=== design 1 ===
[config.mk]
export PLATFORM = sky130hd
export DESIGN_NAME = unified_mem_arbiter_flat
export DESIGN_NICKNAME = d
export VERILOG_FILES = /design/src/rtl/unified_mem_arbiter_if.sv /design/src/rtl/unified_mem_arbiter.sv /design/src/flat_wrapper.sv
export SDC_FILE = /design/constraint.sdc
export NUM_CORES = 1
export LEC_CHECK = 0
export ABC_AREA = 1
export CAP_MARGIN = 20
export CORE_MARGIN = 1.5
export CORE_UTILIZATION = 35
export DETAILED_ROUTE_END_ITERATION = 10
export PLACE_DENSITY = 0.73
export SYNTH_ARGS = -nofsm -noshare
export SYNTH_HDL_FRONTEND = slang
export SYNTH_SLANG_ARGS = --single-unit
export TNS_END_PERCENT = 30
[constraint.sdc]
create_clock -name clk -period 4.8 [get_ports clk]
set_input_delay 0.48 -clock clk [delete_from_list [all_inputs] [get_ports clk]]
set_output_delay 0.48 -clock clk [all_outputs]
set_load 0.02 [all_outputs]
[src/rtl/unified_mem_arbiter_if.sv]
`default_nettype none
// ============================================================================
//  Module      : unified_mem_arbiter_if
//  Description : Signal bundle between the IF/MEM pipeline stages, the shared
//                single-port memory and the unified memory arbiter.
//                master = arbiter view, slave = pipeline + memory view.
//  Revision    : 1.0 - initial release
// ============================================================================
interface unified_mem_arbiter_if #(
    parameter int ADDR_W = 32,
    parameter int DATA_W = 32
);
    // Instruction-fetch requester
    logic              inst_req;
    logic [ADDR_W-1:0] inst_addr;
    logic [DATA_W-1:0] inst_out;
    logic              inst_done;

    // MEM-stage (lw/sw) requester
    logic              data_req;
    logic              data_we;
    logic [ADDR_W-1:0] data_addr;
    logic [DATA_W-1:0] data_wdata;
    logic [DATA_W-1:0] data_rdata;
    logic              data_done;

    // Single-port memory bus
    logic              mem_req;
    logic              mem_we;
    logic [ADDR_W-1:0] mem_addr;
    logic [DATA_W-1:0] mem_wdata;
    logic              mem_ready;
    logic [DATA_W-1:0] mem_rdata;

    // Pipeline stall / bubble controls
    logic              PcWrite;
    logic              IF_ID_Write;
    logic              IF_ID_Flush;
    logic              pipe_stall;

    modport master (
        input  inst_req, inst_addr,
        input  data_req, data_we, data_addr, data_wdata,
        input  mem_ready, mem_rdata,
        output inst_out, inst_done,
        output data_rdata, data_done,
        output mem_req, mem_we, mem_addr, mem_wdata,
        output PcWrite, IF_ID_Write, IF_ID_Flush, pipe_stall
    );

    modport slave (
        output inst_req, inst_addr,
        output data_req, data_we, data_addr, data_wdata,
        output mem_ready, mem_rdata,
        input  inst_out, inst_done,
        input  data_rdata, data_done,
        input  mem_req, mem_we, mem_addr, mem_wdata,
        input  PcWrite, IF_ID_Write, IF_ID_Flush, pipe_stall
    );
endinterface
`default_nettype wire

[src/rtl/unified_mem_arbiter.sv]
`default_nettype none
// ============================================================================
//  Module      : unified_mem_arbiter
//  Description : Shares one single-port memory between instruction fetch and
//                the MEM stage. Non-preemptive IDLE/FETCH/DATA FSM with data
//                priority, a one-word instruction buffer for fetches that
//                complete while the pipeline is frozen, and the resulting
//                PC / IF-ID / pipeline stall controls.
//  Revision    : 1.0 - initial release
// ============================================================================
module unified_mem_arbiter #(
    parameter int ADDR_W = 32,
    parameter int DATA_W = 32
) (
    input  logic                  clk,
    input  logic                  rst,
    unified_mem_arbiter_if.master bus
);

    typedef enum logic [1:0] {
        IDLE  = 2'd0,
        FETCH = 2'd1,
        DATA  = 2'd2
    } state_t;

    state_t            state_q,      state_d;
    logic              mem_req_q,    mem_req_d;
    logic              mem_we_q,     mem_we_d;
    logic [ADDR_W-1:0] mem_addr_q,   mem_addr_d;
    logic [DATA_W-1:0] mem_wdata_q,  mem_wdata_d;
    logic              ibuf_valid_q, ibuf_valid_d;
    logic [DATA_W-1:0] ibuf_q,       ibuf_d;

    logic w_fetch_cpl;
    logic w_data_cpl;
    logic w_inst_done;
    logic w_data_done;
    logic w_fetch_stall;
    logic w_data_stall;
    logic w_pc_write;
    logic w_decide;
    logic w_grant_data;
    logic w_grant_inst;

    // Completion, stall and grant terms shared by the FSM and the outputs
    always_comb begin
        w_fetch_cpl   = (state_q == FETCH) && bus.mem_ready;
        w_data_cpl    = (state_q == DATA)  && bus.mem_ready;

        // A buffered instruction keeps IF satisfied until the PC can move.
        w_inst_done   = w_fetch_cpl || ibuf_valid_q;
        w_data_done   = w_data_cpl;

        w_fetch_stall = bus.inst_req && !w_inst_done;
        w_data_stall  = bus.data_req && !w_data_done;
        w_pc_write    = !(w_fetch_stall || w_data_stall);

        // Decisions are taken when idle or on the ready cycle of the current
        // access (back-to-back). Any state other than FETCH/DATA is treated
        // as idle so an illegal encoding recovers on the next decision.
        w_decide      = ((state_q != FETCH) && (state_q != DATA))
                        || w_fetch_cpl || w_data_cpl;

        // The requester completing this cycle still holds its request, so it
        // must not be granted again.
        w_grant_data  = w_decide && bus.data_req && !w_data_done;
        w_grant_inst  = w_decide && !w_grant_data && bus.inst_req
                        && !ibuf_valid_q && !w_inst_done;
    end

    // State and memory-bus registers; reset abandons any in-flight access
    always_ff @(posedge clk or posedge rst) begin
        if (rst) begin
            state_q     <= IDLE;
            mem_req_q   <= 1'b0;
            mem_we_q    <= 1'b0;
            mem_addr_q  <= '0;
            mem_wdata_q <= '0;
        end else begin
            state_q     <= state_d;
            mem_req_q   <= mem_req_d;
            mem_we_q    <= mem_we_d;
            mem_addr_q  <= mem_addr_d;
            mem_wdata_q <= mem_wdata_d;
        end
    end

    // Next-state: grant on a decision point, otherwise hold the access stable
    always_comb begin
        state_d     = state_q;
        mem_req_d   = mem_req_q;
        mem_we_d    = mem_we_q;
        mem_addr_d  = mem_addr_q;
        mem_wdata_d = mem_wdata_q;

        if (w_grant_data) begin
            // Data is the older instruction, so it wins any tie.
            state_d     = DATA;
            mem_req_d   = 1'b1;
            mem_we_d    = bus.data_we;
            mem_addr_d  = bus.data_addr;
            mem_wdata_d = bus.data_wdata;
        end else if (w_grant_inst) begin
            state_d     = FETCH;
            mem_req_d   = 1'b1;
            mem_we_d    = 1'b0;
            mem_addr_d  = bus.inst_addr;
        end else if (w_decide) begin
            state_d     = IDLE;
            mem_req_d   = 1'b0;
            mem_we_d    = 1'b0;
        end
    end

    // Instruction buffer registers
    always_ff @(posedge clk or posedge rst) begin
        if (rst) begin
            ibuf_valid_q <= 1'b0;
            ibuf_q       <= '0;
        end else begin
            ibuf_valid_q <= ibuf_valid_d;
            ibuf_q       <= ibuf_d;
        end
    end

    // Capture a fetched word the frozen pipeline cannot take yet; release it
    // on the first cycle the PC advances
    always_comb begin
        ibuf_valid_d = ibuf_valid_q;
        ibuf_d       = ibuf_q;
        if (w_fetch_cpl && !w_pc_write) begin
            ibuf_valid_d = 1'b1;
            ibuf_d       = bus.mem_rdata;
        end else if (ibuf_valid_q && w_pc_write) begin
            ibuf_valid_d = 1'b0;
        end
    end

    // Requester responses: buffered word first, else memory pass-through
    assign bus.inst_out    = ibuf_valid_q ? ibuf_q : bus.mem_rdata;
    assign bus.inst_done   = w_inst_done;
    assign bus.data_rdata  = bus.mem_rdata;
    assign bus.data_done   = w_data_done;

    // Registered memory bus
    assign bus.mem_req     = mem_req_q;
    assign bus.mem_we      = mem_we_q;
    assign bus.mem_addr    = mem_addr_q;
    assign bus.mem_wdata   = mem_wdata_q;

    // Pipeline controls: a data wait freezes everything; a fetch-only wait
    // lets the back end drain and feeds a bubble into ID
    assign bus.pipe_stall  = w_data_stall;
    assign bus.PcWrite     = w_pc_write;
    assign bus.IF_ID_Write = w_pc_write;
    assign bus.IF_ID_Flush = w_fetch_stall && !w_data_stall;

endmodule
`default_nettype wire

[src/flat_wrapper.sv]
// flat-port wrapper written by rule: the top's interface ports become plain ports
module unified_mem_arbiter_flat 
#(
    parameter int ADDR_W = 32,
    parameter int DATA_W = 32
)
  (clk, rst, bus_inst_req, bus_inst_addr, bus_data_req, bus_data_we, bus_data_addr, bus_data_wdata, bus_mem_ready, bus_mem_rdata, bus_inst_out, bus_inst_done, bus_data_rdata, bus_data_done, bus_mem_req, bus_mem_we, bus_mem_addr, bus_mem_wdata, bus_PcWrite, bus_IF_ID_Write, bus_IF_ID_Flush, bus_pipe_stall);
  unified_mem_arbiter_if #(.ADDR_W(ADDR_W), .DATA_W(DATA_W)) bus_i ();
  input  logic clk;
  input  logic rst;
  input wire logic [$bits(bus_i.inst_req)-1:0] bus_inst_req;
  input wire logic [$bits(bus_i.inst_addr)-1:0] bus_inst_addr;
  input wire logic [$bits(bus_i.data_req)-1:0] bus_data_req;
  input wire logic [$bits(bus_i.data_we)-1:0] bus_data_we;
  input wire logic [$bits(bus_i.data_addr)-1:0] bus_data_addr;
  input wire logic [$bits(bus_i.data_wdata)-1:0] bus_data_wdata;
  input wire logic [$bits(bus_i.mem_ready)-1:0] bus_mem_ready;
  input wire logic [$bits(bus_i.mem_rdata)-1:0] bus_mem_rdata;
  output wire logic [$bits(bus_i.inst_out)-1:0] bus_inst_out;
  output wire logic [$bits(bus_i.inst_done)-1:0] bus_inst_done;
  output wire logic [$bits(bus_i.data_rdata)-1:0] bus_data_rdata;
  output wire logic [$bits(bus_i.data_done)-1:0] bus_data_done;
  output wire logic [$bits(bus_i.mem_req)-1:0] bus_mem_req;
  output wire logic [$bits(bus_i.mem_we)-1:0] bus_mem_we;
  output wire logic [$bits(bus_i.mem_addr)-1:0] bus_mem_addr;
  output wire logic [$bits(bus_i.mem_wdata)-1:0] bus_mem_wdata;
  output wire logic [$bits(bus_i.PcWrite)-1:0] bus_PcWrite;
  output wire logic [$bits(bus_i.IF_ID_Write)-1:0] bus_IF_ID_Write;
  output wire logic [$bits(bus_i.IF_ID_Flush)-1:0] bus_IF_ID_Flush;
  output wire logic [$bits(bus_i.pipe_stall)-1:0] bus_pipe_stall;
  assign bus_i.inst_req = bus_inst_req;
  assign bus_i.inst_addr = bus_inst_addr;
  assign bus_i.data_req = bus_data_req;
  assign bus_i.data_we = bus_data_we;
  assign bus_i.data_addr = bus_data_addr;
  assign bus_i.data_wdata = bus_data_wdata;
  assign bus_i.mem_ready = bus_mem_ready;
  assign bus_i.mem_rdata = bus_mem_rdata;
  assign bus_inst_out = bus_i.inst_out;
  assign bus_inst_done = bus_i.inst_done;
  assign bus_data_rdata = bus_i.data_rdata;
  assign bus_data_done = bus_i.data_done;
  assign bus_mem_req = bus_i.mem_req;
  assign bus_mem_we = bus_i.mem_we;
  assign bus_mem_addr = bus_i.mem_addr;
  assign bus_mem_wdata = bus_i.mem_wdata;
  assign bus_PcWrite = bus_i.PcWrite;
  assign bus_IF_ID_Write = bus_i.IF_ID_Write;
  assign bus_IF_ID_Flush = bus_i.IF_ID_Flush;
  assign bus_pipe_stall = bus_i.pipe_stall;
  unified_mem_arbiter #(.ADDR_W(ADDR_W), .DATA_W(DATA_W)) u_core (.clk(clk), .rst(rst), .bus(bus_i));
endmodule
=== design 2 ===
[src/rtl/mem_ex_if.sv]
// ID/EX operand+control bundle into the execute stage and the EX/MEM register outputs.
// slave modport is the execute stage; master modport is the upstream/downstream environment.
interface mem_ex_if;
  localparam int unsigned XLEN = 32;
  localparam int unsigned RW   = 5;

  // ID/EX inputs
  logic            memtoreg_IDEX_out;
  logic            regwrite_IDEX_out;
  logic            memread_IDEX_out;
  logic            memwrite_IDEX_out;
  logic            branch_IDEX_out;
  logic            alusrc_IDEX_out;
  logic            i_type_IDEX_out;
  logic            lui_flag_IDEX_out;
  logic            jalr_fla_IDEX_out;
  logic            regwrite_MEMEX_out;
  logic [1:0]      aluop_IDEX_out;
  logic [1:0]      AJ_control_IDEX_out;
  logic [XLEN-1:0] IF_IDEX_PC_ID_out;
  logic [XLEN-1:0] readdata1_IDEX_out;
  logic [XLEN-1:0] readdata2_IDEX_out;
  logic [XLEN-1:0] gen_out_IDEX_out;
  logic [XLEN-1:0] adder1_IDEX;
  logic [XLEN-1:0] writingData_MEMWB;
  logic [XLEN-1:0] ALU_result_EX_out;
  logic [3:0]      function3_out_IDEX_out;
  logic [RW-1:0]   WData_IDEX_out;
  logic [RW-1:0]   RS1_IDEX;
  logic [RW-1:0]   RS2_IDEX;
  logic [RW-1:0]   WData_MEM_out;

  // EX/MEM registered outputs
  logic            memtoreg_MEMEX_out;
  logic            memread_MEMEX_out;
  logic            memwrite_MEMEX_out;
  logic            regwrite_MEMEX_out2;
  logic [1:0]      AJ_control_MEMEX_out;
  logic [XLEN-1:0] ALU_result_MEMEX_out;
  logic [XLEN-1:0] readdata2_MEMEX_out;
  logic [XLEN-1:0] adder1_IDEX_MEM;
  logic [XLEN-1:0] adder2_MEM;
  logic [RW-1:0]   WData_MEMEX_out;
  logic [3:0]      function3_out_MEMEX_out;

  modport slave (
    input  memtoreg_IDEX_out, regwrite_IDEX_out, memread_IDEX_out, memwrite_IDEX_out,
           branch_IDEX_out, alusrc_IDEX_out, i_type_IDEX_out, lui_flag_IDEX_out,
           jalr_fla_IDEX_out, regwrite_MEMEX_out, aluop_IDEX_out, AJ_control_IDEX_out,
           IF_IDEX_PC_ID_out, readdata1_IDEX_out, readdata2_IDEX_out, gen_out_IDEX_out,
           adder1_IDEX, writingData_MEMWB, ALU_result_EX_out, function3_out_IDEX_out,
           WData_IDEX_out, RS1_IDEX, RS2_IDEX, WData_MEM_out,
    output memtoreg_MEMEX_out, memread_MEMEX_out, memwrite_MEMEX_out, regwrite_MEMEX_out2,
           AJ_control_MEMEX_out, ALU_result_MEMEX_out, readdata2_MEMEX_out, adder1_IDEX_MEM,
           adder2_MEM, WData_MEMEX_out, function3_out_MEMEX_out
  );

  modport master (
    output memtoreg_IDEX_out, regwrite_IDEX_out, memread_IDEX_out, memwrite_IDEX_out,
           branch_IDEX_out, alusrc_IDEX_out, i_type_IDEX_out, lui_flag_IDEX_out,
           jalr_fla_IDEX_out, regwrite_MEMEX_out, aluop_IDEX_out, AJ_control_IDEX_out,
           IF_IDEX_PC_ID_out, readdata1_IDEX_out, readdata2_IDEX_out, gen_out_IDEX_out,
           adder1_IDEX, writingData_MEMWB, ALU_result_EX_out, function3_out_IDEX_out,
           WData_IDEX_out, RS1_IDEX, RS2_IDEX, WData_MEM_out,
    input  memtoreg_MEMEX_out, memread_MEMEX_out, memwrite_MEMEX_out, regwrite_MEMEX_out2,
           AJ_control_MEMEX_out, ALU_result_MEMEX_out, readdata2_MEMEX_out, adder1_IDEX_MEM,
           adder2_MEM, WData_MEMEX_out, function3_out_MEMEX_out
  );
endinterface

[src/rtl/mem_ex.sv]
// RV32I execute stage with EX/MEM pipeline register: forwarding, ALU, branch/jump target.
// Optional operand forwarding is compiled in when MEM_EX_FWD_EN is defined.
module mem_ex (
  input logic        clk,
  input logic        rst,
  mem_ex_if.slave    bus
);
  localparam int unsigned XLEN = 32;
  localparam int unsigned SHW  = 5;

  logic [XLEN-1:0] fwd_a_c, fwd_b_c, opb_c, alu_c, tgt_c, jalr_sum_c;
  logic [SHW-1:0]  shamt_c;
  logic            taken_c;

  // Operand forwarding: EX/MEM result has priority over MEM/WB write data
`ifdef MEM_EX_FWD_EN
  always_comb begin
    fwd_a_c = bus.readdata1_IDEX_out;
    if (bus.RS1_IDEX != '0 && bus.regwrite_MEMEX_out2 && bus.WData_MEMEX_out == bus.RS1_IDEX)
      fwd_a_c = bus.ALU_result_EX_out;
    else if (bus.RS1_IDEX != '0 && bus.regwrite_MEMEX_out && bus.WData_MEM_out == bus.RS1_IDEX)
      fwd_a_c = bus.writingData_MEMWB;

    fwd_b_c = bus.readdata2_IDEX_out;
    if (bus.RS2_IDEX != '0 && bus.regwrite_MEMEX_out2 && bus.WData_MEMEX_out == bus.RS2_IDEX)
      fwd_b_c = bus.ALU_result_EX_out;
    else if (bus.RS2_IDEX != '0 && bus.regwrite_MEMEX_out && bus.WData_MEM_out == bus.RS2_IDEX)
      fwd_b_c = bus.writingData_MEMWB;
  end
`else
  logic unused_fwd_c;
  assign unused_fwd_c = ^{bus.ALU_result_EX_out, bus.writingData_MEMWB, bus.regwrite_MEMEX_out,
                          bus.WData_MEM_out, bus.RS1_IDEX, bus.RS2_IDEX};
  always_comb begin
    fwd_a_c = bus.readdata1_IDEX_out;
    fwd_b_c = bus.readdata2_IDEX_out;
  end
`endif

  // branch_IDEX_out only qualifies the compare result downstream; not needed here
  logic unused_br_c;
  assign unused_br_c = bus.branch_IDEX_out;

  assign opb_c   = bus.alusrc_IDEX_out ? bus.gen_out_IDEX_out : fwd_b_c;
  assign shamt_c = opb_c[SHW-1:0];

  // Conditional branch comparison
  always_comb begin
    taken_c = 1'b0;
    unique case (bus.function3_out_IDEX_out[2:0])
      3'b000:  taken_c = (fwd_a_c == opb_c);
      3'b001:  taken_c = (fwd_a_c != opb_c);
      3'b100:  taken_c = ($signed(fwd_a_c) <  $signed(opb_c));
      3'b101:  taken_c = ($signed(fwd_a_c) >= $signed(opb_c));
      3'b110:  taken_c = (fwd_a_c <  opb_c);
      3'b111:  taken_c = (fwd_a_c >= opb_c);
      default: taken_c = 1'b0;
    endcase
  end

  // ALU; LUI overrides the class select
  always_comb begin
    alu_c = '0;
    if (bus.lui_flag_IDEX_out) begin
      alu_c = bus.gen_out_IDEX_out;
    end else begin
      unique case (bus.aluop_IDEX_out)
        2'b00: alu_c = fwd_a_c + opb_c;
        2'b01: alu_c = {31'b0, taken_c};
        2'b10: begin
          unique case (bus.function3_out_IDEX_out)
            4'b0000: alu_c = fwd_a_c + opb_c;
            4'b1000: alu_c = bus.i_type_IDEX_out ? fwd_a_c + opb_c : fwd_a_c - opb_c;
            4'b0001: alu_c = fwd_a_c << shamt_c;
            4'b0010: alu_c = {31'b0, $signed(fwd_a_c) < $signed(opb_c)};
            4'b0011: alu_c = {31'b0, fwd_a_c < opb_c};
            4'b0100: alu_c = fwd_a_c ^ opb_c;
            4'b0101: alu_c = fwd_a_c >> shamt_c;
            4'b1101: alu_c = XLEN'($signed(fwd_a_c) >>> shamt_c);
            4'b0110: alu_c = fwd_a_c | opb_c;
            4'b0111: alu_c = fwd_a_c & opb_c;
            default: alu_c = '0;
          endcase
        end
        default: alu_c = bus.IF_IDEX_PC_ID_out + bus.gen_out_IDEX_out;
      endcase
    end
  end

  // Branch/jump target; JALR clears bit 0
  assign jalr_sum_c = fwd_a_c + bus.gen_out_IDEX_out;
  assign tgt_c = bus.jalr_fla_IDEX_out ? {jalr_sum_c[XLEN-1:1], 1'b0}
                                       : bus.IF_IDEX_PC_ID_out + bus.gen_out_IDEX_out;

  // EX/MEM pipeline register
  always_ff @(posedge clk or negedge rst) begin
    if (!rst) begin
      bus.memtoreg_MEMEX_out      <= 1'b0;
      bus.memread_MEMEX_out       <= 1'b0;
      bus.memwrite_MEMEX_out      <= 1'b0;
      bus.regwrite_MEMEX_out2     <= 1'b0;
      bus.AJ_control_MEMEX_out    <= '0;
      bus.ALU_result_MEMEX_out    <= '0;
      bus.readdata2_MEMEX_out     <= '0;
      bus.adder1_IDEX_MEM         <= '0;
      bus.adder2_MEM              <= '0;
      bus.WData_MEMEX_out         <= '0;
      bus.function3_out_MEMEX_out <= '0;
    end else begin
      bus.memtoreg_MEMEX_out      <= bus.memtoreg_IDEX_out;
      bus.memread_MEMEX_out       <= bus.memread_IDEX_out;
      bus.memwrite_MEMEX_out      <= bus.memwrite_IDEX_out;
      bus.regwrite_MEMEX_out2     <= bus.regwrite_IDEX_out;
      bus.AJ_control_MEMEX_out    <= bus.AJ_control_IDEX_out;
      bus.ALU_result_MEMEX_out    <= alu_c;
      bus.readdata2_MEMEX_out     <= fwd_b_c;
      bus.adder1_IDEX_MEM         <= bus.adder1_IDEX;
      bus.adder2_MEM              <= tgt_c;
      bus.WData_MEMEX_out         <= bus.WData_IDEX_out;
      bus.function3_out_MEMEX_out <= bus.function3_out_IDEX_out;
    end
  end
endmodule

[src/flat_wrapper.sv]
// flat-port wrapper written by rule: the top's interface ports become plain ports
module mem_ex_flat 
  (clk, rst, bus_memtoreg_IDEX_out, bus_regwrite_IDEX_out, bus_memread_IDEX_out, bus_memwrite_IDEX_out, bus_branch_IDEX_out, bus_alusrc_IDEX_out, bus_i_type_IDEX_out, bus_lui_flag_IDEX_out, bus_jalr_fla_IDEX_out, bus_regwrite_MEMEX_out, bus_aluop_IDEX_out, bus_AJ_control_IDEX_out, bus_IF_IDEX_PC_ID_out, bus_readdata1_IDEX_out, bus_readdata2_IDEX_out, bus_gen_out_IDEX_out, bus_adder1_IDEX, bus_writingData_MEMWB, bus_ALU_result_EX_out, bus_function3_out_IDEX_out, bus_WData_IDEX_out, bus_RS1_IDEX, bus_RS2_IDEX, bus_WData_MEM_out, bus_memtoreg_MEMEX_out, bus_memread_MEMEX_out, bus_memwrite_MEMEX_out, bus_regwrite_MEMEX_out2, bus_AJ_control_MEMEX_out, bus_ALU_result_MEMEX_out, bus_readdata2_MEMEX_out, bus_adder1_IDEX_MEM, bus_adder2_MEM, bus_WData_MEMEX_out, bus_function3_out_MEMEX_out);
  mem_ex_if bus_i ();
  input logic clk;
  input logic rst;
  input wire logic [$bits(bus_i.memtoreg_IDEX_out)-1:0] bus_memtoreg_IDEX_out;
  input wire logic [$bits(bus_i.regwrite_IDEX_out)-1:0] bus_regwrite_IDEX_out;
  input wire logic [$bits(bus_i.memread_IDEX_out)-1:0] bus_memread_IDEX_out;
  input wire logic [$bits(bus_i.memwrite_IDEX_out)-1:0] bus_memwrite_IDEX_out;
  input wire logic [$bits(bus_i.branch_IDEX_out)-1:0] bus_branch_IDEX_out;
  input wire logic [$bits(bus_i.alusrc_IDEX_out)-1:0] bus_alusrc_IDEX_out;
  input wire logic [$bits(bus_i.i_type_IDEX_out)-1:0] bus_i_type_IDEX_out;
  input wire logic [$bits(bus_i.lui_flag_IDEX_out)-1:0] bus_lui_flag_IDEX_out;
  input wire logic [$bits(bus_i.jalr_fla_IDEX_out)-1:0] bus_jalr_fla_IDEX_out;
  input wire logic [$bits(bus_i.regwrite_MEMEX_out)-1:0] bus_regwrite_MEMEX_out;
  input wire logic [$bits(bus_i.aluop_IDEX_out)-1:0] bus_aluop_IDEX_out;
  input wire logic [$bits(bus_i.AJ_control_IDEX_out)-1:0] bus_AJ_control_IDEX_out;
  input wire logic [$bits(bus_i.IF_IDEX_PC_ID_out)-1:0] bus_IF_IDEX_PC_ID_out;
  input wire logic [$bits(bus_i.readdata1_IDEX_out)-1:0] bus_readdata1_IDEX_out;
  input wire logic [$bits(bus_i.readdata2_IDEX_out)-1:0] bus_readdata2_IDEX_out;
  input wire logic [$bits(bus_i.gen_out_IDEX_out)-1:0] bus_gen_out_IDEX_out;
  input wire logic [$bits(bus_i.adder1_IDEX)-1:0] bus_adder1_IDEX;
  input wire logic [$bits(bus_i.writingData_MEMWB)-1:0] bus_writingData_MEMWB;
  input wire logic [$bits(bus_i.ALU_result_EX_out)-1:0] bus_ALU_result_EX_out;
  input wire logic [$bits(bus_i.function3_out_IDEX_out)-1:0] bus_function3_out_IDEX_out;
  input wire logic [$bits(bus_i.WData_IDEX_out)-1:0] bus_WData_IDEX_out;
  input wire logic [$bits(bus_i.RS1_IDEX)-1:0] bus_RS1_IDEX;
  input wire logic [$bits(bus_i.RS2_IDEX)-1:0] bus_RS2_IDEX;
  input wire logic [$bits(bus_i.WData_MEM_out)-1:0] bus_WData_MEM_out;
  output wire logic [$bits(bus_i.memtoreg_MEMEX_out)-1:0] bus_memtoreg_MEMEX_out;
  output wire logic [$bits(bus_i.memread_MEMEX_out)-1:0] bus_memread_MEMEX_out;
  output wire logic [$bits(bus_i.memwrite_MEMEX_out)-1:0] bus_memwrite_MEMEX_out;
  output wire logic [$bits(bus_i.regwrite_MEMEX_out2)-1:0] bus_regwrite_MEMEX_out2;
  output wire logic [$bits(bus_i.AJ_control_MEMEX_out)-1:0] bus_AJ_control_MEMEX_out;
  output wire logic [$bits(bus_i.ALU_result_MEMEX_out)-1:0] bus_ALU_result_MEMEX_out;
  output wire logic [$bits(bus_i.readdata2_MEMEX_out)-1:0] bus_readdata2_MEMEX_out;
  output wire logic [$bits(bus_i.adder1_IDEX_MEM)-1:0] bus_adder1_IDEX_MEM;
  output wire logic [$bits(bus_i.adder2_MEM)-1:0] bus_adder2_MEM;
  output wire logic [$bits(bus_i.WData_MEMEX_out)-1:0] bus_WData_MEMEX_out;
  output wire logic [$bits(bus_i.function3_out_MEMEX_out)-1:0] bus_function3_out_MEMEX_out;
  assign bus_i.memtoreg_IDEX_out = bus_memtoreg_IDEX_out;
  assign bus_i.regwrite_IDEX_out = bus_regwrite_IDEX_out;
  assign bus_i.memread_IDEX_out = bus_memread_IDEX_out;
  assign bus_i.memwrite_IDEX_out = bus_memwrite_IDEX_out;
  assign bus_i.branch_IDEX_out = bus_branch_IDEX_out;
  assign bus_i.alusrc_IDEX_out = bus_alusrc_IDEX_out;
  assign bus_i.i_type_IDEX_out = bus_i_type_IDEX_out;
  assign bus_i.lui_flag_IDEX_out = bus_lui_flag_IDEX_out;
  assign bus_i.jalr_fla_IDEX_out = bus_jalr_fla_IDEX_out;
  assign bus_i.regwrite_MEMEX_out = bus_regwrite_MEMEX_out;
  assign bus_i.aluop_IDEX_out = bus_aluop_IDEX_out;
  assign bus_i.AJ_control_IDEX_out = bus_AJ_control_IDEX_out;
  assign bus_i.IF_IDEX_PC_ID_out = bus_IF_IDEX_PC_ID_out;
  assign bus_i.readdata1_IDEX_out = bus_readdata1_IDEX_out;
  assign bus_i.readdata2_IDEX_out = bus_readdata2_IDEX_out;
  assign bus_i.gen_out_IDEX_out = bus_gen_out_IDEX_out;
  assign bus_i.adder1_IDEX = bus_adder1_IDEX;
  assign bus_i.writingData_MEMWB = bus_writingData_MEMWB;
  assign bus_i.ALU_result_EX_out = bus_ALU_result_EX_out;
  assign bus_i.function3_out_IDEX_out = bus_function3_out_IDEX_out;
  assign bus_i.WData_IDEX_out = bus_WData_IDEX_out;
  assign bus_i.RS1_IDEX = bus_RS1_IDEX;
  assign bus_i.RS2_IDEX = bus_RS2_IDEX;
  assign bus_i.WData_MEM_out = bus_WData_MEM_out;
  assign bus_memtoreg_MEMEX_out = bus_i.memtoreg_MEMEX_out;
  assign bus_memread_MEMEX_out = bus_i.memread_MEMEX_out;
  assign bus_memwrite_MEMEX_out = bus_i.memwrite_MEMEX_out;
  assign bus_regwrite_MEMEX_out2 = bus_i.regwrite_MEMEX_out2;
  assign bus_AJ_control_MEMEX_out = bus_i.AJ_control_MEMEX_out;
  assign bus_ALU_result_MEMEX_out = bus_i.ALU_result_MEMEX_out;
  assign bus_readdata2_MEMEX_out = bus_i.readdata2_MEMEX_out;
  assign bus_adder1_IDEX_MEM = bus_i.adder1_IDEX_MEM;
  assign bus_adder2_MEM = bus_i.adder2_MEM;
  assign bus_WData_MEMEX_out = bus_i.WData_MEMEX_out;
  assign bus_function3_out_MEMEX_out = bus_i.function3_out_MEMEX_out;
  mem_ex u_core (.clk(clk), .rst(rst), .bus(bus_i));
endmodule
[config.mk]
export PLATFORM = sky130hd
export DESIGN_NAME = mem_ex_flat
export DESIGN_NICKNAME = d
export VERILOG_FILES = /design/src/rtl/mem_ex_if.sv /design/src/rtl/mem_ex.sv /design/src/flat_wrapper.sv
export SDC_FILE = /design/constraint.sdc
export NUM_CORES = 1
export LEC_CHECK = 0
export CAP_MARGIN = 20
export CORE_MARGIN = 2
export CORE_UTILIZATION = 25
export CTS_CLUSTER_SIZE = 20
export DETAILED_ROUTE_END_ITERATION = 8
export PLACE_DENSITY = 0.45
export RECOVER_POWER = 100
export SETUP_SLACK_MARGIN = 0.05
export SLEW_MARGIN = 20
export SYNTH_ARGS = -nofsm -noshare
export SYNTH_HDL_FRONTEND = slang
export SYNTH_SLANG_ARGS = --single-unit
[constraint.sdc]
create_clock -name clk -period 0.8 [get_ports clk]
set_input_delay 0.08 -clock clk [delete_from_list [all_inputs] [get_ports clk]]
set_output_delay 0.08 -clock clk [all_outputs]
set_load 0.02 [all_outputs]
=== design 3 ===
`src/rtl/hex_word_entry.sv`:
```
// Keypad-style hex word assembler: nibbles shift in on digit presses and
// a commit press offers the finished word to the processor via valid/ready.
module hex_word_entry #(
  parameter int DIGITS = 8
) (
  input  logic                  clk_27,
  input  logic                  reset_n,
  input  logic [3:0]            nibble_in,
  input  logic                  digit_btn,
  input  logic                  commit_btn,
  input  logic                  clear_btn,
  input  logic                  word_ready,
  output logic [4*DIGITS-1:0]   entry_value,
  output logic [3:0]            digit_count,
  output logic                  entry_full,
  output logic [4*DIGITS-1:0]   word_out,
  output logic                  word_valid,
  output logic                  overflow_err
);

  localparam int W = 4 * DIGITS;

  // One-hot so that any corrupted encoding is detectable and recoverable.
  typedef enum logic [1:0] {
    ENTRY = 2'b01,
    OFFER = 2'b10
  } state_e;

  state_e         state_q, state_d;
  logic [W-1:0]   entry_q, entry_d;
  logic [3:0]     count_q, count_d;
  logic [W-1:0]   word_q, word_d;
  logic           valid_q, valid_d;
  logic           ovf_q, ovf_d;
  logic           dig_prev_q, dig_prev_d;
  logic           cmt_prev_q, cmt_prev_d;
  logic           clr_prev_q, clr_prev_d;

  logic dig_press;
  logic cmt_press;
  logic clr_press;
  logic is_full;
  logic in_entry;

  assign dig_press = digit_btn & ~dig_prev_q;
  assign cmt_press = commit_btn & ~cmt_prev_q;
  assign clr_press = clear_btn & ~clr_prev_q;
  assign is_full   = (count_q == 4'(DIGITS));

  always_comb begin
    state_d    = state_q;
    entry_d    = entry_q;
    count_d    = count_q;
    word_d     = word_q;
    valid_d    = valid_q;
    ovf_d      = 1'b0;
    in_entry   = 1'b0;
    dig_prev_d = digit_btn;
    cmt_prev_d = commit_btn;
    clr_prev_d = clear_btn;

    unique case (state_q)
      ENTRY: begin
        in_entry = 1'b1;
        valid_d  = 1'b0;
      end
      OFFER: begin
        valid_d = 1'b1;
        if (word_ready) begin
          state_d = ENTRY;
          valid_d = 1'b0;
        end
      end
      default: begin
        state_d = ENTRY;
        valid_d = 1'b0;
      end
    endcase

    // Only the highest-priority press acts; the rest are dropped.
    priority case (1'b1)
      clr_press: begin
        entry_d = '0;
        count_d = '0;
      end
      cmt_press: begin
        if (in_entry && count_q != 4'd0) begin
          word_d  = entry_q;
          valid_d = 1'b1;
          state_d = OFFER;
          entry_d = '0;
          count_d = '0;
        end
      end
      dig_press: begin
        if (!is_full) begin
          entry_d = {entry_q[W-5:0], nibble_in};
          count_d = count_q + 4'd1;
        end else begin
          ovf_d = 1'b1;
        end
      end
      default: ;
    endcase
  end

  always_ff @(posedge clk_27 or negedge reset_n) begin
    if (!reset_n) begin
      state_q    <= ENTRY;
      entry_q    <= '0;
      count_q    <= '0;
      word_q     <= '0;
      valid_q    <= 1'b0;
      ovf_q      <= 1'b0;
      // Held buttons at reset release must not count as presses.
      dig_prev_q <= 1'b1;
      cmt_prev_q <= 1'b1;
      clr_prev_q <= 1'b1;
    end else begin
      state_q    <= state_d;
      entry_q    <= entry_d;
      count_q    <= count_d;
      word_q     <= word_d;
      valid_q    <= valid_d;
      ovf_q      <= ovf_d;
      dig_prev_q <= dig_prev_d;
      cmt_prev_q <= cmt_prev_d;
      clr_prev_q <= clr_prev_d;
    end
  end

  assign entry_value  = entry_q;
  assign digit_count  = count_q;
  assign entry_full   = is_full;
  assign word_out     = word_q;
  assign word_valid   = valid_q;
  assign overflow_err = ovf_q;

endmodule

```
`config.mk`:
```
export PLATFORM = sky130hd
export DESIGN_NAME = hex_word_entry
export DESIGN_NICKNAME = d
export VERILOG_FILES = /design/src/rtl/hex_word_entry.sv
export SDC_FILE = /design/constraint.sdc
export NUM_CORES = 1
export LEC_CHECK = 0
export CAP_MARGIN = 40
export CORE_MARGIN = 2
export CORE_UTILIZATION = 43
export DETAILED_ROUTE_END_ITERATION = 6
export PLACE_DENSITY = 0.8
export SLEW_MARGIN = 30
export SYNTH_ARGS = -nofsm -noshare
export SYNTH_HDL_FRONTEND = slang
export SYNTH_SLANG_ARGS = --single-unit
```
`constraint.sdc`:
```
create_clock -name clk_27 -period 1.7 [get_ports clk_27]
set_input_delay 0.425 -clock clk_27 [delete_from_list [all_inputs] [get_ports clk_27]]
set_output_delay 0.425 -clock clk_27 [all_outputs]
set_load 0.1 [all_outputs]
```
### Cell density map, design 3

Drawn at 4 px/um. The die is cut into 9 by 9 equal tiles; black is low, pale yellow is high, 0 to 100% covered.
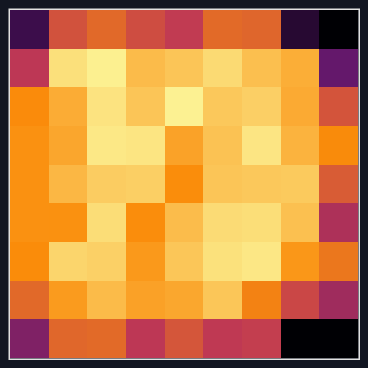
fullest tile: 97%
mean over tiles: 72%
nearly empty tiles: 3.7%

==> results.txt, design 3 <==
Most frequent logic cell in the layout: buf_12
WL final: 9.209 mm
Post-synthesis cell count: 192
RR Startpoint: digit_count[1]$_DFFE_PN0P_
Clock transition at the registers of the reported paths: 80 ps
Clock sinks: 75
Initial DRC Count: 154
Total grt overflow: 0
Fin. max-slew vios: 0
Metal3 WL: 398 um
Switching Fraction: 0.3565
DP Area: 4727 sq um
Area growth syn-to-layout: 87.61%
Dpl ws: -344.6 ps
M3 GR Usage: 0.05782
Slew margin rel.: 0.7343
Met2 wire len: 4.832 mm
Logic pwr share: 0.330
Top Ports: 81
Clock root cell: clkbuf_8
Pwr dens: 929.9 nW/um^2
Most frequent logic cells in the routed design: buf_12, dfrtp_1, mux2_4, a22o_4, buf_4
Post-Syn Area per Cell: 15.46 sq um
Internal Power: 3.333 mW
Sw Pwr: 1.847 mW
Crit-path max cell delay: 490 ps
ANT cells: 0
Seq. cell area: 1892 sq um
CP Capture Type: output pin
Critical Path RT: 1270 ps
Final Hold Viols: 0
Final Skew: 15.25 ps
Total global-route track usage: 0.2604
Simple-gate share of the synthesized area: 0.03793
Gate Area: 1381 sq um
Chip area in the Yosys report: 2969 sq um
Yosys warning total: 0
Hold endpoint: cmt_prev_q$_DFF_PN1_
Max cap viols: 0
Num rows: 30
Placed cell count: 359
Hold-critical path depth: 1
Die extent in x: 87.10 um
CTS max path bufs: 2
F_max: 511.7 MHz
Setup TNS after final layout: -12280 ps
Buffer-and-inverter tally for the worst setup path: 3
Violated checks: setup timing
Final setup margin: -254.3 ps
Final Cycle Share: 1.150
Run status: finished with violations
Async SR Flop Fraction: 1.000
WHS: 532.5 ps
Die area: 7586 sq um
Antenna viol nets, final: 0
Final setup fails: 67
Clk ins delay skew pair: 350 ps
Main logic family: AND-OR/OR-AND gates
design 3: layout make-up:
type	instances	share of cell area
Timing Repair Buffer	113	0.3529
Sequential cell	75	0.3396
Multi-Input combinational cell	100	0.2480
Clock buffer	11	0.02538
Tap cell	80	0.01797
Clock inverter	5	0.01101
Inverter	7	0.005166
design 3: flip-flops by register name, indices dropped and copies added (netlist names):
signal        flops
entry_value      32
word_out         32
digit_count       4
state_q           2
clr_prev_q        1
cmt_prev_q        1
dig_prev_q        1
overflow_err      1
word_valid        1
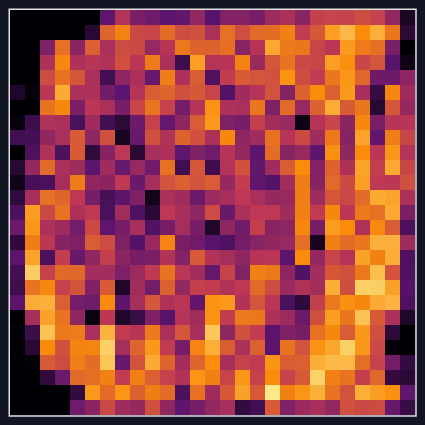
*Cell density map, design 2*
Drawn at 1.5 px/um. The die is cut into 27 by 27 equal tiles; black is low, pale yellow is high, 0 to 100% covered.
nearly empty tiles: 5.5%
fullest tile: 95%
mean over tiles: 47%
emptiest ninth of the die: upper left

==> results.txt, design 2 <==
Internal Power: 26.69 mW
Max cap viols: 0
Main flop type: dfrtp_1
M3 GR Usage: 0.04161
Worst Setup SP: bus_alusrc_IDEX_out
Grt peak-use layer: met2
Peak supply drop: 0.001417 V
Critical path class: input port to flip-flop
Crit path cell chain: buf_12, buf_12, buf_12, buf_8, buf_12, buf_12, mux2i_1, buf_4, ha_1, inv_1, o21ai_0, a21oi_1, o21ai_1, a21oi_2, a311oi_1, a2111oi_1, o32ai_1
Vias in the first global route: 24.67k
Setup TNS after final layout: -137080 ps
Final setup margin: -2107 ps
Placeable Area: 70150 sq um
P_seq: 8.38 mW
Clock transition at the registers of the reported paths: 80 ps
Violated checks: setup timing
Initial antenna violation count: 2
Top Consumer: combinational logic
Final setup fails: 220
# DRC: 0
Highest metal used: met5
Run status: finished with violations
Final instance area: 35710 sq um
GR Util met2: 0.4993
Hold endpoint: u_core.bus.ALU_result_MEMEX_out[5]$_DFF_PN0_
[design 2: layout by cell type, fill, tap and decap left out, drive strengths merged, types with 24 or more instances in the layout]
cell type      instances
xor2                  32
ha                   162
clkbuf                39
a221oi                24
a31oi                 42
a211oi                41
dfrtp                143
o21ai                167
nor3                  37
o211ai                40
mux4                  32
a21o                  39
xnor2                 55
dlygate4sd3          112
inv                  132
buf                 1254
dlygate4sd2           31
nor2                 184
a22oi                 27
nand3                 38
clkdlybuf4s50         41
a21oi                171
nand2                191
mux2i                138
### The clock network, design 1

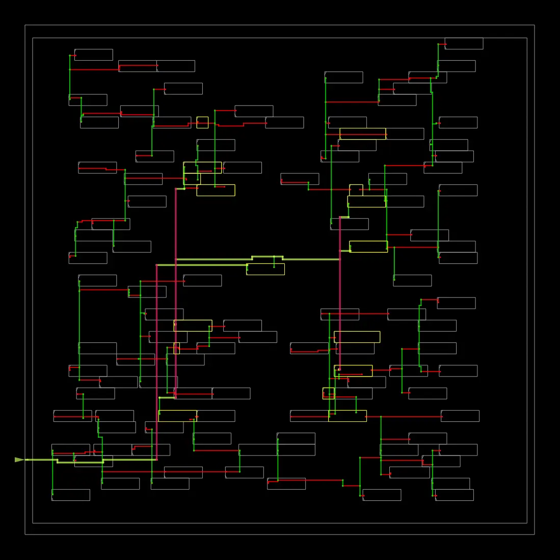
clock sinks: 101
clock buf count: 10
sequential cell count: 101

==> results.txt, design 1 <==
Run status: complete, no violations
Vias in the first global route: 4579
Final core occ: 0.5615
Fraction of final layout cells sized beyond drive strength 1: 0.04128
Met1 usage: 0.2339
Post-synthesis cell count: 656
Comb area share: 0.2381
Hold-fix buffers, CTS: 0
Switching Fraction: 0.3667
Chip area in the Yosys report: 5022 sq um
Dpl ws: 1778 ps
Total CTS buffers: 9
PostCTS Resize Cnt: 0
Final setup fails: 0
Buffer-and-inverter tally for the worst setup path: 4
Setup bufs post-CTS: 0
==> design 1: power groups by stage <==
stage / combinational, mW / clock [mW] / sequential (mW)
finish: 1.50 / 0.788 / 1.34
global route: 1.65 / 0.842 / 1.39
CTS: 1.52 / 0.815 / 1.34
detailed placement: 1.52 / 0 / 1.35
global placement: 1.50 / 0 / 1.35
floorplan: 0.598 / 0 / 1.56
==> design 1: metal layers <==
layer  wire [um]  part of all wire  up-vias
met5           0                 0        -
met4         227             0.016        0
met3        1557              0.11       16
met2        6712              0.47      215
met1        5911              0.41     2084
li1            -                 -     2433

=== design 4 ===
$ cat src/rtl/instruction_fetch_unit_pkg.sv
// Shared definitions for the instruction fetch unit and its neighbours.
//   state_e   : fetch FSM state encoding
//   PC_*      : pc_src next-PC selector codes
//   MEMDST_PC : memory_datapath destination code that control drives during a fetch
//   sext8     : sign-extend an 8-bit branch offset to 16 bits
package instruction_fetch_unit_pkg;

  typedef enum logic [1:0] {
    StIdle  = 2'd0,
    StFetch = 2'd1,
    StIssue = 2'd2
  } state_e;

  localparam logic [1:0] PC_SEQ  = 2'b00;
  localparam logic [1:0] PC_BR   = 2'b01;
  localparam logic [1:0] PC_JMP  = 2'b10;
  localparam logic [1:0] PC_HALT = 2'b11;

  localparam logic [2:0] MEMDST_PC = 3'b000;

  function automatic logic [15:0] sext8(input logic [7:0] v);
    return {{8{v[7]}}, v};
  endfunction

endpackage

$ cat src/rtl/instruction_fetch_unit_pc_next.sv
// Combinational next-PC selection applied at the instruction handshake.
// Ports:
//   pc          in  16  already-incremented PC
//   imm8        in  8   ir[7:0], signed branch offset
//   jump_target in  16  absolute target for a jump
//   pc_src      in  2   seq / branch / jump / halt
//   pc_next     out 16  selected next PC
module instruction_fetch_unit_pc_next
  import instruction_fetch_unit_pkg::*;
(
  input  logic [15:0] pc,
  input  logic [7:0]  imm8,
  input  logic [15:0] jump_target,
  input  logic [1:0]  pc_src,
  output logic [15:0] pc_next
);

  always_comb begin
    pc_next = pc;
    unique case (pc_src)
      PC_SEQ:  pc_next = pc;
      // Branch is relative to the incremented PC; the add wraps at 16 bits.
      PC_BR:   pc_next = pc + sext8(imm8);
      PC_JMP:  pc_next = jump_target;
      PC_HALT: pc_next = pc;
      default: pc_next = pc;
    endcase
  end

endmodule

$ cat src/rtl/instruction_fetch_unit.sv
// Instruction fetch unit: owns PC and IR, reads instructions from memory_datapath and
// hands them to control over a valid/ready handshake.
// Ports:
//   clock, reset        clock (rising edge) and asynchronous active-high reset
//   fetch_en            permit fetching (sampled in IDLE and at the handshake)
//   mem_out             read data returned by memory_datapath
//   fetch_req           high while a read at pc is in progress
//   pc, ir              program counter and instruction register
//   opcode/ze_imm/ls_imm decoded fields of ir
//   instr_valid         ir holds a fresh instruction
//   instr_ready         control accepts the instruction
//   pc_src, jump_target next-PC selection, used only at the handshake
module instruction_fetch_unit
  import instruction_fetch_unit_pkg::*;
#(
  parameter int unsigned DATA_W   = 16,
  parameter int unsigned READ_LAT = 1,
  parameter logic [15:0] RESET_PC = 16'h0000
) (
  input  logic              clock,
  input  logic              reset,
  input  logic              fetch_en,
  input  logic [DATA_W-1:0] mem_out,
  output logic              fetch_req,
  output logic [DATA_W-1:0] pc,
  output logic [DATA_W-1:0] ir,
  output logic [3:0]        opcode,
  output logic [DATA_W-1:0] ze_imm,
  output logic [DATA_W-1:0] ls_imm,
  output logic              instr_valid,
  input  logic              instr_ready,
  input  logic [1:0]        pc_src,
  input  logic [DATA_W-1:0] jump_target
);

  localparam int unsigned CntW = (READ_LAT > 1) ? $clog2(READ_LAT) : 1;
  localparam logic [CntW-1:0] LatLoad = CntW'(READ_LAT - 1);

  state_e            state_q, state_d;
  logic [CntW-1:0]   lat_cnt_q, lat_cnt_d;
  logic [DATA_W-1:0] pc_q, pc_d;
  logic [DATA_W-1:0] ir_q, ir_d;
  logic [DATA_W-1:0] pc_next;

  instruction_fetch_unit_pc_next u_pc_next (
    .pc          (pc_q),
    .imm8        (ir_q[7:0]),
    .jump_target (jump_target),
    .pc_src      (pc_src),
    .pc_next     (pc_next)
  );

  always_ff @(posedge clock or posedge reset) begin
    if (reset) begin
      state_q   <= StIdle;
      lat_cnt_q <= '0;
      pc_q      <= RESET_PC;
      ir_q      <= '0;
    end else begin
      state_q   <= state_d;
      lat_cnt_q <= lat_cnt_d;
      pc_q      <= pc_d;
      ir_q      <= ir_d;
    end
  end

  always_comb begin
    state_d   = state_q;
    lat_cnt_d = lat_cnt_q;
    pc_d      = pc_q;
    ir_d      = ir_q;
    unique case (state_q)
      StIdle: begin
        if (fetch_en) begin
          state_d   = StFetch;
          lat_cnt_d = LatLoad;
        end
      end
      StFetch: begin
        // fetch_en is deliberately ignored here: a started fetch always completes.
        if (lat_cnt_q != '0) begin
          lat_cnt_d = lat_cnt_q - 1'b1;
        end else begin
          ir_d    = mem_out;
          pc_d    = pc_q + 16'd1;
          state_d = StIssue;
        end
      end
      StIssue: begin
        if (instr_ready) begin
          pc_d = pc_next;
          if (pc_src == PC_HALT || !fetch_en) begin
            state_d = StIdle;
          end else begin
            state_d   = StFetch;
            lat_cnt_d = LatLoad;
          end
        end
      end
      default: state_d = StIdle;
    endcase
  end

  // Handshake outputs come from state only, so instr_ready never reaches an output.
  assign fetch_req   = (state_q == StFetch);
  assign instr_valid = (state_q == StIssue);

  assign pc     = pc_q;
  assign ir     = ir_q;
  assign opcode = ir_q[15:12];
  assign ze_imm = {8'b0, ir_q[7:0]};
  assign ls_imm = {6'b0, ir_q[7:0], 2'b00};

endmodule

$ cat config.mk
export PLATFORM = sky130hd
export DESIGN_NAME = instruction_fetch_unit
export DESIGN_NICKNAME = d
export VERILOG_FILES = /design/src/rtl/instruction_fetch_unit_pkg.sv /design/src/rtl/instruction_fetch_unit_pc_next.sv /design/src/rtl/instruction_fetch_unit.sv
export SDC_FILE = /design/constraint.sdc
export NUM_CORES = 1
export LEC_CHECK = 0
export ABC_AREA = 1
export CAP_MARGIN = 30
export CORE_UTILIZATION = 48
export DETAILED_ROUTE_END_ITERATION = 6
export MAX_ROUTING_LAYER = met4
export PLACE_DENSITY = 0.88
export RECOVER_POWER = 25
export SYNTH_ARGS = -nofsm -noshare
export SYNTH_HDL_FRONTEND = slang
export SYNTH_SLANG_ARGS = --single-unit
$ cat constraint.sdc
create_clock -name clock -period 3.63 [get_ports clock]
set_input_delay 0.726 -clock clock [delete_from_list [all_inputs] [get_ports clock]]
set_output_delay 0.726 -clock clock [all_outputs]
set_load 0.005 [all_outputs]
=== design 5 ===
**src/rtl/stopwatch_bcd.sv**
```systemverilog
// -----------------------------------------------------------------------------
// stopwatch_bcd
//
// Purpose:
//   Start/pause/clear stopwatch fed by the toggle output of an upstream
//   modulo-M divider. Each transition of sync_in (rising or falling) is one
//   tick. Ticks are counted in a cascaded BCD counter while running. A lap
//   register can freeze the displayed value while the live count keeps going.
//
// Optional build macro:
//   STOPWATCH_SEXAGESIMAL_EN - digit 1 wraps 5->0, so digits 1:0 are seconds
//   00-59 and the digits above are minutes. Full scale then reads 9959 for
//   four digits. This mode needs DIGITS >= 2.
//
// Parameters:
//   DIGITS - number of cascaded BCD digits (digit 0 least significant)
//   W      - 4*DIGITS, width of the BCD buses (derived; leave at default)
//
// Ports:
//   clk        in   system clock, rising edge
//   rst        in   asynchronous active-high reset
//   sync_in    in   divider toggle; every transition is a tick
//   start_stop in   one-cycle pulse: start / pause / resume
//   clear      in   one-cycle pulse: zero the count when not running
//   lap        in   one-cycle pulse: freeze / release the displayed value
//   disp       out  BCD display value (lap register when held, else count)
//   running    out  high while in RUN
//   lap_hold   out  high while the display is frozen
//   ovf        out  sticky full-scale wrap flag
// -----------------------------------------------------------------------------
module stopwatch_bcd #(
  parameter int DIGITS = 4,
  parameter int W      = 4 * DIGITS
) (
  input  logic         clk,
  input  logic         rst,
  input  logic         sync_in,
  input  logic         start_stop,
  input  logic         clear,
  input  logic         lap,
  output logic [W-1:0] disp,
  output logic         running,
  output logic         lap_hold,
  output logic         ovf
);

  typedef enum logic [1:0] {
    IDLE  = 2'd0,
    RUN   = 2'd1,
    PAUSE = 2'd2
  } state_t;

  state_t       state_q, state_d;
  logic         sync_prev_q, sync_prev_d;
  logic [W-1:0] count_q, count_d;
  logic [W-1:0] lap_q, lap_d;
  logic         lap_hold_q, lap_hold_d;
  logic         ovf_q, ovf_d;
  logic         running_q, running_d;
  logic         tick;
  logic [W:0]   inc;

  // Ripple-carry BCD increment. Returns {carry_out, incremented value}; the
  // carry out of the top digit marks a full-scale wrap. A digit at or above
  // its limit rolls to zero, so a corrupted digit can never persist.
  function automatic logic [W:0] bcd_inc(input logic [W-1:0] v);
    logic [W-1:0] r;
    logic         carry;
    logic [3:0]   dig;
    logic [3:0]   lim;
    r     = v;
    carry = 1'b1;
    for (int k = 0; k < DIGITS; k++) begin
      dig = v[4*k +: 4];
      lim = 4'd9;
`ifdef STOPWATCH_SEXAGESIMAL_EN
      if (k == 1) lim = 4'd5;
`else
`endif
      if (carry) begin
        if (dig >= lim) begin
          r[4*k +: 4] = 4'd0;
        end else begin
          r[4*k +: 4] = dig + 4'd1;
          carry       = 1'b0;
        end
      end
    end
    return {carry, r};
  endfunction

  // Either direction of the divider toggle is a tick.
  assign tick = sync_in ^ sync_prev_q;
  assign inc  = bcd_inc(count_q);

  always_comb begin
    state_d     = state_q;
    sync_prev_d = sync_in;
    count_d     = count_q;
    lap_d       = lap_q;
    lap_hold_d  = lap_hold_q;
    ovf_d       = ovf_q;

    unique case (state_q)
      IDLE: begin
        // Lap is ignored here; clear together with start gives RUN from zero.
        if (clear) begin
          count_d = '0;
          ovf_d   = 1'b0;
        end
        if (start_stop) state_d = RUN;
      end
      RUN: begin
        // Lap captures the pre-increment count of this edge.
        if (lap) begin
          if (!lap_hold_q) begin
            lap_d      = count_q;
            lap_hold_d = 1'b1;
          end else begin
            lap_hold_d = 1'b0;
          end
        end
        // Counting depends on the pre-edge state, so a tick that coincides
        // with the pause pulse is still counted. Clear is ignored.
        if (tick) begin
          count_d = inc[W-1:0];
          if (inc[W]) ovf_d = 1'b1;
        end
        if (start_stop) state_d = PAUSE;
      end
      PAUSE: begin
        // Clear wins over start_stop.
        if (clear) begin
          state_d    = IDLE;
          count_d    = '0;
          ovf_d      = 1'b0;
          lap_hold_d = 1'b0;
        end else begin
          if (start_stop) state_d = RUN;
          if (lap) lap_hold_d = 1'b0;
        end
      end
      default: begin
        state_d = IDLE;
      end
    endcase

    running_d = (state_d == RUN);
  end

  always_ff @(posedge clk or posedge rst) begin
    if (rst) begin
      state_q     <= IDLE;
      sync_prev_q <= 1'b0;
      count_q     <= '0;
      lap_q       <= '0;
      lap_hold_q  <= 1'b0;
      ovf_q       <= 1'b0;
      running_q   <= 1'b0;
    end else begin
      state_q     <= state_d;
      sync_prev_q <= sync_prev_d;
      count_q     <= count_d;
      lap_q       <= lap_d;
      lap_hold_q  <= lap_hold_d;
      ovf_q       <= ovf_d;
      running_q   <= running_d;
    end
  end

  assign disp     = lap_hold_q ? lap_q : count_q;
  assign running  = running_q;
  assign lap_hold = lap_hold_q;
  assign ovf      = ovf_q;

endmodule

```
**config.mk**
```make
export PLATFORM = sky130hd
export DESIGN_NAME = stopwatch_bcd
export DESIGN_NICKNAME = d
export VERILOG_FILES = /design/src/rtl/stopwatch_bcd.sv
export SDC_FILE = /design/constraint.sdc
export NUM_CORES = 1
export LEC_CHECK = 0
export CORE_ASPECT_RATIO = 1.25
export CORE_MARGIN = 1.5
export CORE_UTILIZATION = 28
export DETAILED_ROUTE_END_ITERATION = 10
export HOLD_SLACK_MARGIN = 0.03
export PLACE_DENSITY = 0.49
export SLEW_MARGIN = 30
export SYNTH_ARGS = -nofsm -noshare
export SYNTH_HDL_FRONTEND = slang
export SYNTH_SLANG_ARGS = --single-unit
```
**constraint.sdc**
```tcl
create_clock -name clk -period 1.77 [get_ports clk]
set_input_delay 0.354 -clock clk [delete_from_list [all_inputs] [get_ports clk]]
set_output_delay 0.354 -clock clk [all_outputs]
set_load 0.05 [all_outputs]
```
=== design 6 ===
==> config.mk <==
export PLATFORM = sky130hd
export DESIGN_NAME = position_tracker_xy
export DESIGN_NICKNAME = d
export VERILOG_FILES = /design/src/rtl/position_tracker_xy.sv
export SDC_FILE = /design/constraint.sdc
export NUM_CORES = 1
export LEC_CHECK = 0
export ABC_AREA = 1
export CORE_ASPECT_RATIO = 1.25
export CORE_MARGIN = 2
export CORE_UTILIZATION = 45
export CTS_CLUSTER_DIAMETER = 80
export CTS_CLUSTER_SIZE = 30
export DETAILED_ROUTE_END_ITERATION = 10
export DONT_BUFFER_PORTS = 1
export PLACE_DENSITY = 0.61
export REMOVE_ABC_BUFFERS = 1
export SYNTH_ARGS = -nofsm -noshare
export SYNTH_HDL_FRONTEND = slang
export SYNTH_SLANG_ARGS = --single-unit
==> constraint.sdc <==
create_clock -name clock -period 2.9 [get_ports clock]
set_clock_uncertainty 0.15 [all_clocks]
set_input_delay 0.435 -clock clock [delete_from_list [all_inputs] [get_ports clock]]
set_output_delay 0.435 -clock clock [all_outputs]
set_load 0.005 [all_outputs]
==> src/rtl/position_tracker_xy.sv <==
// Two-axis object position tracker: steps X/Y on each movement tick and
// sequences the draw controller through an erase-old / draw-new handshake.
module position_tracker_xy #(
    parameter int X_W    = 8,
    parameter int Y_W    = 7,
    parameter int X_MIN  = 0,
    parameter int X_MAX  = 156,
    parameter int Y_MIN  = 0,
    parameter int Y_MAX  = 116,
    parameter int STEP_W = 3
) (
    input  logic              clock,
    input  logic              reset,
    input  logic              move,
    input  logic [STEP_W-1:0] step_x,
    input  logic [STEP_W-1:0] step_y,
    input  logic              wrap_x,
    input  logic              wrap_y,
    input  logic              pause,
    input  logic              load,
    input  logic [X_W-1:0]    x_load,
    input  logic [Y_W-1:0]    y_load,
    output logic [X_W-1:0]    x_out,
    output logic [Y_W-1:0]    y_out,
    output logic              erase_req,
    output logic              draw_req,
    input  logic              done,
    output logic              dir_x,
    output logic              dir_y,
    output logic              bounce,
    output logic              overrun,
    output logic              busy
);

    // One extra bit above the widest coordinate keeps p + s from overflowing.
    localparam int AW = ((X_W > Y_W) ? X_W : Y_W) + 1;
    localparam logic [AW-1:0] X_MIN_A = AW'(X_MIN);
    localparam logic [AW-1:0] X_MAX_A = AW'(X_MAX);
    localparam logic [AW-1:0] Y_MIN_A = AW'(Y_MIN);
    localparam logic [AW-1:0] Y_MAX_A = AW'(Y_MAX);
    localparam logic [AW-1:0] ONE_A   = AW'(1);
    localparam logic [AW-1:0] ZERO_A  = AW'(0);

    typedef enum logic [1:0] {
        IDLE   = 2'd0,
        ERASE  = 2'd1,
        UPDATE = 2'd2,
        DRAW   = 2'd3
    } state_t;

    // Returns {bounce, new_dir, new_pos} for one axis.
    function automatic logic [AW+1:0] step_axis(
        input logic [AW-1:0] p,
        input logic [AW-1:0] s,
        input logic [AW-1:0] mn,
        input logic [AW-1:0] mx,
        input logic          wrap,
        input logic          dir
    );
        logic [AW-1:0] np;
        logic          nd;
        logic          b;
        np = p;
        nd = dir;
        b  = 1'b0;
        if (s == ZERO_A) begin
            np = p;
        end else if (!wrap && !dir) begin
            if (p + s >= mx) begin
                np = mx; nd = 1'b1; b = 1'b1;
            end else begin
                np = p + s;
            end
        end else if (!wrap && dir) begin
            if (p <= mn + s) begin
                np = mn; nd = 1'b0; b = 1'b1;
            end else begin
                np = p - s;
            end
        end else if (!dir) begin
            if (p + s > mx) begin
                np = mn + (p + s - mx - ONE_A); b = 1'b1;
            end else begin
                np = p + s;
            end
        end else begin
            if (p < mn + s) begin
                np = mx - (mn + s - p - ONE_A); b = 1'b1;
            end else begin
                np = p - s;
            end
        end
        return {b, nd, np};
    endfunction

    function automatic logic [AW-1:0] clamp(
        input logic [AW-1:0] v,
        input logic [AW-1:0] mn,
        input logic [AW-1:0] mx
    );
        logic [AW-1:0] r;
        if (v <= mn) begin
            r = mn;
        end else if (v >= mx) begin
            r = mx;
        end else begin
            r = v;
        end
        return r;
    endfunction

    state_t         r_state;
    state_t         w_state_nxt;
    logic [X_W-1:0] r_pos_x, w_pos_x_nxt;
    logic [Y_W-1:0] r_pos_y, w_pos_y_nxt;
    logic           r_dir_x, w_dir_x_nxt;
    logic           r_dir_y, w_dir_y_nxt;
    logic           r_pending, w_pending_nxt;
    logic           r_bounce, w_bounce_nxt;
    logic           r_overrun, w_overrun_nxt;
    logic           r_erase_req, r_draw_req, r_busy;
    logic [AW+1:0]  w_x_res, w_y_res;
    logic [AW-1:0]  w_x_clamp, w_y_clamp;

    assign w_x_res   = step_axis(AW'(r_pos_x), AW'(step_x), X_MIN_A, X_MAX_A, wrap_x, r_dir_x);
    assign w_y_res   = step_axis(AW'(r_pos_y), AW'(step_y), Y_MIN_A, Y_MAX_A, wrap_y, r_dir_y);
    assign w_x_clamp = clamp(AW'(x_load), X_MIN_A, X_MAX_A);
    assign w_y_clamp = clamp(AW'(y_load), Y_MIN_A, Y_MAX_A);

    // Next-state, position update and tick bookkeeping.
    always_comb begin
        w_state_nxt   = r_state;
        w_pos_x_nxt   = r_pos_x;
        w_pos_y_nxt   = r_pos_y;
        w_dir_x_nxt   = r_dir_x;
        w_dir_y_nxt   = r_dir_y;
        w_pending_nxt = r_pending;
        w_bounce_nxt  = 1'b0;
        w_overrun_nxt = 1'b0;
        case (r_state)
            IDLE: begin
                if (load) begin
                    w_pos_x_nxt = X_W'(w_x_clamp);
                    w_pos_y_nxt = Y_W'(w_y_clamp);
                    if (move && !pause) begin
                        w_pending_nxt = 1'b1;
                    end else begin
                        w_pending_nxt = r_pending;
                    end
                end else if (!pause && (move || r_pending)) begin
                    w_state_nxt   = ERASE;
                    w_pending_nxt = 1'b0;
                end else begin
                    w_state_nxt = IDLE;
                end
            end
            ERASE: begin
                if (done) begin
                    w_state_nxt = UPDATE;
                end else begin
                    w_state_nxt = ERASE;
                end
            end
            UPDATE: begin
                w_pos_x_nxt  = X_W'(w_x_res);
                w_pos_y_nxt  = Y_W'(w_y_res);
                w_dir_x_nxt  = w_x_res[AW];
                w_dir_y_nxt  = w_y_res[AW];
                w_bounce_nxt = w_x_res[AW+1] | w_y_res[AW+1];
                w_state_nxt  = DRAW;
            end
            DRAW: begin
                if (done) begin
                    w_state_nxt = IDLE;
                end else begin
                    w_state_nxt = DRAW;
                end
            end
            default: begin
                w_state_nxt = IDLE;
            end
        endcase
        // Only one tick can be queued while the handshake is in flight.
        if (r_state != IDLE && move) begin
            if (r_pending) begin
                w_overrun_nxt = 1'b1;
            end else begin
                w_pending_nxt = 1'b1;
            end
        end else begin
            w_overrun_nxt = 1'b0;
        end
    end

    // FSM state register.
    always_ff @(posedge clock or negedge reset) begin
        if (!reset) begin
            r_state <= IDLE;
        end else begin
            r_state <= w_state_nxt;
        end
    end

    // Position, direction and registered handshake/pulse outputs.
    always_ff @(posedge clock or negedge reset) begin
        if (!reset) begin
            r_pos_x     <= X_W'(X_MIN);
            r_pos_y     <= Y_W'(Y_MIN);
            r_dir_x     <= 1'b0;
            r_dir_y     <= 1'b0;
            r_pending   <= 1'b0;
            r_bounce    <= 1'b0;
            r_overrun   <= 1'b0;
            r_erase_req <= 1'b0;
            r_draw_req  <= 1'b0;
            r_busy      <= 1'b0;
        end else begin
            r_pos_x     <= w_pos_x_nxt;
            r_pos_y     <= w_pos_y_nxt;
            r_dir_x     <= w_dir_x_nxt;
            r_dir_y     <= w_dir_y_nxt;
            r_pending   <= w_pending_nxt;
            r_bounce    <= w_bounce_nxt;
            r_overrun   <= w_overrun_nxt;
            r_erase_req <= (w_state_nxt == ERASE);
            r_draw_req  <= (w_state_nxt == DRAW);
            r_busy      <= (w_state_nxt != IDLE);
        end
    end

    assign x_out     = r_pos_x;
    assign y_out     = r_pos_y;
    assign dir_x     = r_dir_x;
    assign dir_y     = r_dir_y;
    assign bounce    = r_bounce;
    assign overrun   = r_overrun;
    assign erase_req = r_erase_req;
    assign draw_req  = r_draw_req;
    assign busy      = r_busy;

endmodule
=== design 7 ===
<file path="config.mk">
export PLATFORM = sky130hd
export DESIGN_NAME = hazard_scoreboard_unit
export DESIGN_NICKNAME = d
export VERILOG_FILES = /design/src/rtl/hazard_pkg.sv /design/src/rtl/hazard_scoreboard_unit_md_scoreboard.sv /design/src/rtl/hazard_scoreboard_unit.sv
export SDC_FILE = /design/constraint.sdc
export NUM_CORES = 1
export LEC_CHECK = 0
export CAP_MARGIN = 10
export CELL_PAD_IN_SITES_DETAIL_PLACEMENT = 1
export CELL_PAD_IN_SITES_GLOBAL_PLACEMENT = 2
export CORE_MARGIN = 2
export CORE_UTILIZATION = 30
export DETAILED_ROUTE_END_ITERATION = 8
export HOLD_SLACK_MARGIN = 0.1
export MAX_ROUTING_LAYER = met4
export PLACE_DENSITY = 0.78
export SKIP_CTS_REPAIR_TIMING = 1
export SLEW_MARGIN = 5
export SYNTH_ARGS = -nofsm -noshare
export SYNTH_HDL_FRONTEND = slang
export SYNTH_SLANG_ARGS = --single-unit
</file>
<file path="constraint.sdc">
create_clock -name clk -period 4.13 [get_ports clk]
set_input_delay 1.0325 -clock clk [delete_from_list [all_inputs] [get_ports clk]]
set_output_delay 1.0325 -clock clk [all_outputs]
set_load 0.1 [all_outputs]
</file>
<file path="src/rtl/hazard_pkg.sv">
// Shared constants and the forwarding-select helper for the hazard scoreboard unit.
// Optional perf counters in the top are enabled by defining HAZARD_PERF_CNT_EN.
`timescale 1ns/1ps
package hazard_pkg;

   localparam logic [1:0] FWD_REG   = 2'b00;
   localparam logic [1:0] FWD_W     = 2'b01;
   localparam logic [1:0] FWD_M_ALU = 2'b10;
   localparam logic [1:0] FWD_M_IMM = 2'b11;
   localparam logic [1:0] PCSRC_SEQ = 2'b00;

   // M beats W because M holds the younger result; LUI in M forwards its immediate path.
   function automatic logic [1:0] fwd_select(
      input logic src_nonzero,
      input logic match_m,
      input logic reg_write_m,
      input logic lui_m,
      input logic match_w,
      input logic reg_write_w
   );
      logic [1:0] sel;
      sel = FWD_REG;
      if (!src_nonzero) begin
         sel = FWD_REG;
      end else if (match_m && reg_write_m) begin
         sel = lui_m ? FWD_M_IMM : FWD_M_ALU;
      end else if (match_w && reg_write_w) begin
         sel = FWD_W;
      end else begin
         sel = FWD_REG;
      end
      return sel;
   endfunction

endpackage

</file>
<file path="src/rtl/hazard_scoreboard_unit_md_scoreboard.sv">
// Fixed-latency mul/div tracker: countdown, per-register pending bits, writeback pulse.
// Also holds the protocol checker flagging an md issue while a previous one is mid-flight.
`timescale 1ns/1ps
module md_scoreboard
   import hazard_pkg::*;
#(
   parameter int REG_COUNT = 32,
   parameter int ADDR_W    = 5,
   parameter int MD_LAT    = 4
) (
   input  logic              clk,
   input  logic              rst,
   input  logic              md_start,
   input  logic [ADDR_W-1:0] issue_rd,
   input  logic [ADDR_W-1:0] rs1,
   input  logic [ADDR_W-1:0] rs2,
   output logic              rs1_pending,
   output logic              rs2_pending,
   output logic              md_busy,
   output logic              cnt_gt_one,
   output logic              md_wb,
   output logic [ADDR_W-1:0] md_rd
);

   localparam int CNT_W = $clog2(MD_LAT + 1);
   localparam logic [CNT_W-1:0] CNT_LOAD = CNT_W'(MD_LAT);
   localparam logic [CNT_W-1:0] CNT_ONE  = CNT_W'(1);
   localparam logic [CNT_W-1:0] CNT_ZERO = {CNT_W{1'b0}};
   localparam logic [ADDR_W-1:0] REG_X0  = {ADDR_W{1'b0}};

   logic [CNT_W-1:0]     cnt_r;
   logic [CNT_W-1:0]     cnt_next_s;
   logic [REG_COUNT-1:0] sb_r;
   logic [REG_COUNT-1:0] sb_next_s;
   logic [ADDR_W-1:0]    md_rd_r;
   logic [ADDR_W-1:0]    md_rd_next_s;
   logic                 wb_now_s;

   assign wb_now_s = (cnt_r == CNT_ONE) && !rst;

   // Next state; the issue set is applied after the completion clear so set wins.
   always_comb begin
      cnt_next_s   = cnt_r;
      sb_next_s    = sb_r;
      md_rd_next_s = md_rd_r;
      if (wb_now_s) begin
         sb_next_s[md_rd_r] = 1'b0;
      end else begin
         sb_next_s = sb_r;
      end
      if (md_start) begin
         cnt_next_s   = CNT_LOAD;
         md_rd_next_s = issue_rd;
         if (issue_rd != REG_X0) begin
            sb_next_s[issue_rd] = 1'b1;
         end else begin
            sb_next_s = sb_next_s;
         end
      end else if (cnt_r != CNT_ZERO) begin
         cnt_next_s = cnt_r - CNT_ONE;
      end else begin
         cnt_next_s = cnt_r;
      end
   end

   // State registers with synchronous reset.
   always_ff @(posedge clk) begin
      if (rst) begin
         cnt_r   <= CNT_ZERO;
         sb_r    <= {REG_COUNT{1'b0}};
         md_rd_r <= REG_X0;
      end else begin
         cnt_r   <= cnt_next_s;
         sb_r    <= sb_next_s;
         md_rd_r <= md_rd_next_s;
      end
   end

   // A register completing this cycle is already on the writeback path, so it no longer blocks.
   assign rs1_pending = (rs1 != REG_X0) && sb_r[rs1] && !(wb_now_s && (md_rd_r == rs1));
   assign rs2_pending = (rs2 != REG_X0) && sb_r[rs2] && !(wb_now_s && (md_rd_r == rs2));
   assign md_busy     = (cnt_r != CNT_ZERO);
   assign cnt_gt_one  = (cnt_r > CNT_ONE);
   assign md_wb       = wb_now_s;
   assign md_rd       = md_rd_r;

   md_scoreboard_checker u_checker (
      .clk        (clk),
      .rst        (rst),
      .md_start   (md_start),
      .cnt_gt_one (cnt_gt_one)
   );

endmodule

module md_scoreboard_checker (
   input logic clk,
   input logic rst,
   input logic md_start,
   input logic cnt_gt_one
);

   a_no_issue_while_busy: assert property (@(posedge clk) disable iff (rst) !(md_start && cnt_gt_one));

endmodule

</file>
<file path="src/rtl/hazard_scoreboard_unit.sv">
// Hazard unit for the 5-stage pipeline: forwarding, load-use and md-scoreboard stalls, flushes.
// Define HAZARD_PERF_CNT_EN to add saturating stall/flush/md-stall counters.
`timescale 1ns/1ps
module hazard_scoreboard_unit
   import hazard_pkg::*;
#(
   parameter int REG_COUNT = 32,
   parameter int ADDR_W    = 5,
   parameter int MD_LAT    = 4,
   parameter int PERF_W    = 16
) (
   input  logic              clk,
   input  logic              rst,
   input  logic [ADDR_W-1:0] rs1D,
   input  logic [ADDR_W-1:0] rs2D,
   input  logic              mdOpD,
   input  logic [ADDR_W-1:0] rs1E,
   input  logic [ADDR_W-1:0] rs2E,
   input  logic [ADDR_W-1:0] rdE,
   input  logic              loadE,
   input  logic              mdStartE,
   input  logic [1:0]        pcSrcE,
   input  logic [ADDR_W-1:0] rdM,
   input  logic [ADDR_W-1:0] rdW,
   input  logic              regWriteM,
   input  logic              regWriteW,
   input  logic              luiM,
   output logic [1:0]        forwardAE,
   output logic [1:0]        forwardBE,
   output logic              stallF,
   output logic              stallD,
   output logic              flushD,
   output logic              flushE,
   output logic              mdBusy,
   output logic              mdWbW,
   output logic [ADDR_W-1:0] mdRdW
`ifdef HAZARD_PERF_CNT_EN
   ,
   output logic [PERF_W-1:0] stallCnt,
   output logic [PERF_W-1:0] flushCnt,
   output logic [PERF_W-1:0] mdStallCnt
`endif
);

   localparam logic [ADDR_W-1:0] REG_X0 = {ADDR_W{1'b0}};

   logic rs1_pending_s;
   logic rs2_pending_s;
   logic cnt_gt_one_s;
   logic lw_stall_s;
   logic sb_stall_s;
   logic stall_s;
   logic redirect_s;

   md_scoreboard #(
      .REG_COUNT (REG_COUNT),
      .ADDR_W    (ADDR_W),
      .MD_LAT    (MD_LAT)
   ) u_md_scoreboard (
      .clk         (clk),
      .rst         (rst),
      .md_start    (mdStartE),
      .issue_rd    (rdE),
      .rs1         (rs1D),
      .rs2         (rs2D),
      .rs1_pending (rs1_pending_s),
      .rs2_pending (rs2_pending_s),
      .md_busy     (mdBusy),
      .cnt_gt_one  (cnt_gt_one_s),
      .md_wb       (mdWbW),
      .md_rd       (mdRdW)
   );

   // Forwarding selects for both E-stage operands.
   always_comb begin
      forwardAE = fwd_select(rs1E != REG_X0, rs1E == rdM, regWriteM, luiM, rs1E == rdW, regWriteW);
      forwardBE = fwd_select(rs2E != REG_X0, rs2E == rdM, regWriteM, luiM, rs2E == rdW, regWriteW);
   end

   assign lw_stall_s = loadE && (rdE != REG_X0) && ((rs1D == rdE) || (rs2D == rdE));
   assign sb_stall_s = rs1_pending_s || rs2_pending_s || (mdOpD && mdBusy && cnt_gt_one_s);
   assign stall_s    = lw_stall_s || sb_stall_s;
   assign redirect_s = (pcSrcE != PCSRC_SEQ);

   // A redirect discards the wrong-path D instruction, so it overrides any hold.
   always_comb begin
      stallF = stall_s && !redirect_s;
      stallD = stall_s && !redirect_s;
      flushD = redirect_s;
      flushE = stall_s || redirect_s;
   end

`ifdef HAZARD_PERF_CNT_EN
   localparam logic [PERF_W-1:0] PERF_MAX = {PERF_W{1'b1}};
   localparam logic [PERF_W-1:0] PERF_ONE = PERF_W'(1);

   // Saturating event counters.
   always_ff @(posedge clk) begin
      if (rst) begin
         stallCnt   <= {PERF_W{1'b0}};
         flushCnt   <= {PERF_W{1'b0}};
         mdStallCnt <= {PERF_W{1'b0}};
      end else begin
         if (stallF && (stallCnt != PERF_MAX)) begin
            stallCnt <= stallCnt + PERF_ONE;
         end
         if (flushD && (flushCnt != PERF_MAX)) begin
            flushCnt <= flushCnt + PERF_ONE;
         end
         if (sb_stall_s && stallF && (mdStallCnt != PERF_MAX)) begin
            mdStallCnt <= mdStallCnt + PERF_ONE;
         end
      end
   end
`endif

endmodule
</file>
### The clock network, design 4

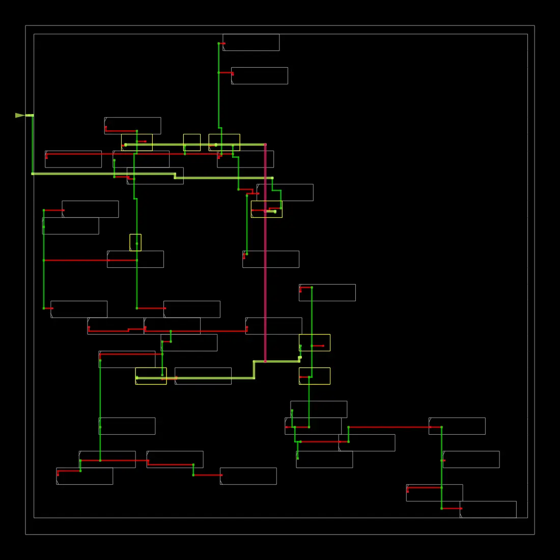
clock buf count: 6
clk ins delay skew pair: 290 ps
sequential cell count: 34
total CTS buffers: 5
clock sinks: 34

==> results.txt, design 4 <==
Fraction of final layout cells sized beyond drive strength 1: 0.04891
Tool warnings: 27
Crit-path max cell delay: 610 ps
Violated checks: capacitance limit, slew limit
Area growth syn-to-layout: 26.70%
GR Util met2: 0.4359
Post-synthesis cell count: 482
CP Launch Type: input port
Most numerous cell in the Yosys netlist: nand2_1
Top Ports: 108
Crit path cell chain: clkdlybuf4s50_1, ha_1, clkinv_1, o21ai_0, o21ai_0, nand2_1, o21ai_0
Flop pwr share: 0.239
Hpwl dp: 6.370 mm
Net count reported at finish: 608
Run status: finished with violations
Comb area share: 0.4550
Highest metal used: met4
Max cap viols: 1
Fin. max-slew vios: 35
Setup TNS after final layout: 0 ps
Comb_multi_in: 361
Final instance area: 3990 sq um
RR Startpoint: ir[7]$_DFFE_PP0P_
Gate Area: 1815 sq um
F_max: 372.7 MHz
design 4: cell usage in the layout (no fill, tap or decap), types with 4 or more instances in the layout:
master	Yosys	layout
a21oi_1	28	28
clkbuf_8	0	6
clkdlybuf4s50_1	0	90
conb_1	1	16
dfrtp_1	34	34
ha_1	18	18
inv_1	49	49
inv_2	6	6
nand2_1	159	159
nand3_1	27	27
nand4_1	5	5
nor2_1	48	48
nor2_4	4	4
o21ai_0	19	19
xnor2_1	4	4
xor2_1	6	6
design 4: registers in the layout, summed over array words and instances (netlist names):
name,count
ir,16
state_q,2
pc,16
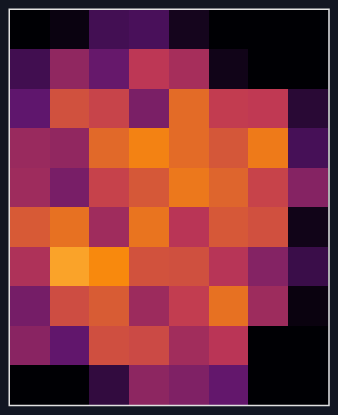
*Cell density map, design 5*
Drawn at 4 px/um. The die is cut into 8 by 10 equal tiles; black is low, pale yellow is high, 0 to 100% covered.
tiles over 75% full: 1.3%
fullest tile: 80%
emptiest ninth of the die: upper right

==> results.txt, design 5 <==
Inverter count: 10
Total Power: 5.584 mW
Post-synthesis cell count: 186
Synth area leader: dfrtp_1
F_max: 559.1 MHz
Metal3 WL: 132 um
Fin. max-slew vios: 0
Finished Layout Cells: 339
Placed cell count: 321
Slew margin rel.: 0.7337
Num rows: 34
Final setup margin: -18.73 ps
WHS: 406.8 ps
Run status: finished with violations
Crit path cell chain: ha_1, or3b_4, nand4_4, o21ai_2, and2_4, mux2_4
Crit Path Max Fanout: 4
Main logic family: multiplexers
Post-synth regs: 38
Fillers: 683
Clock buf count: 7
Top Consumer: combinational logic
Top cells by count: dfrtp_1, mux2_2, o21ai_0
Chip area in the Yosys report: 2052 sq um
Yosys aoi share: 0.1146
Reg2Reg Setup Slack: -20 ps
Violated checks: setup timing
Via count: 1551
Yosys xor share: 0.02134
Clock root cell: clkbuf_8
Final setup fails: 2
Met1 usage: 0.1551
Vias per Instance: 4.575
## design 5: flip-flops by register name (all words and copies together) (netlist names)
signal,count
count_q,16
lap_hold,1
lap_q,16
ovf,1
running,1
state_q,2
sync_prev_q,1
## design 5: critical path: cells and delay by family (launching register included)
family / cells / cell delay [ps]
flops: 1 / 410
mux: 1 / 290
compound gates: 1 / 80
fa+ha+maj: 1 / 210
simple gates: 3 / 700
## design 5: repair_timing
action                                  CTS  global route
endpoints found under the setup margin   18            19
gates resized                            24            17
pin swaps                                 5             9
cloned                                    0             0
buffers inserted                          6             4
### Cell density map, design 7

Drawn at 4 px/um. The die is cut into 10 by 10 equal tiles; black is low, pale yellow is high, 0 to 100% covered.
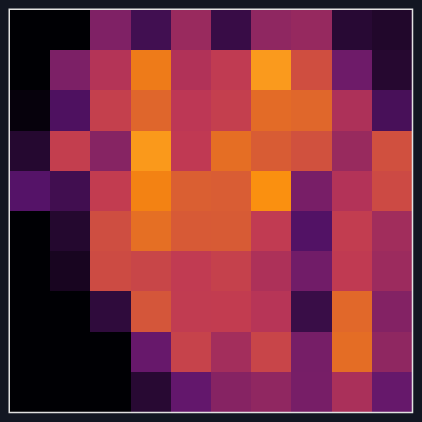
mean over tiles: 38%
fullest tile: 78%
nearly empty tiles: 14%
densest ninth of the die: center
tiles over 75% full: 3.0%
emptiest ninth of the die: lower left
final core occ: 0.4301
fp util: 0.3050

==> results.txt, design 7 <==
Run status: complete, no violations
Multiplexer share of the synthesized area: 0.1390
# DRC: 0
Total CTS buffers: 5
Tmin final: 4077 ps
Vias per Instance: 5.512
Number of cells in Yosys stat: 344
Most frequent logic cells in the routed design: nand2_1, dfxtp_1, buf_4
Post-synth EDFFs: 0
Inverter count: 7
Critical path arrival: 3040 ps
Die area: 10090 sq um
Fillers: 1085
Internal Power: 699.7 uW
First drt pass iteration count: 4
Clock-cell share: 0.02702
WL final: 10.64 mm
Peak supply drop: 0.0001206 V
Metal3 WL: 516 um
Placeable Area: 9153 sq um
Seq. cell area: 780.7 sq um
Final Skew: 9.608 ps
Finished Layout Cells: 531
I/O Buffers: 59
Main logic family: simple AND/OR/NAND/NOR gates
Clock sinks: 39
Comb area share: 0.4825
P_leak: 1.596 nW
F_max: 245.3 MHz
Largest net degree at the start of global routing: 40
Crit path cell chain: clkdlybuf4s50_1, xor2_1, nor4_1, nand3_1, nor2_1, a41oi_1, nor2_1, buf_12
Main flop type: dfxtp_1
Met1 wire length: 4.643 mm
Final Cycle Share: 0.9872
Simple-gate share of the synthesized area: 0.2116
Cell family with most CP delay: simple AND/OR/NAND/NOR gates
Die extent in x: 100.5 um
Logic pwr share: 0.310
Comb_multi_in: 272
Max reg flops: 31
Most numerous cell in the Yosys netlist: nand2_1
Async SR Flop Fraction: 0
Synth area leader: dfxtp_1
CP Capture Type: output pin
Top reg by flops: u_md_scoreboard.sb_r
Clock root cell: clkbuf_8
Crit Path Max Fanout: 3
Sw Pwr: 348.3 uW
Hpwl dp: 7.866 mm
Slew margin rel.: 0.3377
Chip area in the Yosys report: 2791 sq um
Most frequent logic cell in the layout: nand2_1
Worst hold path class: flip-flop to flip-flop
Antenna viol nets, final: 0
Post-synthesis cell count: 344
Count of different cell masters after synthesis: 45
Syn nets: 392
Power share of the clock group: 0.309
WL per Instance: 20.04 um
Largest class: logic gates
Clk. pwr: 324 uW
RR Startpoint: u_md_scoreboard.cnt_r[1]$_SDFFE_PP0N_
Critical Path RT: 3100 ps
Total grt overflow: 0
==> design 7: path summary, 6_finish.rpt <==
kind,end,slack (ps),cells after the start
setup / recovery,forwardAE[0],50,8
hold / removal,u_md_scoreboard.sb_r[21]$_SDFF_PP0_,500,2
setup reg to reg,u_md_scoreboard.sb_r[7]$_SDFF_PP0_,2270,7
hold reg to reg,u_md_scoreboard.sb_r[21]$_SDFF_PP0_,500,2
==> design 7: layer usage <==
metal,up-vias,global-route usage
li1,1365,-
met1,1431,0.2632
met2,104,0.3748
met3,27,0.03398
met4,0,0.09378
met5,-,-
### Power grid, design 6

Drawn at 3 px/um. Pins as bars on the die edge.
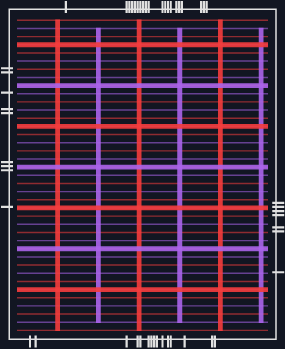
legend:
  purple:
    net: VDD
  red:
    net: VSS
rows: 38
signal pins: 51
met1 rails: 39
met4 straps: 6

==> results.txt, design 6 <==
Run status: complete, no violations
P_leak: 2.464 nW
DP Area: 4292 sq um
Main logic family: simple AND/OR/NAND/NOR gates
Inverter count: 108
Setup bufs post-CTS: 0
Worst hold path class: input port to flip-flop
Final core occ: 0.5343
Most area-consuming cells after synthesis: nand2_1, dfrtp_1, ha_1
Power share of the clock group: 0.036
Vias per Instance: 5.228
Final Cycle Share: 0.9507
CTS tree: built
Area share, top type: 0.1667
Dpl ws: 8.435 ps
Top Consumer: combinational logic
Gate Area: 3000 sq um
Fillers: 932
Critical Path RT: 2980 ps
Register share after synthesis: 0.1561
Slowest cell on the critical path: fa_2
Comb area share: 0.6490
Signal buf overhead: 0.08444
Yosys warning total: 0
Chip area in the Yosys report: 4008 sq um
Fraction of final layout cells sized beyond drive strength 1: 0.1942
Hold endpoint: draw_req$_DFF_PN0_
Post-synth EDFFs: 0
Count of plain and timing-repair buffers: 49
Clock sinks: 25
==> design 6: layer usage <==
layer | global-route usage | up-vias | part of all wire
li1 | - | 2129 | -
met1 | 0.2769 | 1969 | 0.37
met2 | 0.5150 | 102 | 0.55
met3 | 0.02327 | 35 | 0.038
met4 | 0.1288 | 0 | 0.046
met5 | 0 | - | 0
==> design 6: worst max-delay path, delay by kind of cell (launching register included) <==
kind / cells / cell delay, ps
buffers and inverters: 3 / 250
adder cells (fa/ha/maj): 2 / 610
AND-OR/OR-AND: 2 / 210
AND/OR/NAND/NOR: 12 / 1110
flip-flops: 1 / 370

=== design 8 ===
### Power grid, design 8

Drawn at 4 px/um. Pins as bars on the die edge.
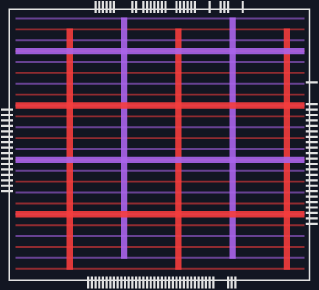

<file path="config.mk">
export PLATFORM = sky130hd
export DESIGN_NAME = mem_arbiter
export DESIGN_NICKNAME = d
export VERILOG_FILES = /design/src/rtl/mem_arbiter.sv
export SDC_FILE = /design/constraint.sdc
export NUM_CORES = 1
export LEC_CHECK = 0
export ABC_CLOCK_PERIOD_IN_PS = 1800
export CAP_MARGIN = 20
export CORE_ASPECT_RATIO = 0.9
export CORE_UTILIZATION = 42
export DETAILED_ROUTE_END_ITERATION = 8
export GPL_TIMING_DRIVEN = 0
export PLACE_DENSITY = 0.95
export REMOVE_ABC_BUFFERS = 1
export SETUP_SLACK_MARGIN = 0.2
export SYNTH_ARGS = -nofsm -noshare
export SYNTH_HDL_FRONTEND = slang
export SYNTH_SLANG_ARGS = --single-unit
</file>
<file path="constraint.sdc">
create_clock -name CLK -period 1.8 [get_ports CLK]
set_input_delay 0.18 -clock CLK [delete_from_list [all_inputs] [get_ports CLK]]
set_output_delay 0.18 -clock CLK [all_outputs]
set_load 0.005 [all_outputs]
</file>
<file path="src/rtl/mem_arbiter.sv">
// mem_arbiter: shares a single-port SPRAM (1-cycle synchronous read) between two req/gnt requesters.
// Define MEM_ARB_RR_EN for round-robin arbitration; otherwise port A has fixed priority.
`default_nettype none

module mem_arbiter #(
  parameter int ADDR_W = 15,
  parameter int DATA_W = 8
) (
  input  logic              CLK,
  input  logic              RST_N,
  input  logic              a_req,
  input  logic              a_we,
  input  logic [ADDR_W-1:0] a_addr,
  input  logic [DATA_W-1:0] a_wdata,
  output logic              a_gnt,
  output logic              a_rvalid,
  output logic [DATA_W-1:0] a_rdata,
  input  logic              b_req,
  input  logic              b_we,
  input  logic [ADDR_W-1:0] b_addr,
  input  logic [DATA_W-1:0] b_wdata,
  output logic              b_gnt,
  output logic              b_rvalid,
  output logic [DATA_W-1:0] b_rdata,
  output logic [ADDR_W-1:0] mem_addr,
  output logic              mem_write,
  output logic [DATA_W-1:0] mem_data_in,
  input  logic [DATA_W-1:0] mem_data_out
);

  logic pick_a;
  logic s1_rd, s1_port, s2_rd, s2_port;

`ifdef MEM_ARB_RR_EN
  // last_b set means B was granted last, so A wins the next contention
  logic last_b;

  always_ff @(posedge CLK or negedge RST_N) begin
    if (!RST_N) begin
      last_b <= 1'b0;
    end else if (a_gnt || b_gnt) begin
      last_b <= b_gnt;
    end
  end

  assign pick_a = last_b;
`else
  assign pick_a = 1'b1;
`endif

  always_comb begin
    a_gnt = RST_N & a_req & (~b_req | pick_a);
    b_gnt = RST_N & b_req & (~a_req | ~pick_a);
  end

  always_ff @(posedge CLK or negedge RST_N) begin
    if (!RST_N) begin
      mem_addr    <= '0;
      mem_write   <= 1'b0;
      mem_data_in <= '0;
      s1_rd       <= 1'b0;
      s1_port     <= 1'b0;
      s2_rd       <= 1'b0;
      s2_port     <= 1'b0;
      a_rvalid    <= 1'b0;
      b_rvalid    <= 1'b0;
      a_rdata     <= '0;
      b_rdata     <= '0;
    end else begin
      mem_write <= 1'b0;
      s1_rd     <= 1'b0;
      if (a_gnt) begin
        mem_addr    <= a_addr;
        mem_write   <= a_we;
        mem_data_in <= a_wdata;
        s1_rd       <= ~a_we;
        s1_port     <= 1'b0;
      end else if (b_gnt) begin
        mem_addr    <= b_addr;
        mem_write   <= b_we;
        mem_data_in <= b_wdata;
        s1_rd       <= ~b_we;
        s1_port     <= 1'b1;
      end
      // Read data is on mem_data_out while the tag sits in stage 2
      s2_rd    <= s1_rd;
      s2_port  <= s1_port;
      a_rvalid <= s2_rd & ~s2_port;
      b_rvalid <= s2_rd & s2_port;
      if (s2_rd && !s2_port) a_rdata <= mem_data_out;
      if (s2_rd && s2_port)  b_rdata <= mem_data_out;
    end
  end

endmodule

`default_nettype wire
</file>
=== design 9 ===
--- src/rtl/execute_writeback_pkg.sv ---
// Shared ALU operation codes, FSM state encoding and control helpers for the
// execute/writeback block.
package execute_writeback_pkg;

  localparam logic [3:0] ALU_AND = 4'b0000;
  localparam logic [3:0] ALU_OR  = 4'b0001;
  localparam logic [3:0] ALU_ADD = 4'b0010;
  localparam logic [3:0] ALU_SUB = 4'b0110;

  typedef enum logic [1:0] {
    ST_IDLE = 2'b00,
    ST_EXEC = 2'b01,
    ST_MEM  = 2'b10,
    ST_WB   = 2'b11
  } state_t;

  // Exactly one of read/write needs a memory transaction.
  function automatic logic needs_mem(input logic rd, input logic wr);
    return rd ^ wr;
  endfunction

  function automatic logic mem_conflict(input logic rd, input logic wr);
    return rd & wr;
  endfunction

endpackage

--- src/rtl/execute_writeback_alu.sv ---
// Combinational 64-bit ALU: AND/OR/ADD/SUB; any other code yields 0 and flags invalid.
module alu64
  import execute_writeback_pkg::*;
(
  input  logic [63:0] a,
  input  logic [63:0] b,
  input  logic [3:0]  alu_control_signal,
  output logic [63:0] result,
  output logic        invalid
);

  // Operation decode; ADD/SUB wrap naturally at 64 bits.
  always_comb begin
    result  = 64'd0;
    invalid = 1'b0;
    case (alu_control_signal)
      ALU_AND: result = a & b;
      ALU_OR:  result = a | b;
      ALU_ADD: result = a + b;
      ALU_SUB: result = a - b;
      default: invalid = 1'b1;
    endcase
  end

endmodule

--- src/rtl/execute_writeback.sv ---
// Multi-cycle execute / memory / writeback stage. All outputs are registered
// against the next state so they line up with the state they belong to.
module execute_writeback
  import execute_writeback_pkg::*;
(
  input  logic        clk,
  input  logic        reset,
  input  logic        in_valid,
  output logic        in_ready,
  input  logic [63:0] rd1,
  input  logic [63:0] rd2,
  input  logic [63:0] imm,
  input  logic        alu_src,
  input  logic [4:0]  write_addr,
  input  logic [3:0]  alu_control_signal,
  input  logic        RegWrite,
  input  logic        MemRead,
  input  logic        MemtoReg,
  input  logic        MemWrite,
  input  logic        Branch,
  output logic        mem_req,
  output logic        mem_we,
  output logic [63:0] mem_addr,
  output logic [63:0] mem_wdata,
  input  logic        mem_ack,
  input  logic [63:0] mem_rdata,
  output logic        rf_we,
  output logic [4:0]  rf_waddr,
  output logic [63:0] rf_wdata,
  output logic        branch_valid,
  output logic        branch_taken,
  output logic        err
);

  state_t      state_r, state_next_s;
  logic        exec_stage_r;
  logic [63:0] rd1_r, rd2_r, imm_r;
  logic        alu_src_r;
  logic [4:0]  waddr_r;
  logic [3:0]  op_r;
  logic        reg_write_r, mem_read_r, memto_reg_r, mem_write_r, branch_r;
  logic [63:0] alu_b_s, alu_result_s, alu_r, load_r, wb_data_s;
  logic        alu_invalid_s, err_flag_r;
  logic        accept_s, enter_mem_s, enter_wb_s;
  logic        in_ready_r, mem_req_r, mem_we_r, rf_we_r;
  logic        branch_valid_r, branch_taken_r, err_r;
  logic [63:0] mem_addr_r, mem_wdata_r, rf_wdata_r;
  logic [4:0]  rf_waddr_r;

  assign alu_b_s = alu_src_r ? imm_r : rd2_r;

  alu64 u_alu (
    .a                  (rd1_r),
    .b                  (alu_b_s),
    .alu_control_signal (op_r),
    .result             (alu_result_s),
    .invalid            (alu_invalid_s)
  );

  // Next-state decode; EXEC spends one cycle registering the ALU result and
  // a second cycle launching into MEM or WB.
  always_comb begin
    state_next_s = state_r;
    case (state_r)
      ST_IDLE: begin
        if (in_valid) state_next_s = ST_EXEC;
        else          state_next_s = ST_IDLE;
      end
      ST_EXEC: begin
        if (exec_stage_r) state_next_s = needs_mem(mem_read_r, mem_write_r) ? ST_MEM : ST_WB;
        else              state_next_s = ST_EXEC;
      end
      ST_MEM: begin
        if (mem_ack) state_next_s = ST_WB;
        else         state_next_s = ST_MEM;
      end
      ST_WB:   state_next_s = ST_IDLE;
      default: state_next_s = ST_IDLE;
    endcase
  end

  assign accept_s    = (state_r == ST_IDLE) && in_valid;
  assign enter_mem_s = (state_r == ST_EXEC) && (state_next_s == ST_MEM);
  assign enter_wb_s  = (state_next_s == ST_WB);
  // On the ack edge the load data is taken straight from the bus.
  assign wb_data_s   = memto_reg_r ? ((state_r == ST_MEM) ? mem_rdata : load_r) : alu_r;

  // State register and EXEC sub-cycle flag.
  always_ff @(posedge clk or posedge reset) begin
    if (reset) begin
      state_r      <= ST_IDLE;
      exec_stage_r <= 1'b0;
    end else begin
      state_r      <= state_next_s;
      exec_stage_r <= (state_r == ST_EXEC) && !exec_stage_r;
    end
  end

  // Instruction latch on acceptance, load-data latch on memory completion.
  always_ff @(posedge clk or posedge reset) begin
    if (reset) begin
      rd1_r <= 64'd0; rd2_r <= 64'd0; imm_r <= 64'd0; alu_src_r <= 1'b0;
      waddr_r <= 5'd0; op_r <= 4'd0; reg_write_r <= 1'b0; mem_read_r <= 1'b0;
      memto_reg_r <= 1'b0; mem_write_r <= 1'b0; branch_r <= 1'b0; load_r <= 64'd0;
    end else if (accept_s) begin
      rd1_r <= rd1; rd2_r <= rd2; imm_r <= imm; alu_src_r <= alu_src;
      waddr_r <= write_addr; op_r <= alu_control_signal; reg_write_r <= RegWrite;
      mem_read_r <= MemRead; memto_reg_r <= MemtoReg; mem_write_r <= MemWrite;
      branch_r <= Branch; load_r <= 64'd0;
    end else if ((state_r == ST_MEM) && mem_ack) begin
      load_r <= mem_rdata;
    end
  end

  // ALU result and error flag, captured in the first EXEC cycle.
  always_ff @(posedge clk or posedge reset) begin
    if (reset) begin
      alu_r      <= 64'd0;
      err_flag_r <= 1'b0;
    end else if ((state_r == ST_EXEC) && !exec_stage_r) begin
      alu_r      <= alu_result_s;
      err_flag_r <= alu_invalid_s | mem_conflict(mem_read_r, mem_write_r);
    end
  end

  // Registered outputs, decoded from the state being entered.
  always_ff @(posedge clk or posedge reset) begin
    if (reset) begin
      in_ready_r <= 1'b1; mem_req_r <= 1'b0; mem_we_r <= 1'b0;
      mem_addr_r <= 64'd0; mem_wdata_r <= 64'd0; rf_we_r <= 1'b0;
      rf_waddr_r <= 5'd0; rf_wdata_r <= 64'd0; branch_valid_r <= 1'b0;
      branch_taken_r <= 1'b0; err_r <= 1'b0;
    end else begin
      in_ready_r     <= (state_next_s == ST_IDLE);
      mem_req_r      <= (state_next_s == ST_MEM);
      mem_we_r       <= (state_next_s == ST_MEM) && mem_write_r;
      rf_we_r        <= enter_wb_s && reg_write_r && (waddr_r != 5'd0);
      branch_valid_r <= enter_wb_s && branch_r;
      branch_taken_r <= enter_wb_s && branch_r && (alu_r == 64'd0);
      err_r          <= enter_wb_s && err_flag_r;
      if (enter_mem_s) begin
        mem_addr_r  <= alu_r;
        mem_wdata_r <= rd2_r;
      end
      if (enter_wb_s) begin
        rf_waddr_r <= waddr_r;
        rf_wdata_r <= wb_data_s;
      end
    end
  end

  assign in_ready     = in_ready_r;
  assign mem_req      = mem_req_r;
  assign mem_we       = mem_we_r;
  assign mem_addr     = mem_addr_r;
  assign mem_wdata    = mem_wdata_r;
  assign rf_we        = rf_we_r;
  assign rf_waddr     = rf_waddr_r;
  assign rf_wdata     = rf_wdata_r;
  assign branch_valid = branch_valid_r;
  assign branch_taken = branch_taken_r;
  assign err          = err_r;

endmodule

--- config.mk ---
export PLATFORM = sky130hd
export DESIGN_NAME = execute_writeback
export DESIGN_NICKNAME = d
export VERILOG_FILES = /design/src/rtl/execute_writeback_pkg.sv /design/src/rtl/execute_writeback_alu.sv /design/src/rtl/execute_writeback.sv
export SDC_FILE = /design/constraint.sdc
export NUM_CORES = 1
export LEC_CHECK = 0
export ABC_AREA = 1
export CAP_MARGIN = 15
export CORE_MARGIN = 2
export CORE_UTILIZATION = 50
export DETAILED_ROUTE_END_ITERATION = 16
export GPL_TIMING_DRIVEN = 0
export PLACE_DENSITY = 0.78
export SLEW_MARGIN = 30
export SYNTH_ARGS = -nofsm -noshare
export SYNTH_HDL_FRONTEND = slang
export SYNTH_SLANG_ARGS = --single-unit
--- constraint.sdc ---
create_clock -name clk -period 22.9 [get_ports clk]
set_input_delay 6.87 -clock clk [delete_from_list [all_inputs] [get_ports clk]]
set_output_delay 6.87 -clock clk [all_outputs]
set_load 0.1 [all_outputs]
### Cell density map, design 8

Drawn at 4 px/um. The die is cut into 7 by 7 equal tiles; black is low, pale yellow is high, 0 to 100% covered.
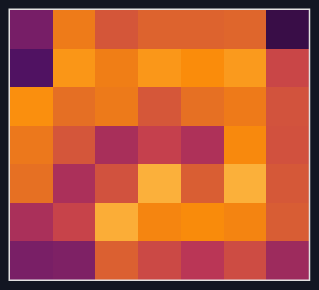
fullest tile: 83%
tiles over 75% full: 16%
emptiest ninth of the die: lower left
mean over tiles: 60%
fp util: 0.4417
Placeable Area: 4518 sq um
final core occ: 0.6854

### Sequential cells colored by netlist name, design 8

Drawn at 4 px/um. Other sequential cells in the stronger gray, the rest of the logic in the fainter gray.
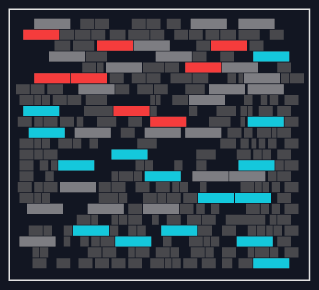
legend:
  red:
    netlist_name: b_rdata
    sequential_cells: 8
  cyan:
    netlist_name: mem_addr
    sequential_cells: 15

## Picture notes: 'Power grid' of design 8
legend:
  purple:
    net: VDD
  red:
    net: VSS
met1 rails: 24
signal pins: 104
rows: 23

==> results.txt, design 8 <==
H-tree depth: 2
Tap Count: 62
Max cap viols: 0
Seq. cell area: 1151 sq um
Violated checks: hold timing
Post-Syn Area per Cell: 12.40 sq um
Final Hold Viols: 46
ANT cells: 0
Reg2Reg Setup Slack: 570 ps
Simple-gate share of the synthesized area: 0.04075
Initial DRC Count: 93
GR Util met2: 0.3908
Run status: finished with violations
Largest net degree at the start of global routing: 76
Yosys xor share: 0
Yosys aoi share: 0.2100
Cell family with most CP delay: buffers and inverters
CTS tree: built
M3 GR Usage: 0.04030
RSZ-0062 raised after global routing: yes
Clock-cell share: 0.02909
F_max: 654.9 MHz
Critical Path RT: 1620 ps
WHS: -248.4 ps
Post-synth regs: 46
Final Cycle Share: 0.8483
Setup bufs post-CTS: 0
Worst-Margin Slew: 426.4 ps
R2R Path End: a_rdata[2]$_DFFE_PN0P_
Yosys warning total: 0
Worst Setup SP: a_req
Hpwl dp: 3.611 mm
Tool warnings: 28
Number of cells in Yosys stat: 161
Initial antenna violation count: 0
Inverter count: 4
Count of different cell masters after synthesis: 19
Metal3 WL: 238 um
Synth Area in Adders: 0
Top reg by flops: mem_addr
RR Startpoint: s2_port$_DFF_PN0_
Num rows: 23
[design 8: synth_stat cells (all sizes together)]
cell type	n	area, sq um
and2	2	12.51
nor2b	1	13.76
dfrtp	46	1151
mux2	16	210.2
nor2	2	7.510
inv	4	15.01
nand2	4	41.29
buf	13	118.9
o21ai	1	5.000
nand2b	1	6.260
o22ai	47	294.0
a21oi	24	120.1
[design 8: stage by stage]
step	cell area (sq um)	cells
final	3097	322
after global routing	3097	322
after CTS	3088	322
after detailed placement	2983	313
after global placement	2985	313
after floorplan	1877	148
### Cell density map, design 9

Drawn at 1.5 px/um. The die is cut into 25 by 25 equal tiles; black is low, pale yellow is high, 0 to 100% covered.
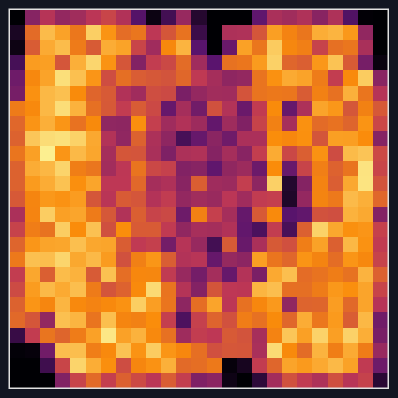
fullest tile: 97%
mean over tiles: 59%
tiles over 75% full: 28%
nearly empty tiles: 3.0%
fp util: 0.5074
Placeable Area: 60470 sq um

### The metal 2 layer, design 9

Drawn at 1.5 px/um.
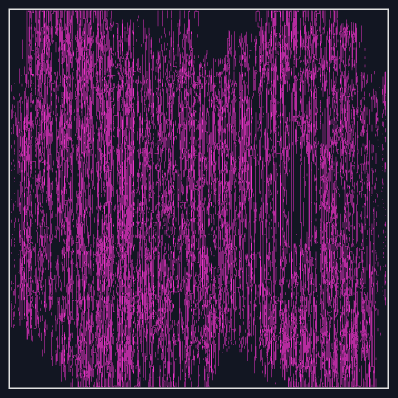
longest straight run: 142 um
nets with wire on the layer: 4037
wire length on this layer: 51.1 mm
GR Util met2: 0.5590
WL final: 110.7 mm

==> results.txt, design 9 <==
Tmin final: 10330 ps
Tap Count: 782
Main logic family: simple AND/OR/NAND/NOR gates
CP dominant cell by count: nand2_1
Async SR Flop Fraction: 1.000
Fraction of final layout cells sized beyond drive strength 1: 0.07302
Clock transition at the registers of the reported paths: 60 ps
Metal3 WL: 9.265 mm
WL per Instance: 20.50 um
Cell family with most CP delay: buffers and inverters
Hold-fix buffers, CTS: 0
Sequential cell count: 543
Routability Congestion: 1.021
Post-synth EDFFs: 0
Simple-gate share of the synthesized area: 0.2526
Number of cells in Yosys stat: 4026
Slew margin rel.: 0.2910
Synthesized area: 30680 sq um
Most numerous cell in the Yosys netlist: nand2_1
Yosys aoi share: 0.1264
Met1 wire length: 45.48 mm
Most area-consuming cells after synthesis: dfrtp_1, nand2_1, o21ai_0
Post-synth regs: 543
R2R Path End: alu_r[28]$_DFFE_PP0P_
Wire length of the first global-routing pass: 166.9 mm
Yosys xor share: 0.01595
Met1 usage: 0.4627
Clock sinks: 543
Buffer-and-inverter tally for the worst setup path: 4
Count of different cell masters after synthesis: 56
Gate Area: 14680 sq um
RR Startpoint: op_r[0]$_DFFE_PP0P_
Crit path depth: 11
Worst-Margin Slew: 1060 ps
Num rows: 90
Total grt overflow: 0
Top Ports: 479
Grt peak-use layer: met2
Syn nets: 4369
Met2 wire len: 51.09 mm
Worst hold path class: flip-flop to flip-flop
Hold endpoint: alu_r[27]$_DFFE_PP0P_
Post-synthesis cell count: 4026
Area share, top type: 0.4421
CP Capture Type: flip-flop
Signal buf overhead: 0.1462
Hpwl dp: 88.09 mm
Fillers: 5303
Max cap viols: 0
Comb_multi_in: 2866
First drt pass iteration count: 5
Run status: complete, no violations
RSZ-0062 raised after global routing: no
M3 GR Usage: 0.05313
Net count reported at finish: 4911
Total global-route track usage: 0.3452
Fin. max-slew vios: 0
Critical path class: input port to flip-flop
# DRC: 0
-- design 9: metrics by stage --
stage	TNS [ps]	utilization	instances	hold slack, ps
floorplan	0	-	4026	448.8
global placement	-2738210	0.6025	5285	462.1
detailed placement	0	0.6046	5291	466.6
CTS	0	0.6359	5397	482.0
global route	0	0.6359	5401	499.9
finish	0	0.6360	5402	476.1

==> screenshots <==
The clock network.
(a)
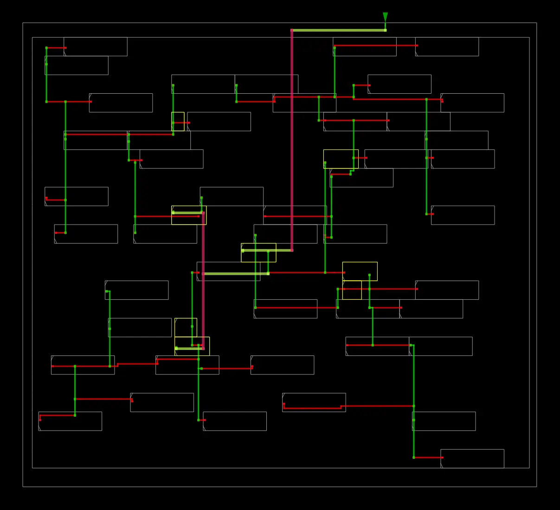
(b)
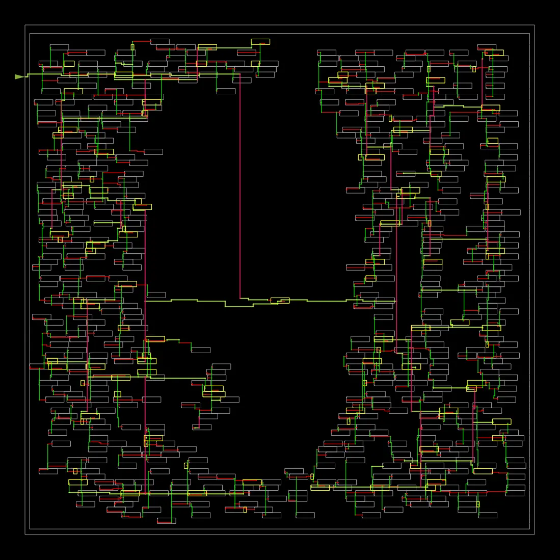
The one with the most clock buffers is (b).
(b): design 9
(a): design 8


=== design 10 ===
### Cell density map, design 10

Drawn at 4 px/um. The die is cut into 8 by 8 equal tiles; black is low, pale yellow is high, 0 to 100% covered.
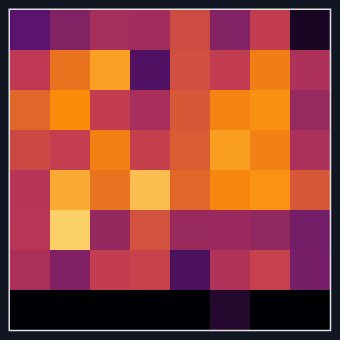

**src/rtl/product_seq_pkg.sv**
```systemverilog
// Shared types and constants for the nibble-serial multiplier host sequencer.
package product_seq_pkg;

  localparam int unsigned FRAME_LEN  = 6;
  localparam int unsigned NIB_W      = 4;
  localparam int unsigned BYTE_W     = 8;
  localparam int unsigned PROD_W     = 2 * BYTE_W;
  localparam int unsigned PHASE_CALC = 4;
  localparam int unsigned PHASE_HI   = 5;
  localparam int unsigned PHASE_W    = 3;

  typedef enum logic [3:0] {
    ST_RST,
    ST_IDLE,
    ST_P0,
    ST_P1,
    ST_P2,
    ST_P3,
    ST_P4,
    ST_P5,
    ST_LO
  } state_e;

  typedef struct packed {
    logic [BYTE_W-1:0] a;
    logic [BYTE_W-1:0] b;
  } operand_t;

  // Tile frame phase for a frame state; all-ones means "not inside a frame".
  function automatic logic [PHASE_W-1:0] frame_phase(input state_e st);
    logic [PHASE_W-1:0] ph;
    case (st)
      ST_P0:   ph = PHASE_W'(0);
      ST_P1:   ph = PHASE_W'(1);
      ST_P2:   ph = PHASE_W'(2);
      ST_P3:   ph = PHASE_W'(3);
      ST_P4:   ph = PHASE_W'(4);
      ST_P5:   ph = PHASE_W'(5);
      default: ph = '1;
    endcase
    return ph;
  endfunction

  // Nibble presented to the tile while in frame state st: A hi, A lo, B hi, B lo, then zero.
  function automatic logic [NIB_W-1:0] frame_nibble(input operand_t op, input state_e st);
    logic [PHASE_W-1:0] ph;
    logic [NIB_W-1:0]   nib;
    ph = frame_phase(st);
    if (ph >= PHASE_W'(PHASE_CALC)) begin
      nib = '0;
    end else begin
      case (ph[1:0])
        2'd0:    nib = op.a[BYTE_W-1 -: NIB_W];
        2'd1:    nib = op.a[NIB_W-1:0];
        2'd2:    nib = op.b[BYTE_W-1 -: NIB_W];
        default: nib = op.b[NIB_W-1:0];
      endcase
    end
    return nib;
  endfunction

endpackage

```
**src/rtl/product_ref_check.sv**
```systemverilog
// Local reference multiply compared against the tile's {hi,lo} result on strobe.
module product_ref_check
  import product_seq_pkg::*;
(
  input  logic [BYTE_W-1:0] a,
  input  logic [BYTE_W-1:0] b,
  input  logic [BYTE_W-1:0] hi,
  input  logic [BYTE_W-1:0] lo,
  input  logic              strobe,
  output logic              err
);

  logic [PROD_W-1:0] ref_c;

  assign ref_c = PROD_W'(a) * PROD_W'(b);
  assign err   = strobe && (ref_c != {hi, lo});

endmodule

```
**src/rtl/product_host_seq.sv**
```systemverilog
// Host sequencer: feeds operands to the nibble-serial 8x8 tile and returns its 16-bit product.
// Optional result self-check enabled by defining PRODUCT_SEQ_CHECK_EN.
module product_host_seq
  import product_seq_pkg::*;
#(
  parameter int unsigned RESET_CYCLES = 2
) (
  input  logic              clk,
  input  logic              reset_n,
  input  logic              in_valid,
  output logic              in_ready,
  input  logic [BYTE_W-1:0] in_a,
  input  logic [BYTE_W-1:0] in_b,
  output logic              out_valid,
  input  logic              out_ready,
  output logic [PROD_W-1:0] out_product,
  output logic              out_err,
  output logic              mul_reset,
  output logic [NIB_W-1:0]  mul_nibble,
  input  logic [BYTE_W-1:0] mul_byte
);

  localparam int unsigned CNT_W = (RESET_CYCLES < 1) ? 1 : $clog2(RESET_CYCLES + 1);

  state_e             state_q, state_d;
  logic [CNT_W-1:0]   rst_cnt_q, rst_cnt_d;
  operand_t           op_q, op_d;
  logic [BYTE_W-1:0]  hi_q, hi_d;
  logic [PROD_W-1:0]  prod_q, prod_d;
  logic               valid_q, valid_d;
  logic               err_q, err_d;
  logic               ready_q, ready_d;
  logic               mul_reset_q, mul_reset_d;
  logic [NIB_W-1:0]   nib_q, nib_d;
  logic               chk_err_c;

`ifdef PRODUCT_SEQ_CHECK_EN
  product_ref_check u_ref_check (
    .a      (op_q.a),
    .b      (op_q.b),
    .hi     (hi_q),
    .lo     (mul_byte),
    .strobe (state_q == ST_LO),
    .err    (chk_err_c)
  );
`else
  assign chk_err_c = 1'b0;
`endif

  always_ff @(posedge clk or negedge reset_n) begin
    if (!reset_n) begin
      state_q     <= ST_RST;
      rst_cnt_q   <= '0;
      op_q        <= '0;
      hi_q        <= '0;
      prod_q      <= '0;
      valid_q     <= 1'b0;
      err_q       <= 1'b0;
      ready_q     <= 1'b0;
      mul_reset_q <= 1'b1;
      nib_q       <= '0;
    end else begin
      state_q     <= state_d;
      rst_cnt_q   <= rst_cnt_d;
      op_q        <= op_d;
      hi_q        <= hi_d;
      prod_q      <= prod_d;
      valid_q     <= valid_d;
      err_q       <= err_d;
      ready_q     <= ready_d;
      mul_reset_q <= mul_reset_d;
      nib_q       <= nib_d;
    end
  end

  always_comb begin
    state_d     = state_q;
    rst_cnt_d   = rst_cnt_q;
    op_d        = op_q;
    hi_d        = hi_q;
    prod_d      = prod_q;
    valid_d     = valid_q;
    err_d       = err_q;
    ready_d     = 1'b0;
    mul_reset_d = 1'b1;
    nib_d       = '0;

    if (valid_q && out_ready) begin
      valid_d = 1'b0;
      err_d   = 1'b0;
    end

    case (state_q)
      ST_RST: begin
        if (rst_cnt_q == CNT_W'(RESET_CYCLES)) begin
          state_d = ST_IDLE;
        end else begin
          rst_cnt_d = rst_cnt_q + CNT_W'(1);
        end
      end
      ST_IDLE: begin
        if (in_valid && ready_q) begin
          op_d    = '{a: in_a, b: in_b};
          state_d = ST_P0;
        end
      end
      ST_P0, ST_P1, ST_P2, ST_P3, ST_P4, ST_P5: begin
        if (frame_phase(state_q) == PHASE_W'(PHASE_HI)) begin
          hi_d = mul_byte;
        end
        if (frame_phase(state_q) == PHASE_W'(FRAME_LEN - 1)) begin
          state_d = ST_LO;
        end else begin
          state_d = state_e'(state_q + 4'd1);
        end
      end
      ST_LO: begin
        prod_d  = {hi_q, mul_byte};
        valid_d = 1'b1;
        err_d   = chk_err_c;
        state_d = ST_IDLE;
      end
      default: state_d = ST_RST;
    endcase

    // Outputs are registered from the state being entered, so they line up with that cycle.
    if (frame_phase(state_d) < PHASE_W'(FRAME_LEN)) begin
      mul_reset_d = 1'b0;
    end
    nib_d   = frame_nibble(op_d, state_d);
    ready_d = (state_d == ST_IDLE) && !valid_d;
  end

  assign in_ready    = ready_q;
  assign out_valid   = valid_q;
  assign out_product = prod_q;
  assign out_err     = err_q;
  assign mul_reset   = mul_reset_q;
  assign mul_nibble  = nib_q;

endmodule

```
**config.mk**
```make
export PLATFORM = sky130hd
export DESIGN_NAME = product_host_seq
export DESIGN_NICKNAME = d
export VERILOG_FILES = /design/src/rtl/product_seq_pkg.sv /design/src/rtl/product_ref_check.sv /design/src/rtl/product_host_seq.sv
export SDC_FILE = /design/constraint.sdc
export NUM_CORES = 1
export LEC_CHECK = 0
export CORE_UTILIZATION = 40
export DETAILED_ROUTE_END_ITERATION = 12
export GPL_TIMING_DRIVEN = 0
export PLACE_DENSITY = 0.65
export REMOVE_ABC_BUFFERS = 1
export SLEW_MARGIN = 10
export SYNTH_ARGS = -nofsm -noshare
export SYNTH_HDL_FRONTEND = slang
export SYNTH_SLANG_ARGS = --single-unit
```
**constraint.sdc**
```tcl
create_clock -name clk -period 3.1 [get_ports clk]
set_input_delay 0.62 -clock clk [delete_from_list [all_inputs] [get_ports clk]]
set_output_delay 0.62 -clock clk [all_outputs]
set_load 0.05 [all_outputs]
```
=== design 11 ===
$ cat src/rtl/pop_phase_sequencer.sv
// ============================================================================
// Module   : pop_phase_sequencer
// Function : Repeating pump/dark/probe/gap phase sequencer with down-counter
//            timing, abort, and a completed-repetition counter.
// Revision : 1.0 - initial release
// ============================================================================
`default_nettype none

module pop_phase_sequencer #(
    parameter int WIDTH  = 16,
    parameter int CWIDTH = 8
) (
    input  logic              clk,
    input  logic              reset,
    input  logic              start_i,
    input  logic              abort_i,
    input  logic [WIDTH-1:0]  pump_len_i,
    input  logic [WIDTH-1:0]  dark_len_i,
    input  logic [WIDTH-1:0]  probe_len_i,
    input  logic [WIDTH-1:0]  gap_len_i,
    input  logic [CWIDTH-1:0] cycles_i,
    output logic              pump_out_o,
    output logic              probe_out_o,
    output logic              busy_o,
    output logic              done_o,
    output logic [2:0]        phase_o,
    output logic [CWIDTH-1:0] cycle_cnt_o
);

    typedef enum logic [2:0] {
        S_IDLE  = 3'd0,
        S_PUMP  = 3'd1,
        S_DARK  = 3'd2,
        S_PROBE = 3'd3,
        S_GAP   = 3'd4,
        S_DONE  = 3'd5
    } state_t;

    state_t            state_q, state_d;
    logic [WIDTH-1:0]  cnt_q, cnt_d;
    logic [CWIDTH-1:0] cycle_cnt_q, cycle_cnt_d;
    logic [WIDTH-1:0]  pump_len_q, dark_len_q, probe_len_q, gap_len_q;
    logic [CWIDTH-1:0] cycles_q;
    logic              latch_en;
    logic [CWIDTH:0]   reps_next;
    logic              pump_q, probe_q, busy_q, done_q;

    // A zero-length phase still occupies one cycle, so 0 and 1 both load 0.
    function automatic logic [WIDTH-1:0] load_val(input logic [WIDTH-1:0] len);
        return (len == '0) ? '0 : len - WIDTH'(1);
    endfunction

    always_comb begin
        state_d     = state_q;
        cnt_d       = cnt_q;
        cycle_cnt_d = cycle_cnt_q;
        latch_en    = 1'b0;
        reps_next   = {1'b0, cycle_cnt_q} + (CWIDTH+1)'(1);
        case (state_q)
            S_IDLE: begin
                if (start_i && !abort_i) begin
                    latch_en    = 1'b1;
                    cycle_cnt_d = '0;
                    if (cycles_i == '0) begin
                        state_d = S_DONE;
                        cnt_d   = '0;
                    end else begin
                        state_d = S_PUMP;
                        cnt_d   = load_val(pump_len_i);
                    end
                end
            end
            S_PUMP: begin
                if (abort_i) begin
                    state_d = S_IDLE;
                    cnt_d   = '0;
                end else if (cnt_q == '0) begin
                    state_d = S_DARK;
                    cnt_d   = load_val(dark_len_q);
                end else begin
                    cnt_d = cnt_q - WIDTH'(1);
                end
            end
            S_DARK: begin
                if (abort_i) begin
                    state_d = S_IDLE;
                    cnt_d   = '0;
                end else if (cnt_q == '0) begin
                    state_d = S_PROBE;
                    cnt_d   = load_val(probe_len_q);
                end else begin
                    cnt_d = cnt_q - WIDTH'(1);
                end
            end
            S_PROBE: begin
                if (abort_i) begin
                    state_d = S_IDLE;
                    cnt_d   = '0;
                end else if (cnt_q == '0) begin
                    state_d = S_GAP;
                    cnt_d   = load_val(gap_len_q);
                end else begin
                    cnt_d = cnt_q - WIDTH'(1);
                end
            end
            S_GAP: begin
                if (abort_i) begin
                    state_d = S_IDLE;
                    cnt_d   = '0;
                end else if (cnt_q == '0) begin
                    cycle_cnt_d = reps_next[CWIDTH-1:0];
                    if (reps_next < {1'b0, cycles_q}) begin
                        state_d = S_PUMP;
                        cnt_d   = load_val(pump_len_q);
                    end else begin
                        state_d = S_DONE;
                        cnt_d   = '0;
                    end
                end else begin
                    cnt_d = cnt_q - WIDTH'(1);
                end
            end
            S_DONE:  state_d = S_IDLE;
            default: state_d = S_IDLE;
        endcase
    end

    // Outputs are registered from the next state so they align with phase_o.
    always_ff @(posedge clk) begin
        if (reset) begin
            state_q     <= S_IDLE;
            cnt_q       <= '0;
            cycle_cnt_q <= '0;
            pump_len_q  <= '0;
            dark_len_q  <= '0;
            probe_len_q <= '0;
            gap_len_q   <= '0;
            cycles_q    <= '0;
            pump_q      <= 1'b0;
            probe_q     <= 1'b0;
            busy_q      <= 1'b0;
            done_q      <= 1'b0;
        end else begin
            state_q     <= state_d;
            cnt_q       <= cnt_d;
            cycle_cnt_q <= cycle_cnt_d;
            if (latch_en) begin
                pump_len_q  <= pump_len_i;
                dark_len_q  <= dark_len_i;
                probe_len_q <= probe_len_i;
                gap_len_q   <= gap_len_i;
                cycles_q    <= cycles_i;
            end
            pump_q  <= (state_d == S_PUMP);
            probe_q <= (state_d == S_PROBE);
            busy_q  <= (state_d == S_PUMP) || (state_d == S_DARK) ||
                       (state_d == S_PROBE) || (state_d == S_GAP);
            done_q  <= (state_d == S_DONE);
        end
    end

    assign pump_out_o  = pump_q;
    assign probe_out_o = probe_q;
    assign busy_o      = busy_q;
    assign done_o      = done_q;
    assign phase_o     = state_q;
    assign cycle_cnt_o = cycle_cnt_q;

endmodule

`default_nettype wire

$ cat config.mk
export PLATFORM = sky130hd
export DESIGN_NAME = pop_phase_sequencer
export DESIGN_NICKNAME = d
export VERILOG_FILES = /design/src/rtl/pop_phase_sequencer.sv
export SDC_FILE = /design/constraint.sdc
export NUM_CORES = 1
export LEC_CHECK = 0
export CORE_MARGIN = 2
export CORE_UTILIZATION = 35
export CTS_BUF_LIST = sky130_fd_sc_hd__clkbuf_4 sky130_fd_sc_hd__clkbuf_8
export CTS_CLUSTER_DIAMETER = 150
export DETAILED_ROUTE_END_ITERATION = 16
export GPL_TIMING_DRIVEN = 1
export MAX_ROUTING_LAYER = met4
export SYNTH_ARGS = -nofsm -noshare
export SYNTH_HDL_FRONTEND = slang
export SYNTH_SLANG_ARGS = --single-unit
$ cat constraint.sdc
create_clock -name clk -period 2.88 [get_ports clk]
set_clock_uncertainty 0.15 [all_clocks]
set_input_delay 0.576 -clock clk [delete_from_list [all_inputs] [get_ports clk]]
set_output_delay 0.576 -clock clk [all_outputs]
set_load 0.01 [all_outputs]

==> screenshots <==
Power grid.
picture 1
Drawn at 4 px/um. Pins as bars on the die edge.
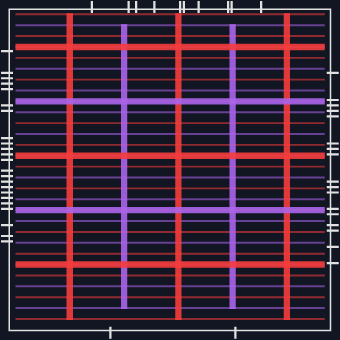
picture 2
Drawn at 3 px/um. Pins as bars on the die edge.
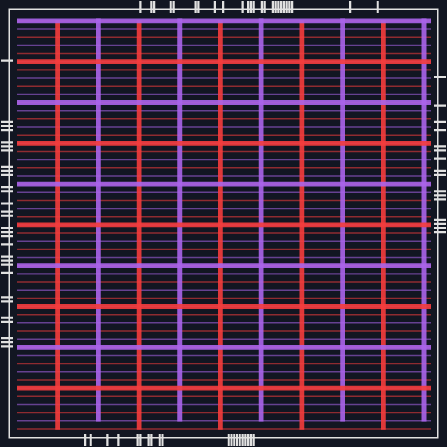
design 10: picture 1
design 11: picture 2

### Sequential cells colored by netlist name, design 10

Drawn at 4 px/um. Other sequential cells in the stronger gray, the rest of the logic in the fainter gray.
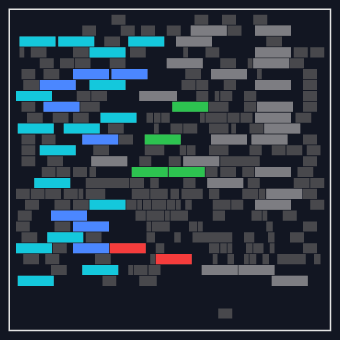
legend:
  green:
    netlist_name: state_q
    sequential_cells: 4
    where: center
  blue:
    netlist_name: hi_q
    sequential_cells: 8
  cyan:
    netlist_name: out_product
    sequential_cells: 16
  red:
    netlist_name: rst_cnt_q
    sequential_cells: 2
not colored: 23

### The clock network, design 10

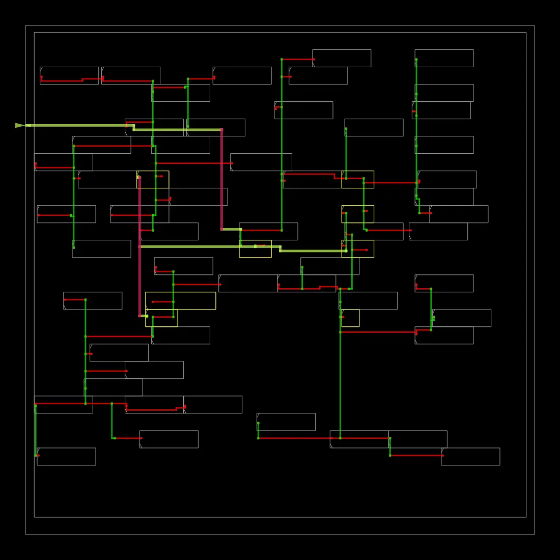
sequential cell count: 53
Clk. pwr: 484 uW
total CTS buffers: 5
clock buf count: 6

## Picture notes: 'Cell density map' of design 10
mean over tiles: 47%
fullest tile: 90%
tiles over 75% full: 11%
nearly empty tiles: 11%
Placeable Area: 5886 sq um
final core occ: 0.5264
fp util: 0.4131

==> results.txt, design 10 <==
Final Skew: 4.502 ps
Net count reported at finish: 265
Run status: complete, no violations
Total Power: 3.423 mW
Sw Pwr: 1.427 mW
Final setup fails: 0
Peak supply drop: 0.0007653 V
Critical path arrival: 2600 ps
Finished Layout Cells: 308
Area growth syn-to-layout: 27.43%
Count of plain and timing-repair buffers: 51
Worst-Margin Slew: 861.3 ps
Internal Power: 1.996 mW
Worst Setup SP: state_q[1]$_DFF_PN0_
Gate Area: 988.4 sq um
Multiplexer share of the synthesized area: 0.1688
Dpl ws: 350.2 ps
Met2 wire len: 1.987 mm
Num rows: 28
## design 10: flip-flops by register name, indices dropped and copies added, names as in the netlist
| signal | count |
|---|---|
| out_product | 16 |
| op_q | 16 |
| mul_nibble | 4 |
| mul_reset | 1 |
| state_q | 4 |
| out_valid | 1 |
| rst_cnt_q | 2 |
| in_ready | 1 |
| hi_q | 8 |
## design 10: per-stage QoR
step,utilization,area [sq um],hold WS [ps]
after floorplan,-,2369,324.4
after global placement,0.5034,2963,461.2
after detailed placement,0.5060,2978,471.6
after CTS,0.5264,3098,266.6
after global routing,0.5264,3098,279.5
final,0.5264,3098,261.2
### The metal 2 layer, design 11

Drawn at 3 px/um.
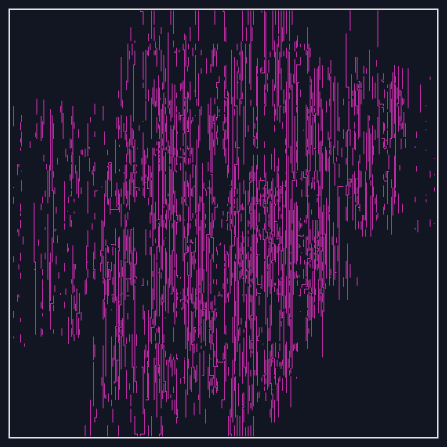
share of all routed wire: 46%
nets with wire on the layer: 866
wire length on this layer: 9760 um
main direction: vertical
GR Util met2: 0.3389
via count: 6933
WL final: 21.14 mm

### The clock network, design 11

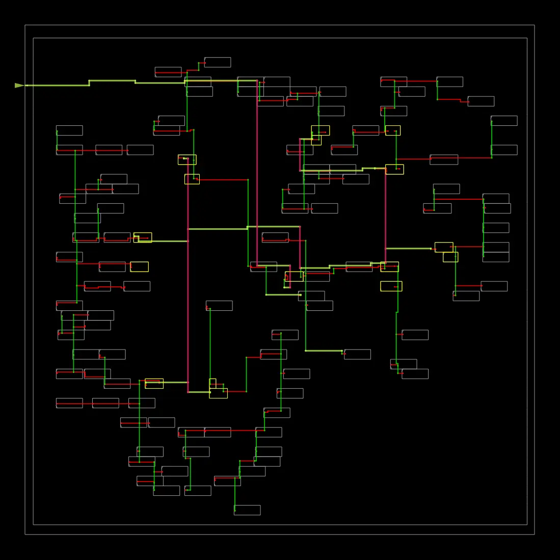
total CTS buffers: 9
Clk. pwr: 949 uW
sequential cell count: 103
clk ins delay skew pair: 410 ps
clock buf count: 10

==> results.txt, design 11 <==
Run status: complete, no violations
Post-Syn Area per Cell: 7.445 sq um
Comb power: 1.14 mW
Area growth syn-to-layout: 28.55%
Hold-critical path depth: 2
Slew margin rel.: 0.4497
Yosys aoi share: 0.2118
PostCTS Resize Cnt: 1
Logic pwr share: 0.310
DP Area: 8278 sq um
Clock-cell share: 0.02324
Post-synth EDFFs: 0
Synth area leader: dfxtp_1
Highest metal used: met4
Tmin final: 2833 ps
Register share after synthesis: 0.3077
WL per Instance: 16.60 um
Hold endpoint: cycles_q[3]$_SDFFE_PP0P_
Initial antenna violation count: 0
Cell family with most CP delay: AND-OR/OR-AND gates
Routability Congestion: 0.9826
Synthesized area: 6700 sq um
Final Cycle Share: 0.9837
# DRC: 0
Power share of the clock group: 0.258
R2R Path End: cnt_q[12]$_SDFFE_PP0P_
H-tree depth: 3
Initial DRC Count: 460
Yosys warning total: 0
CTS tree: built
Synth Area in Adders: 0.03735
First drt pass iteration count: 6
Buffer-and-inverter tally for the worst setup path: 1
Top Consumer: registers
WHS: 308.4 ps
RSZ-0062 raised after global routing: yes
Clock sinks: 103
Fin. max-slew vios: 0
Most frequent logic cell in the layout: nand2_1
Met1 wire length: 9.757 mm
ANT cells: 0
Slowest cell on the critical path: dfxtp_2
Placed cell count: 1256
Die extent in x: 142.4 um
Tool warnings: 33
Gate Area: 4410 sq um
Final Hold Viols: 0
Worst hold path class: flip-flop to flip-flop
Largest class: logic gates
Signal buf overhead: 0.1797
Top Ports: 91
Flop pwr share: 0.432
Syn nets: 996
Number of cells in Yosys stat: 900
Fraction of final layout cells sized beyond drive strength 1: 0.1375
## design 11: how the worst max path moves through the flow
| stage | depth (start not counted) | to | slack [ps] |
|---|---|---|---|
| detailed placement | 9 | cnt_q[15]$_SDFFE_PP0P_ | -130 |
| floorplan | 11 | cnt_q[11]$_SDFFE_PP0P_ | 100 |
| CTS | 12 | cnt_q[7]$_SDFFE_PP0P_ | 8 |
| global placement | 9 | cnt_q[15]$_SDFFE_PP0P_ | 9 |
| finish | 12 | cnt_q[12]$_SDFFE_PP0P_ | 50 |
| global route | 12 | cnt_q[3]$_SDFFE_PP0P_ | -60 |


## Gallery

Cell density map.
Plate I
Drawn at 3 px/um. The die is cut into 9 by 11 equal tiles; black is low, pale yellow is high, 0 to 100% covered.
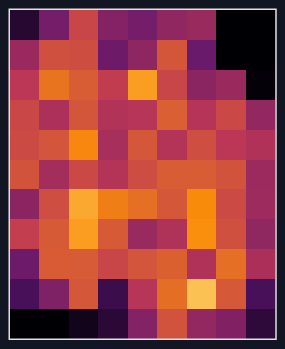
Plate II
Drawn at 3 px/um. The die is cut into 12 by 12 equal tiles; black is low, pale yellow is high, 0 to 100% covered.
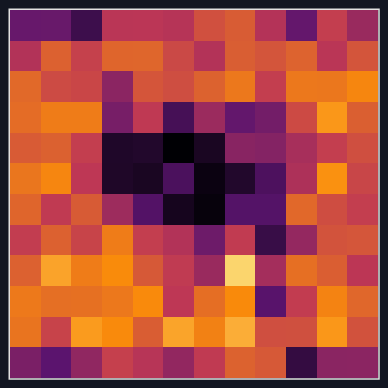
Plate III
Drawn at 4 px/um. The die is cut into 8 by 8 equal tiles; black is low, pale yellow is high, 0 to 100% covered.
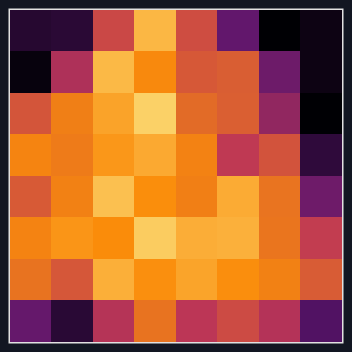
Plate IV
Drawn at 3 px/um. The die is cut into 14 by 14 equal tiles; black is low, pale yellow is high, 0 to 100% covered.
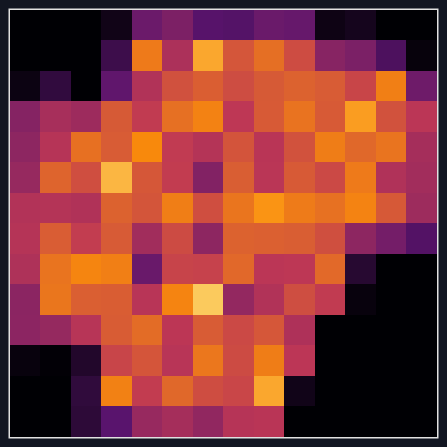
| picture | from |
|---|---|
| Plate I | design 6 |
| Plate IV | design 11 |
| Plate II | design 1 |
| Plate III | design 4 |

Key to Plate II:
tiles over 75% full: 5.6%
fullest tile: 91%
nearly empty tiles: 1.4%


==> notes/layouts.md <==
Pictures saved along the way, in no particular order.

Power grid.
image #1
Drawn at 4 px/um. Pins as bars on the die edge.
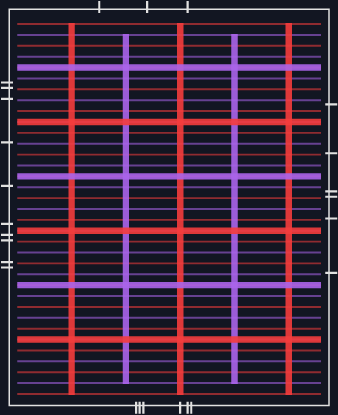
image #2
Drawn at 4 px/um. Pins as bars on the die edge.
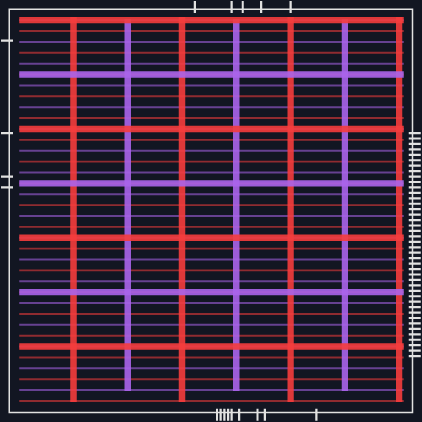
image #3
Drawn at 3 px/um. Pins as bars on the die edge.
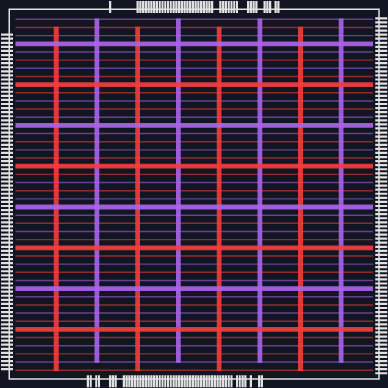
image #4
Drawn at 1.5 px/um. Pins as bars on the die edge.
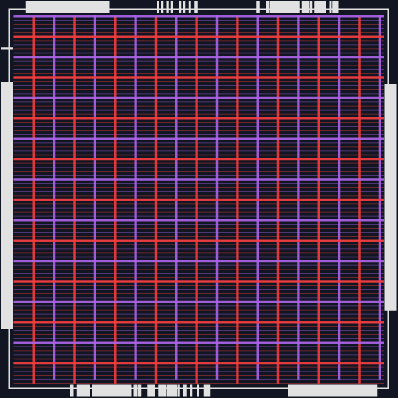
image #5
Drawn at 4 px/um. Pins as bars on the die edge.
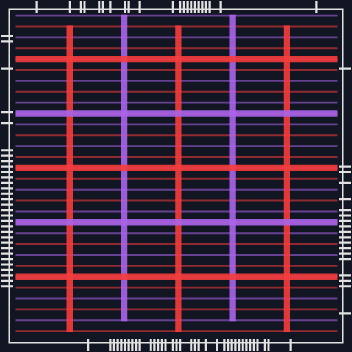
image #6
Drawn at 1.5 px/um. Pins as bars on the die edge.
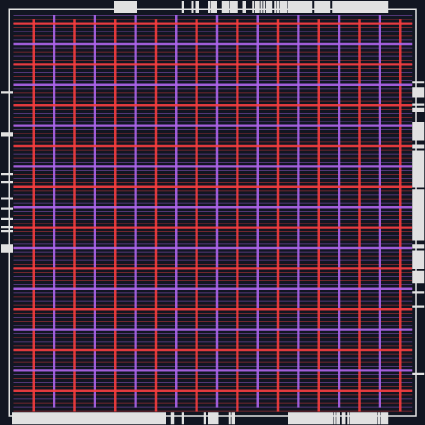
Image #3 is design 1.
Image #5 is design 4.
Image #6 is design 2.
Image #4 is design 9.
Image #1 is design 5.
Image #2 is design 7.

Key to image #4:
legend:
  red:
    net: VSS
  purple:
    net: VDD
met4 straps: 18
rows: 90
met1 rails: 91

Power and IR drop assume default switching activity.
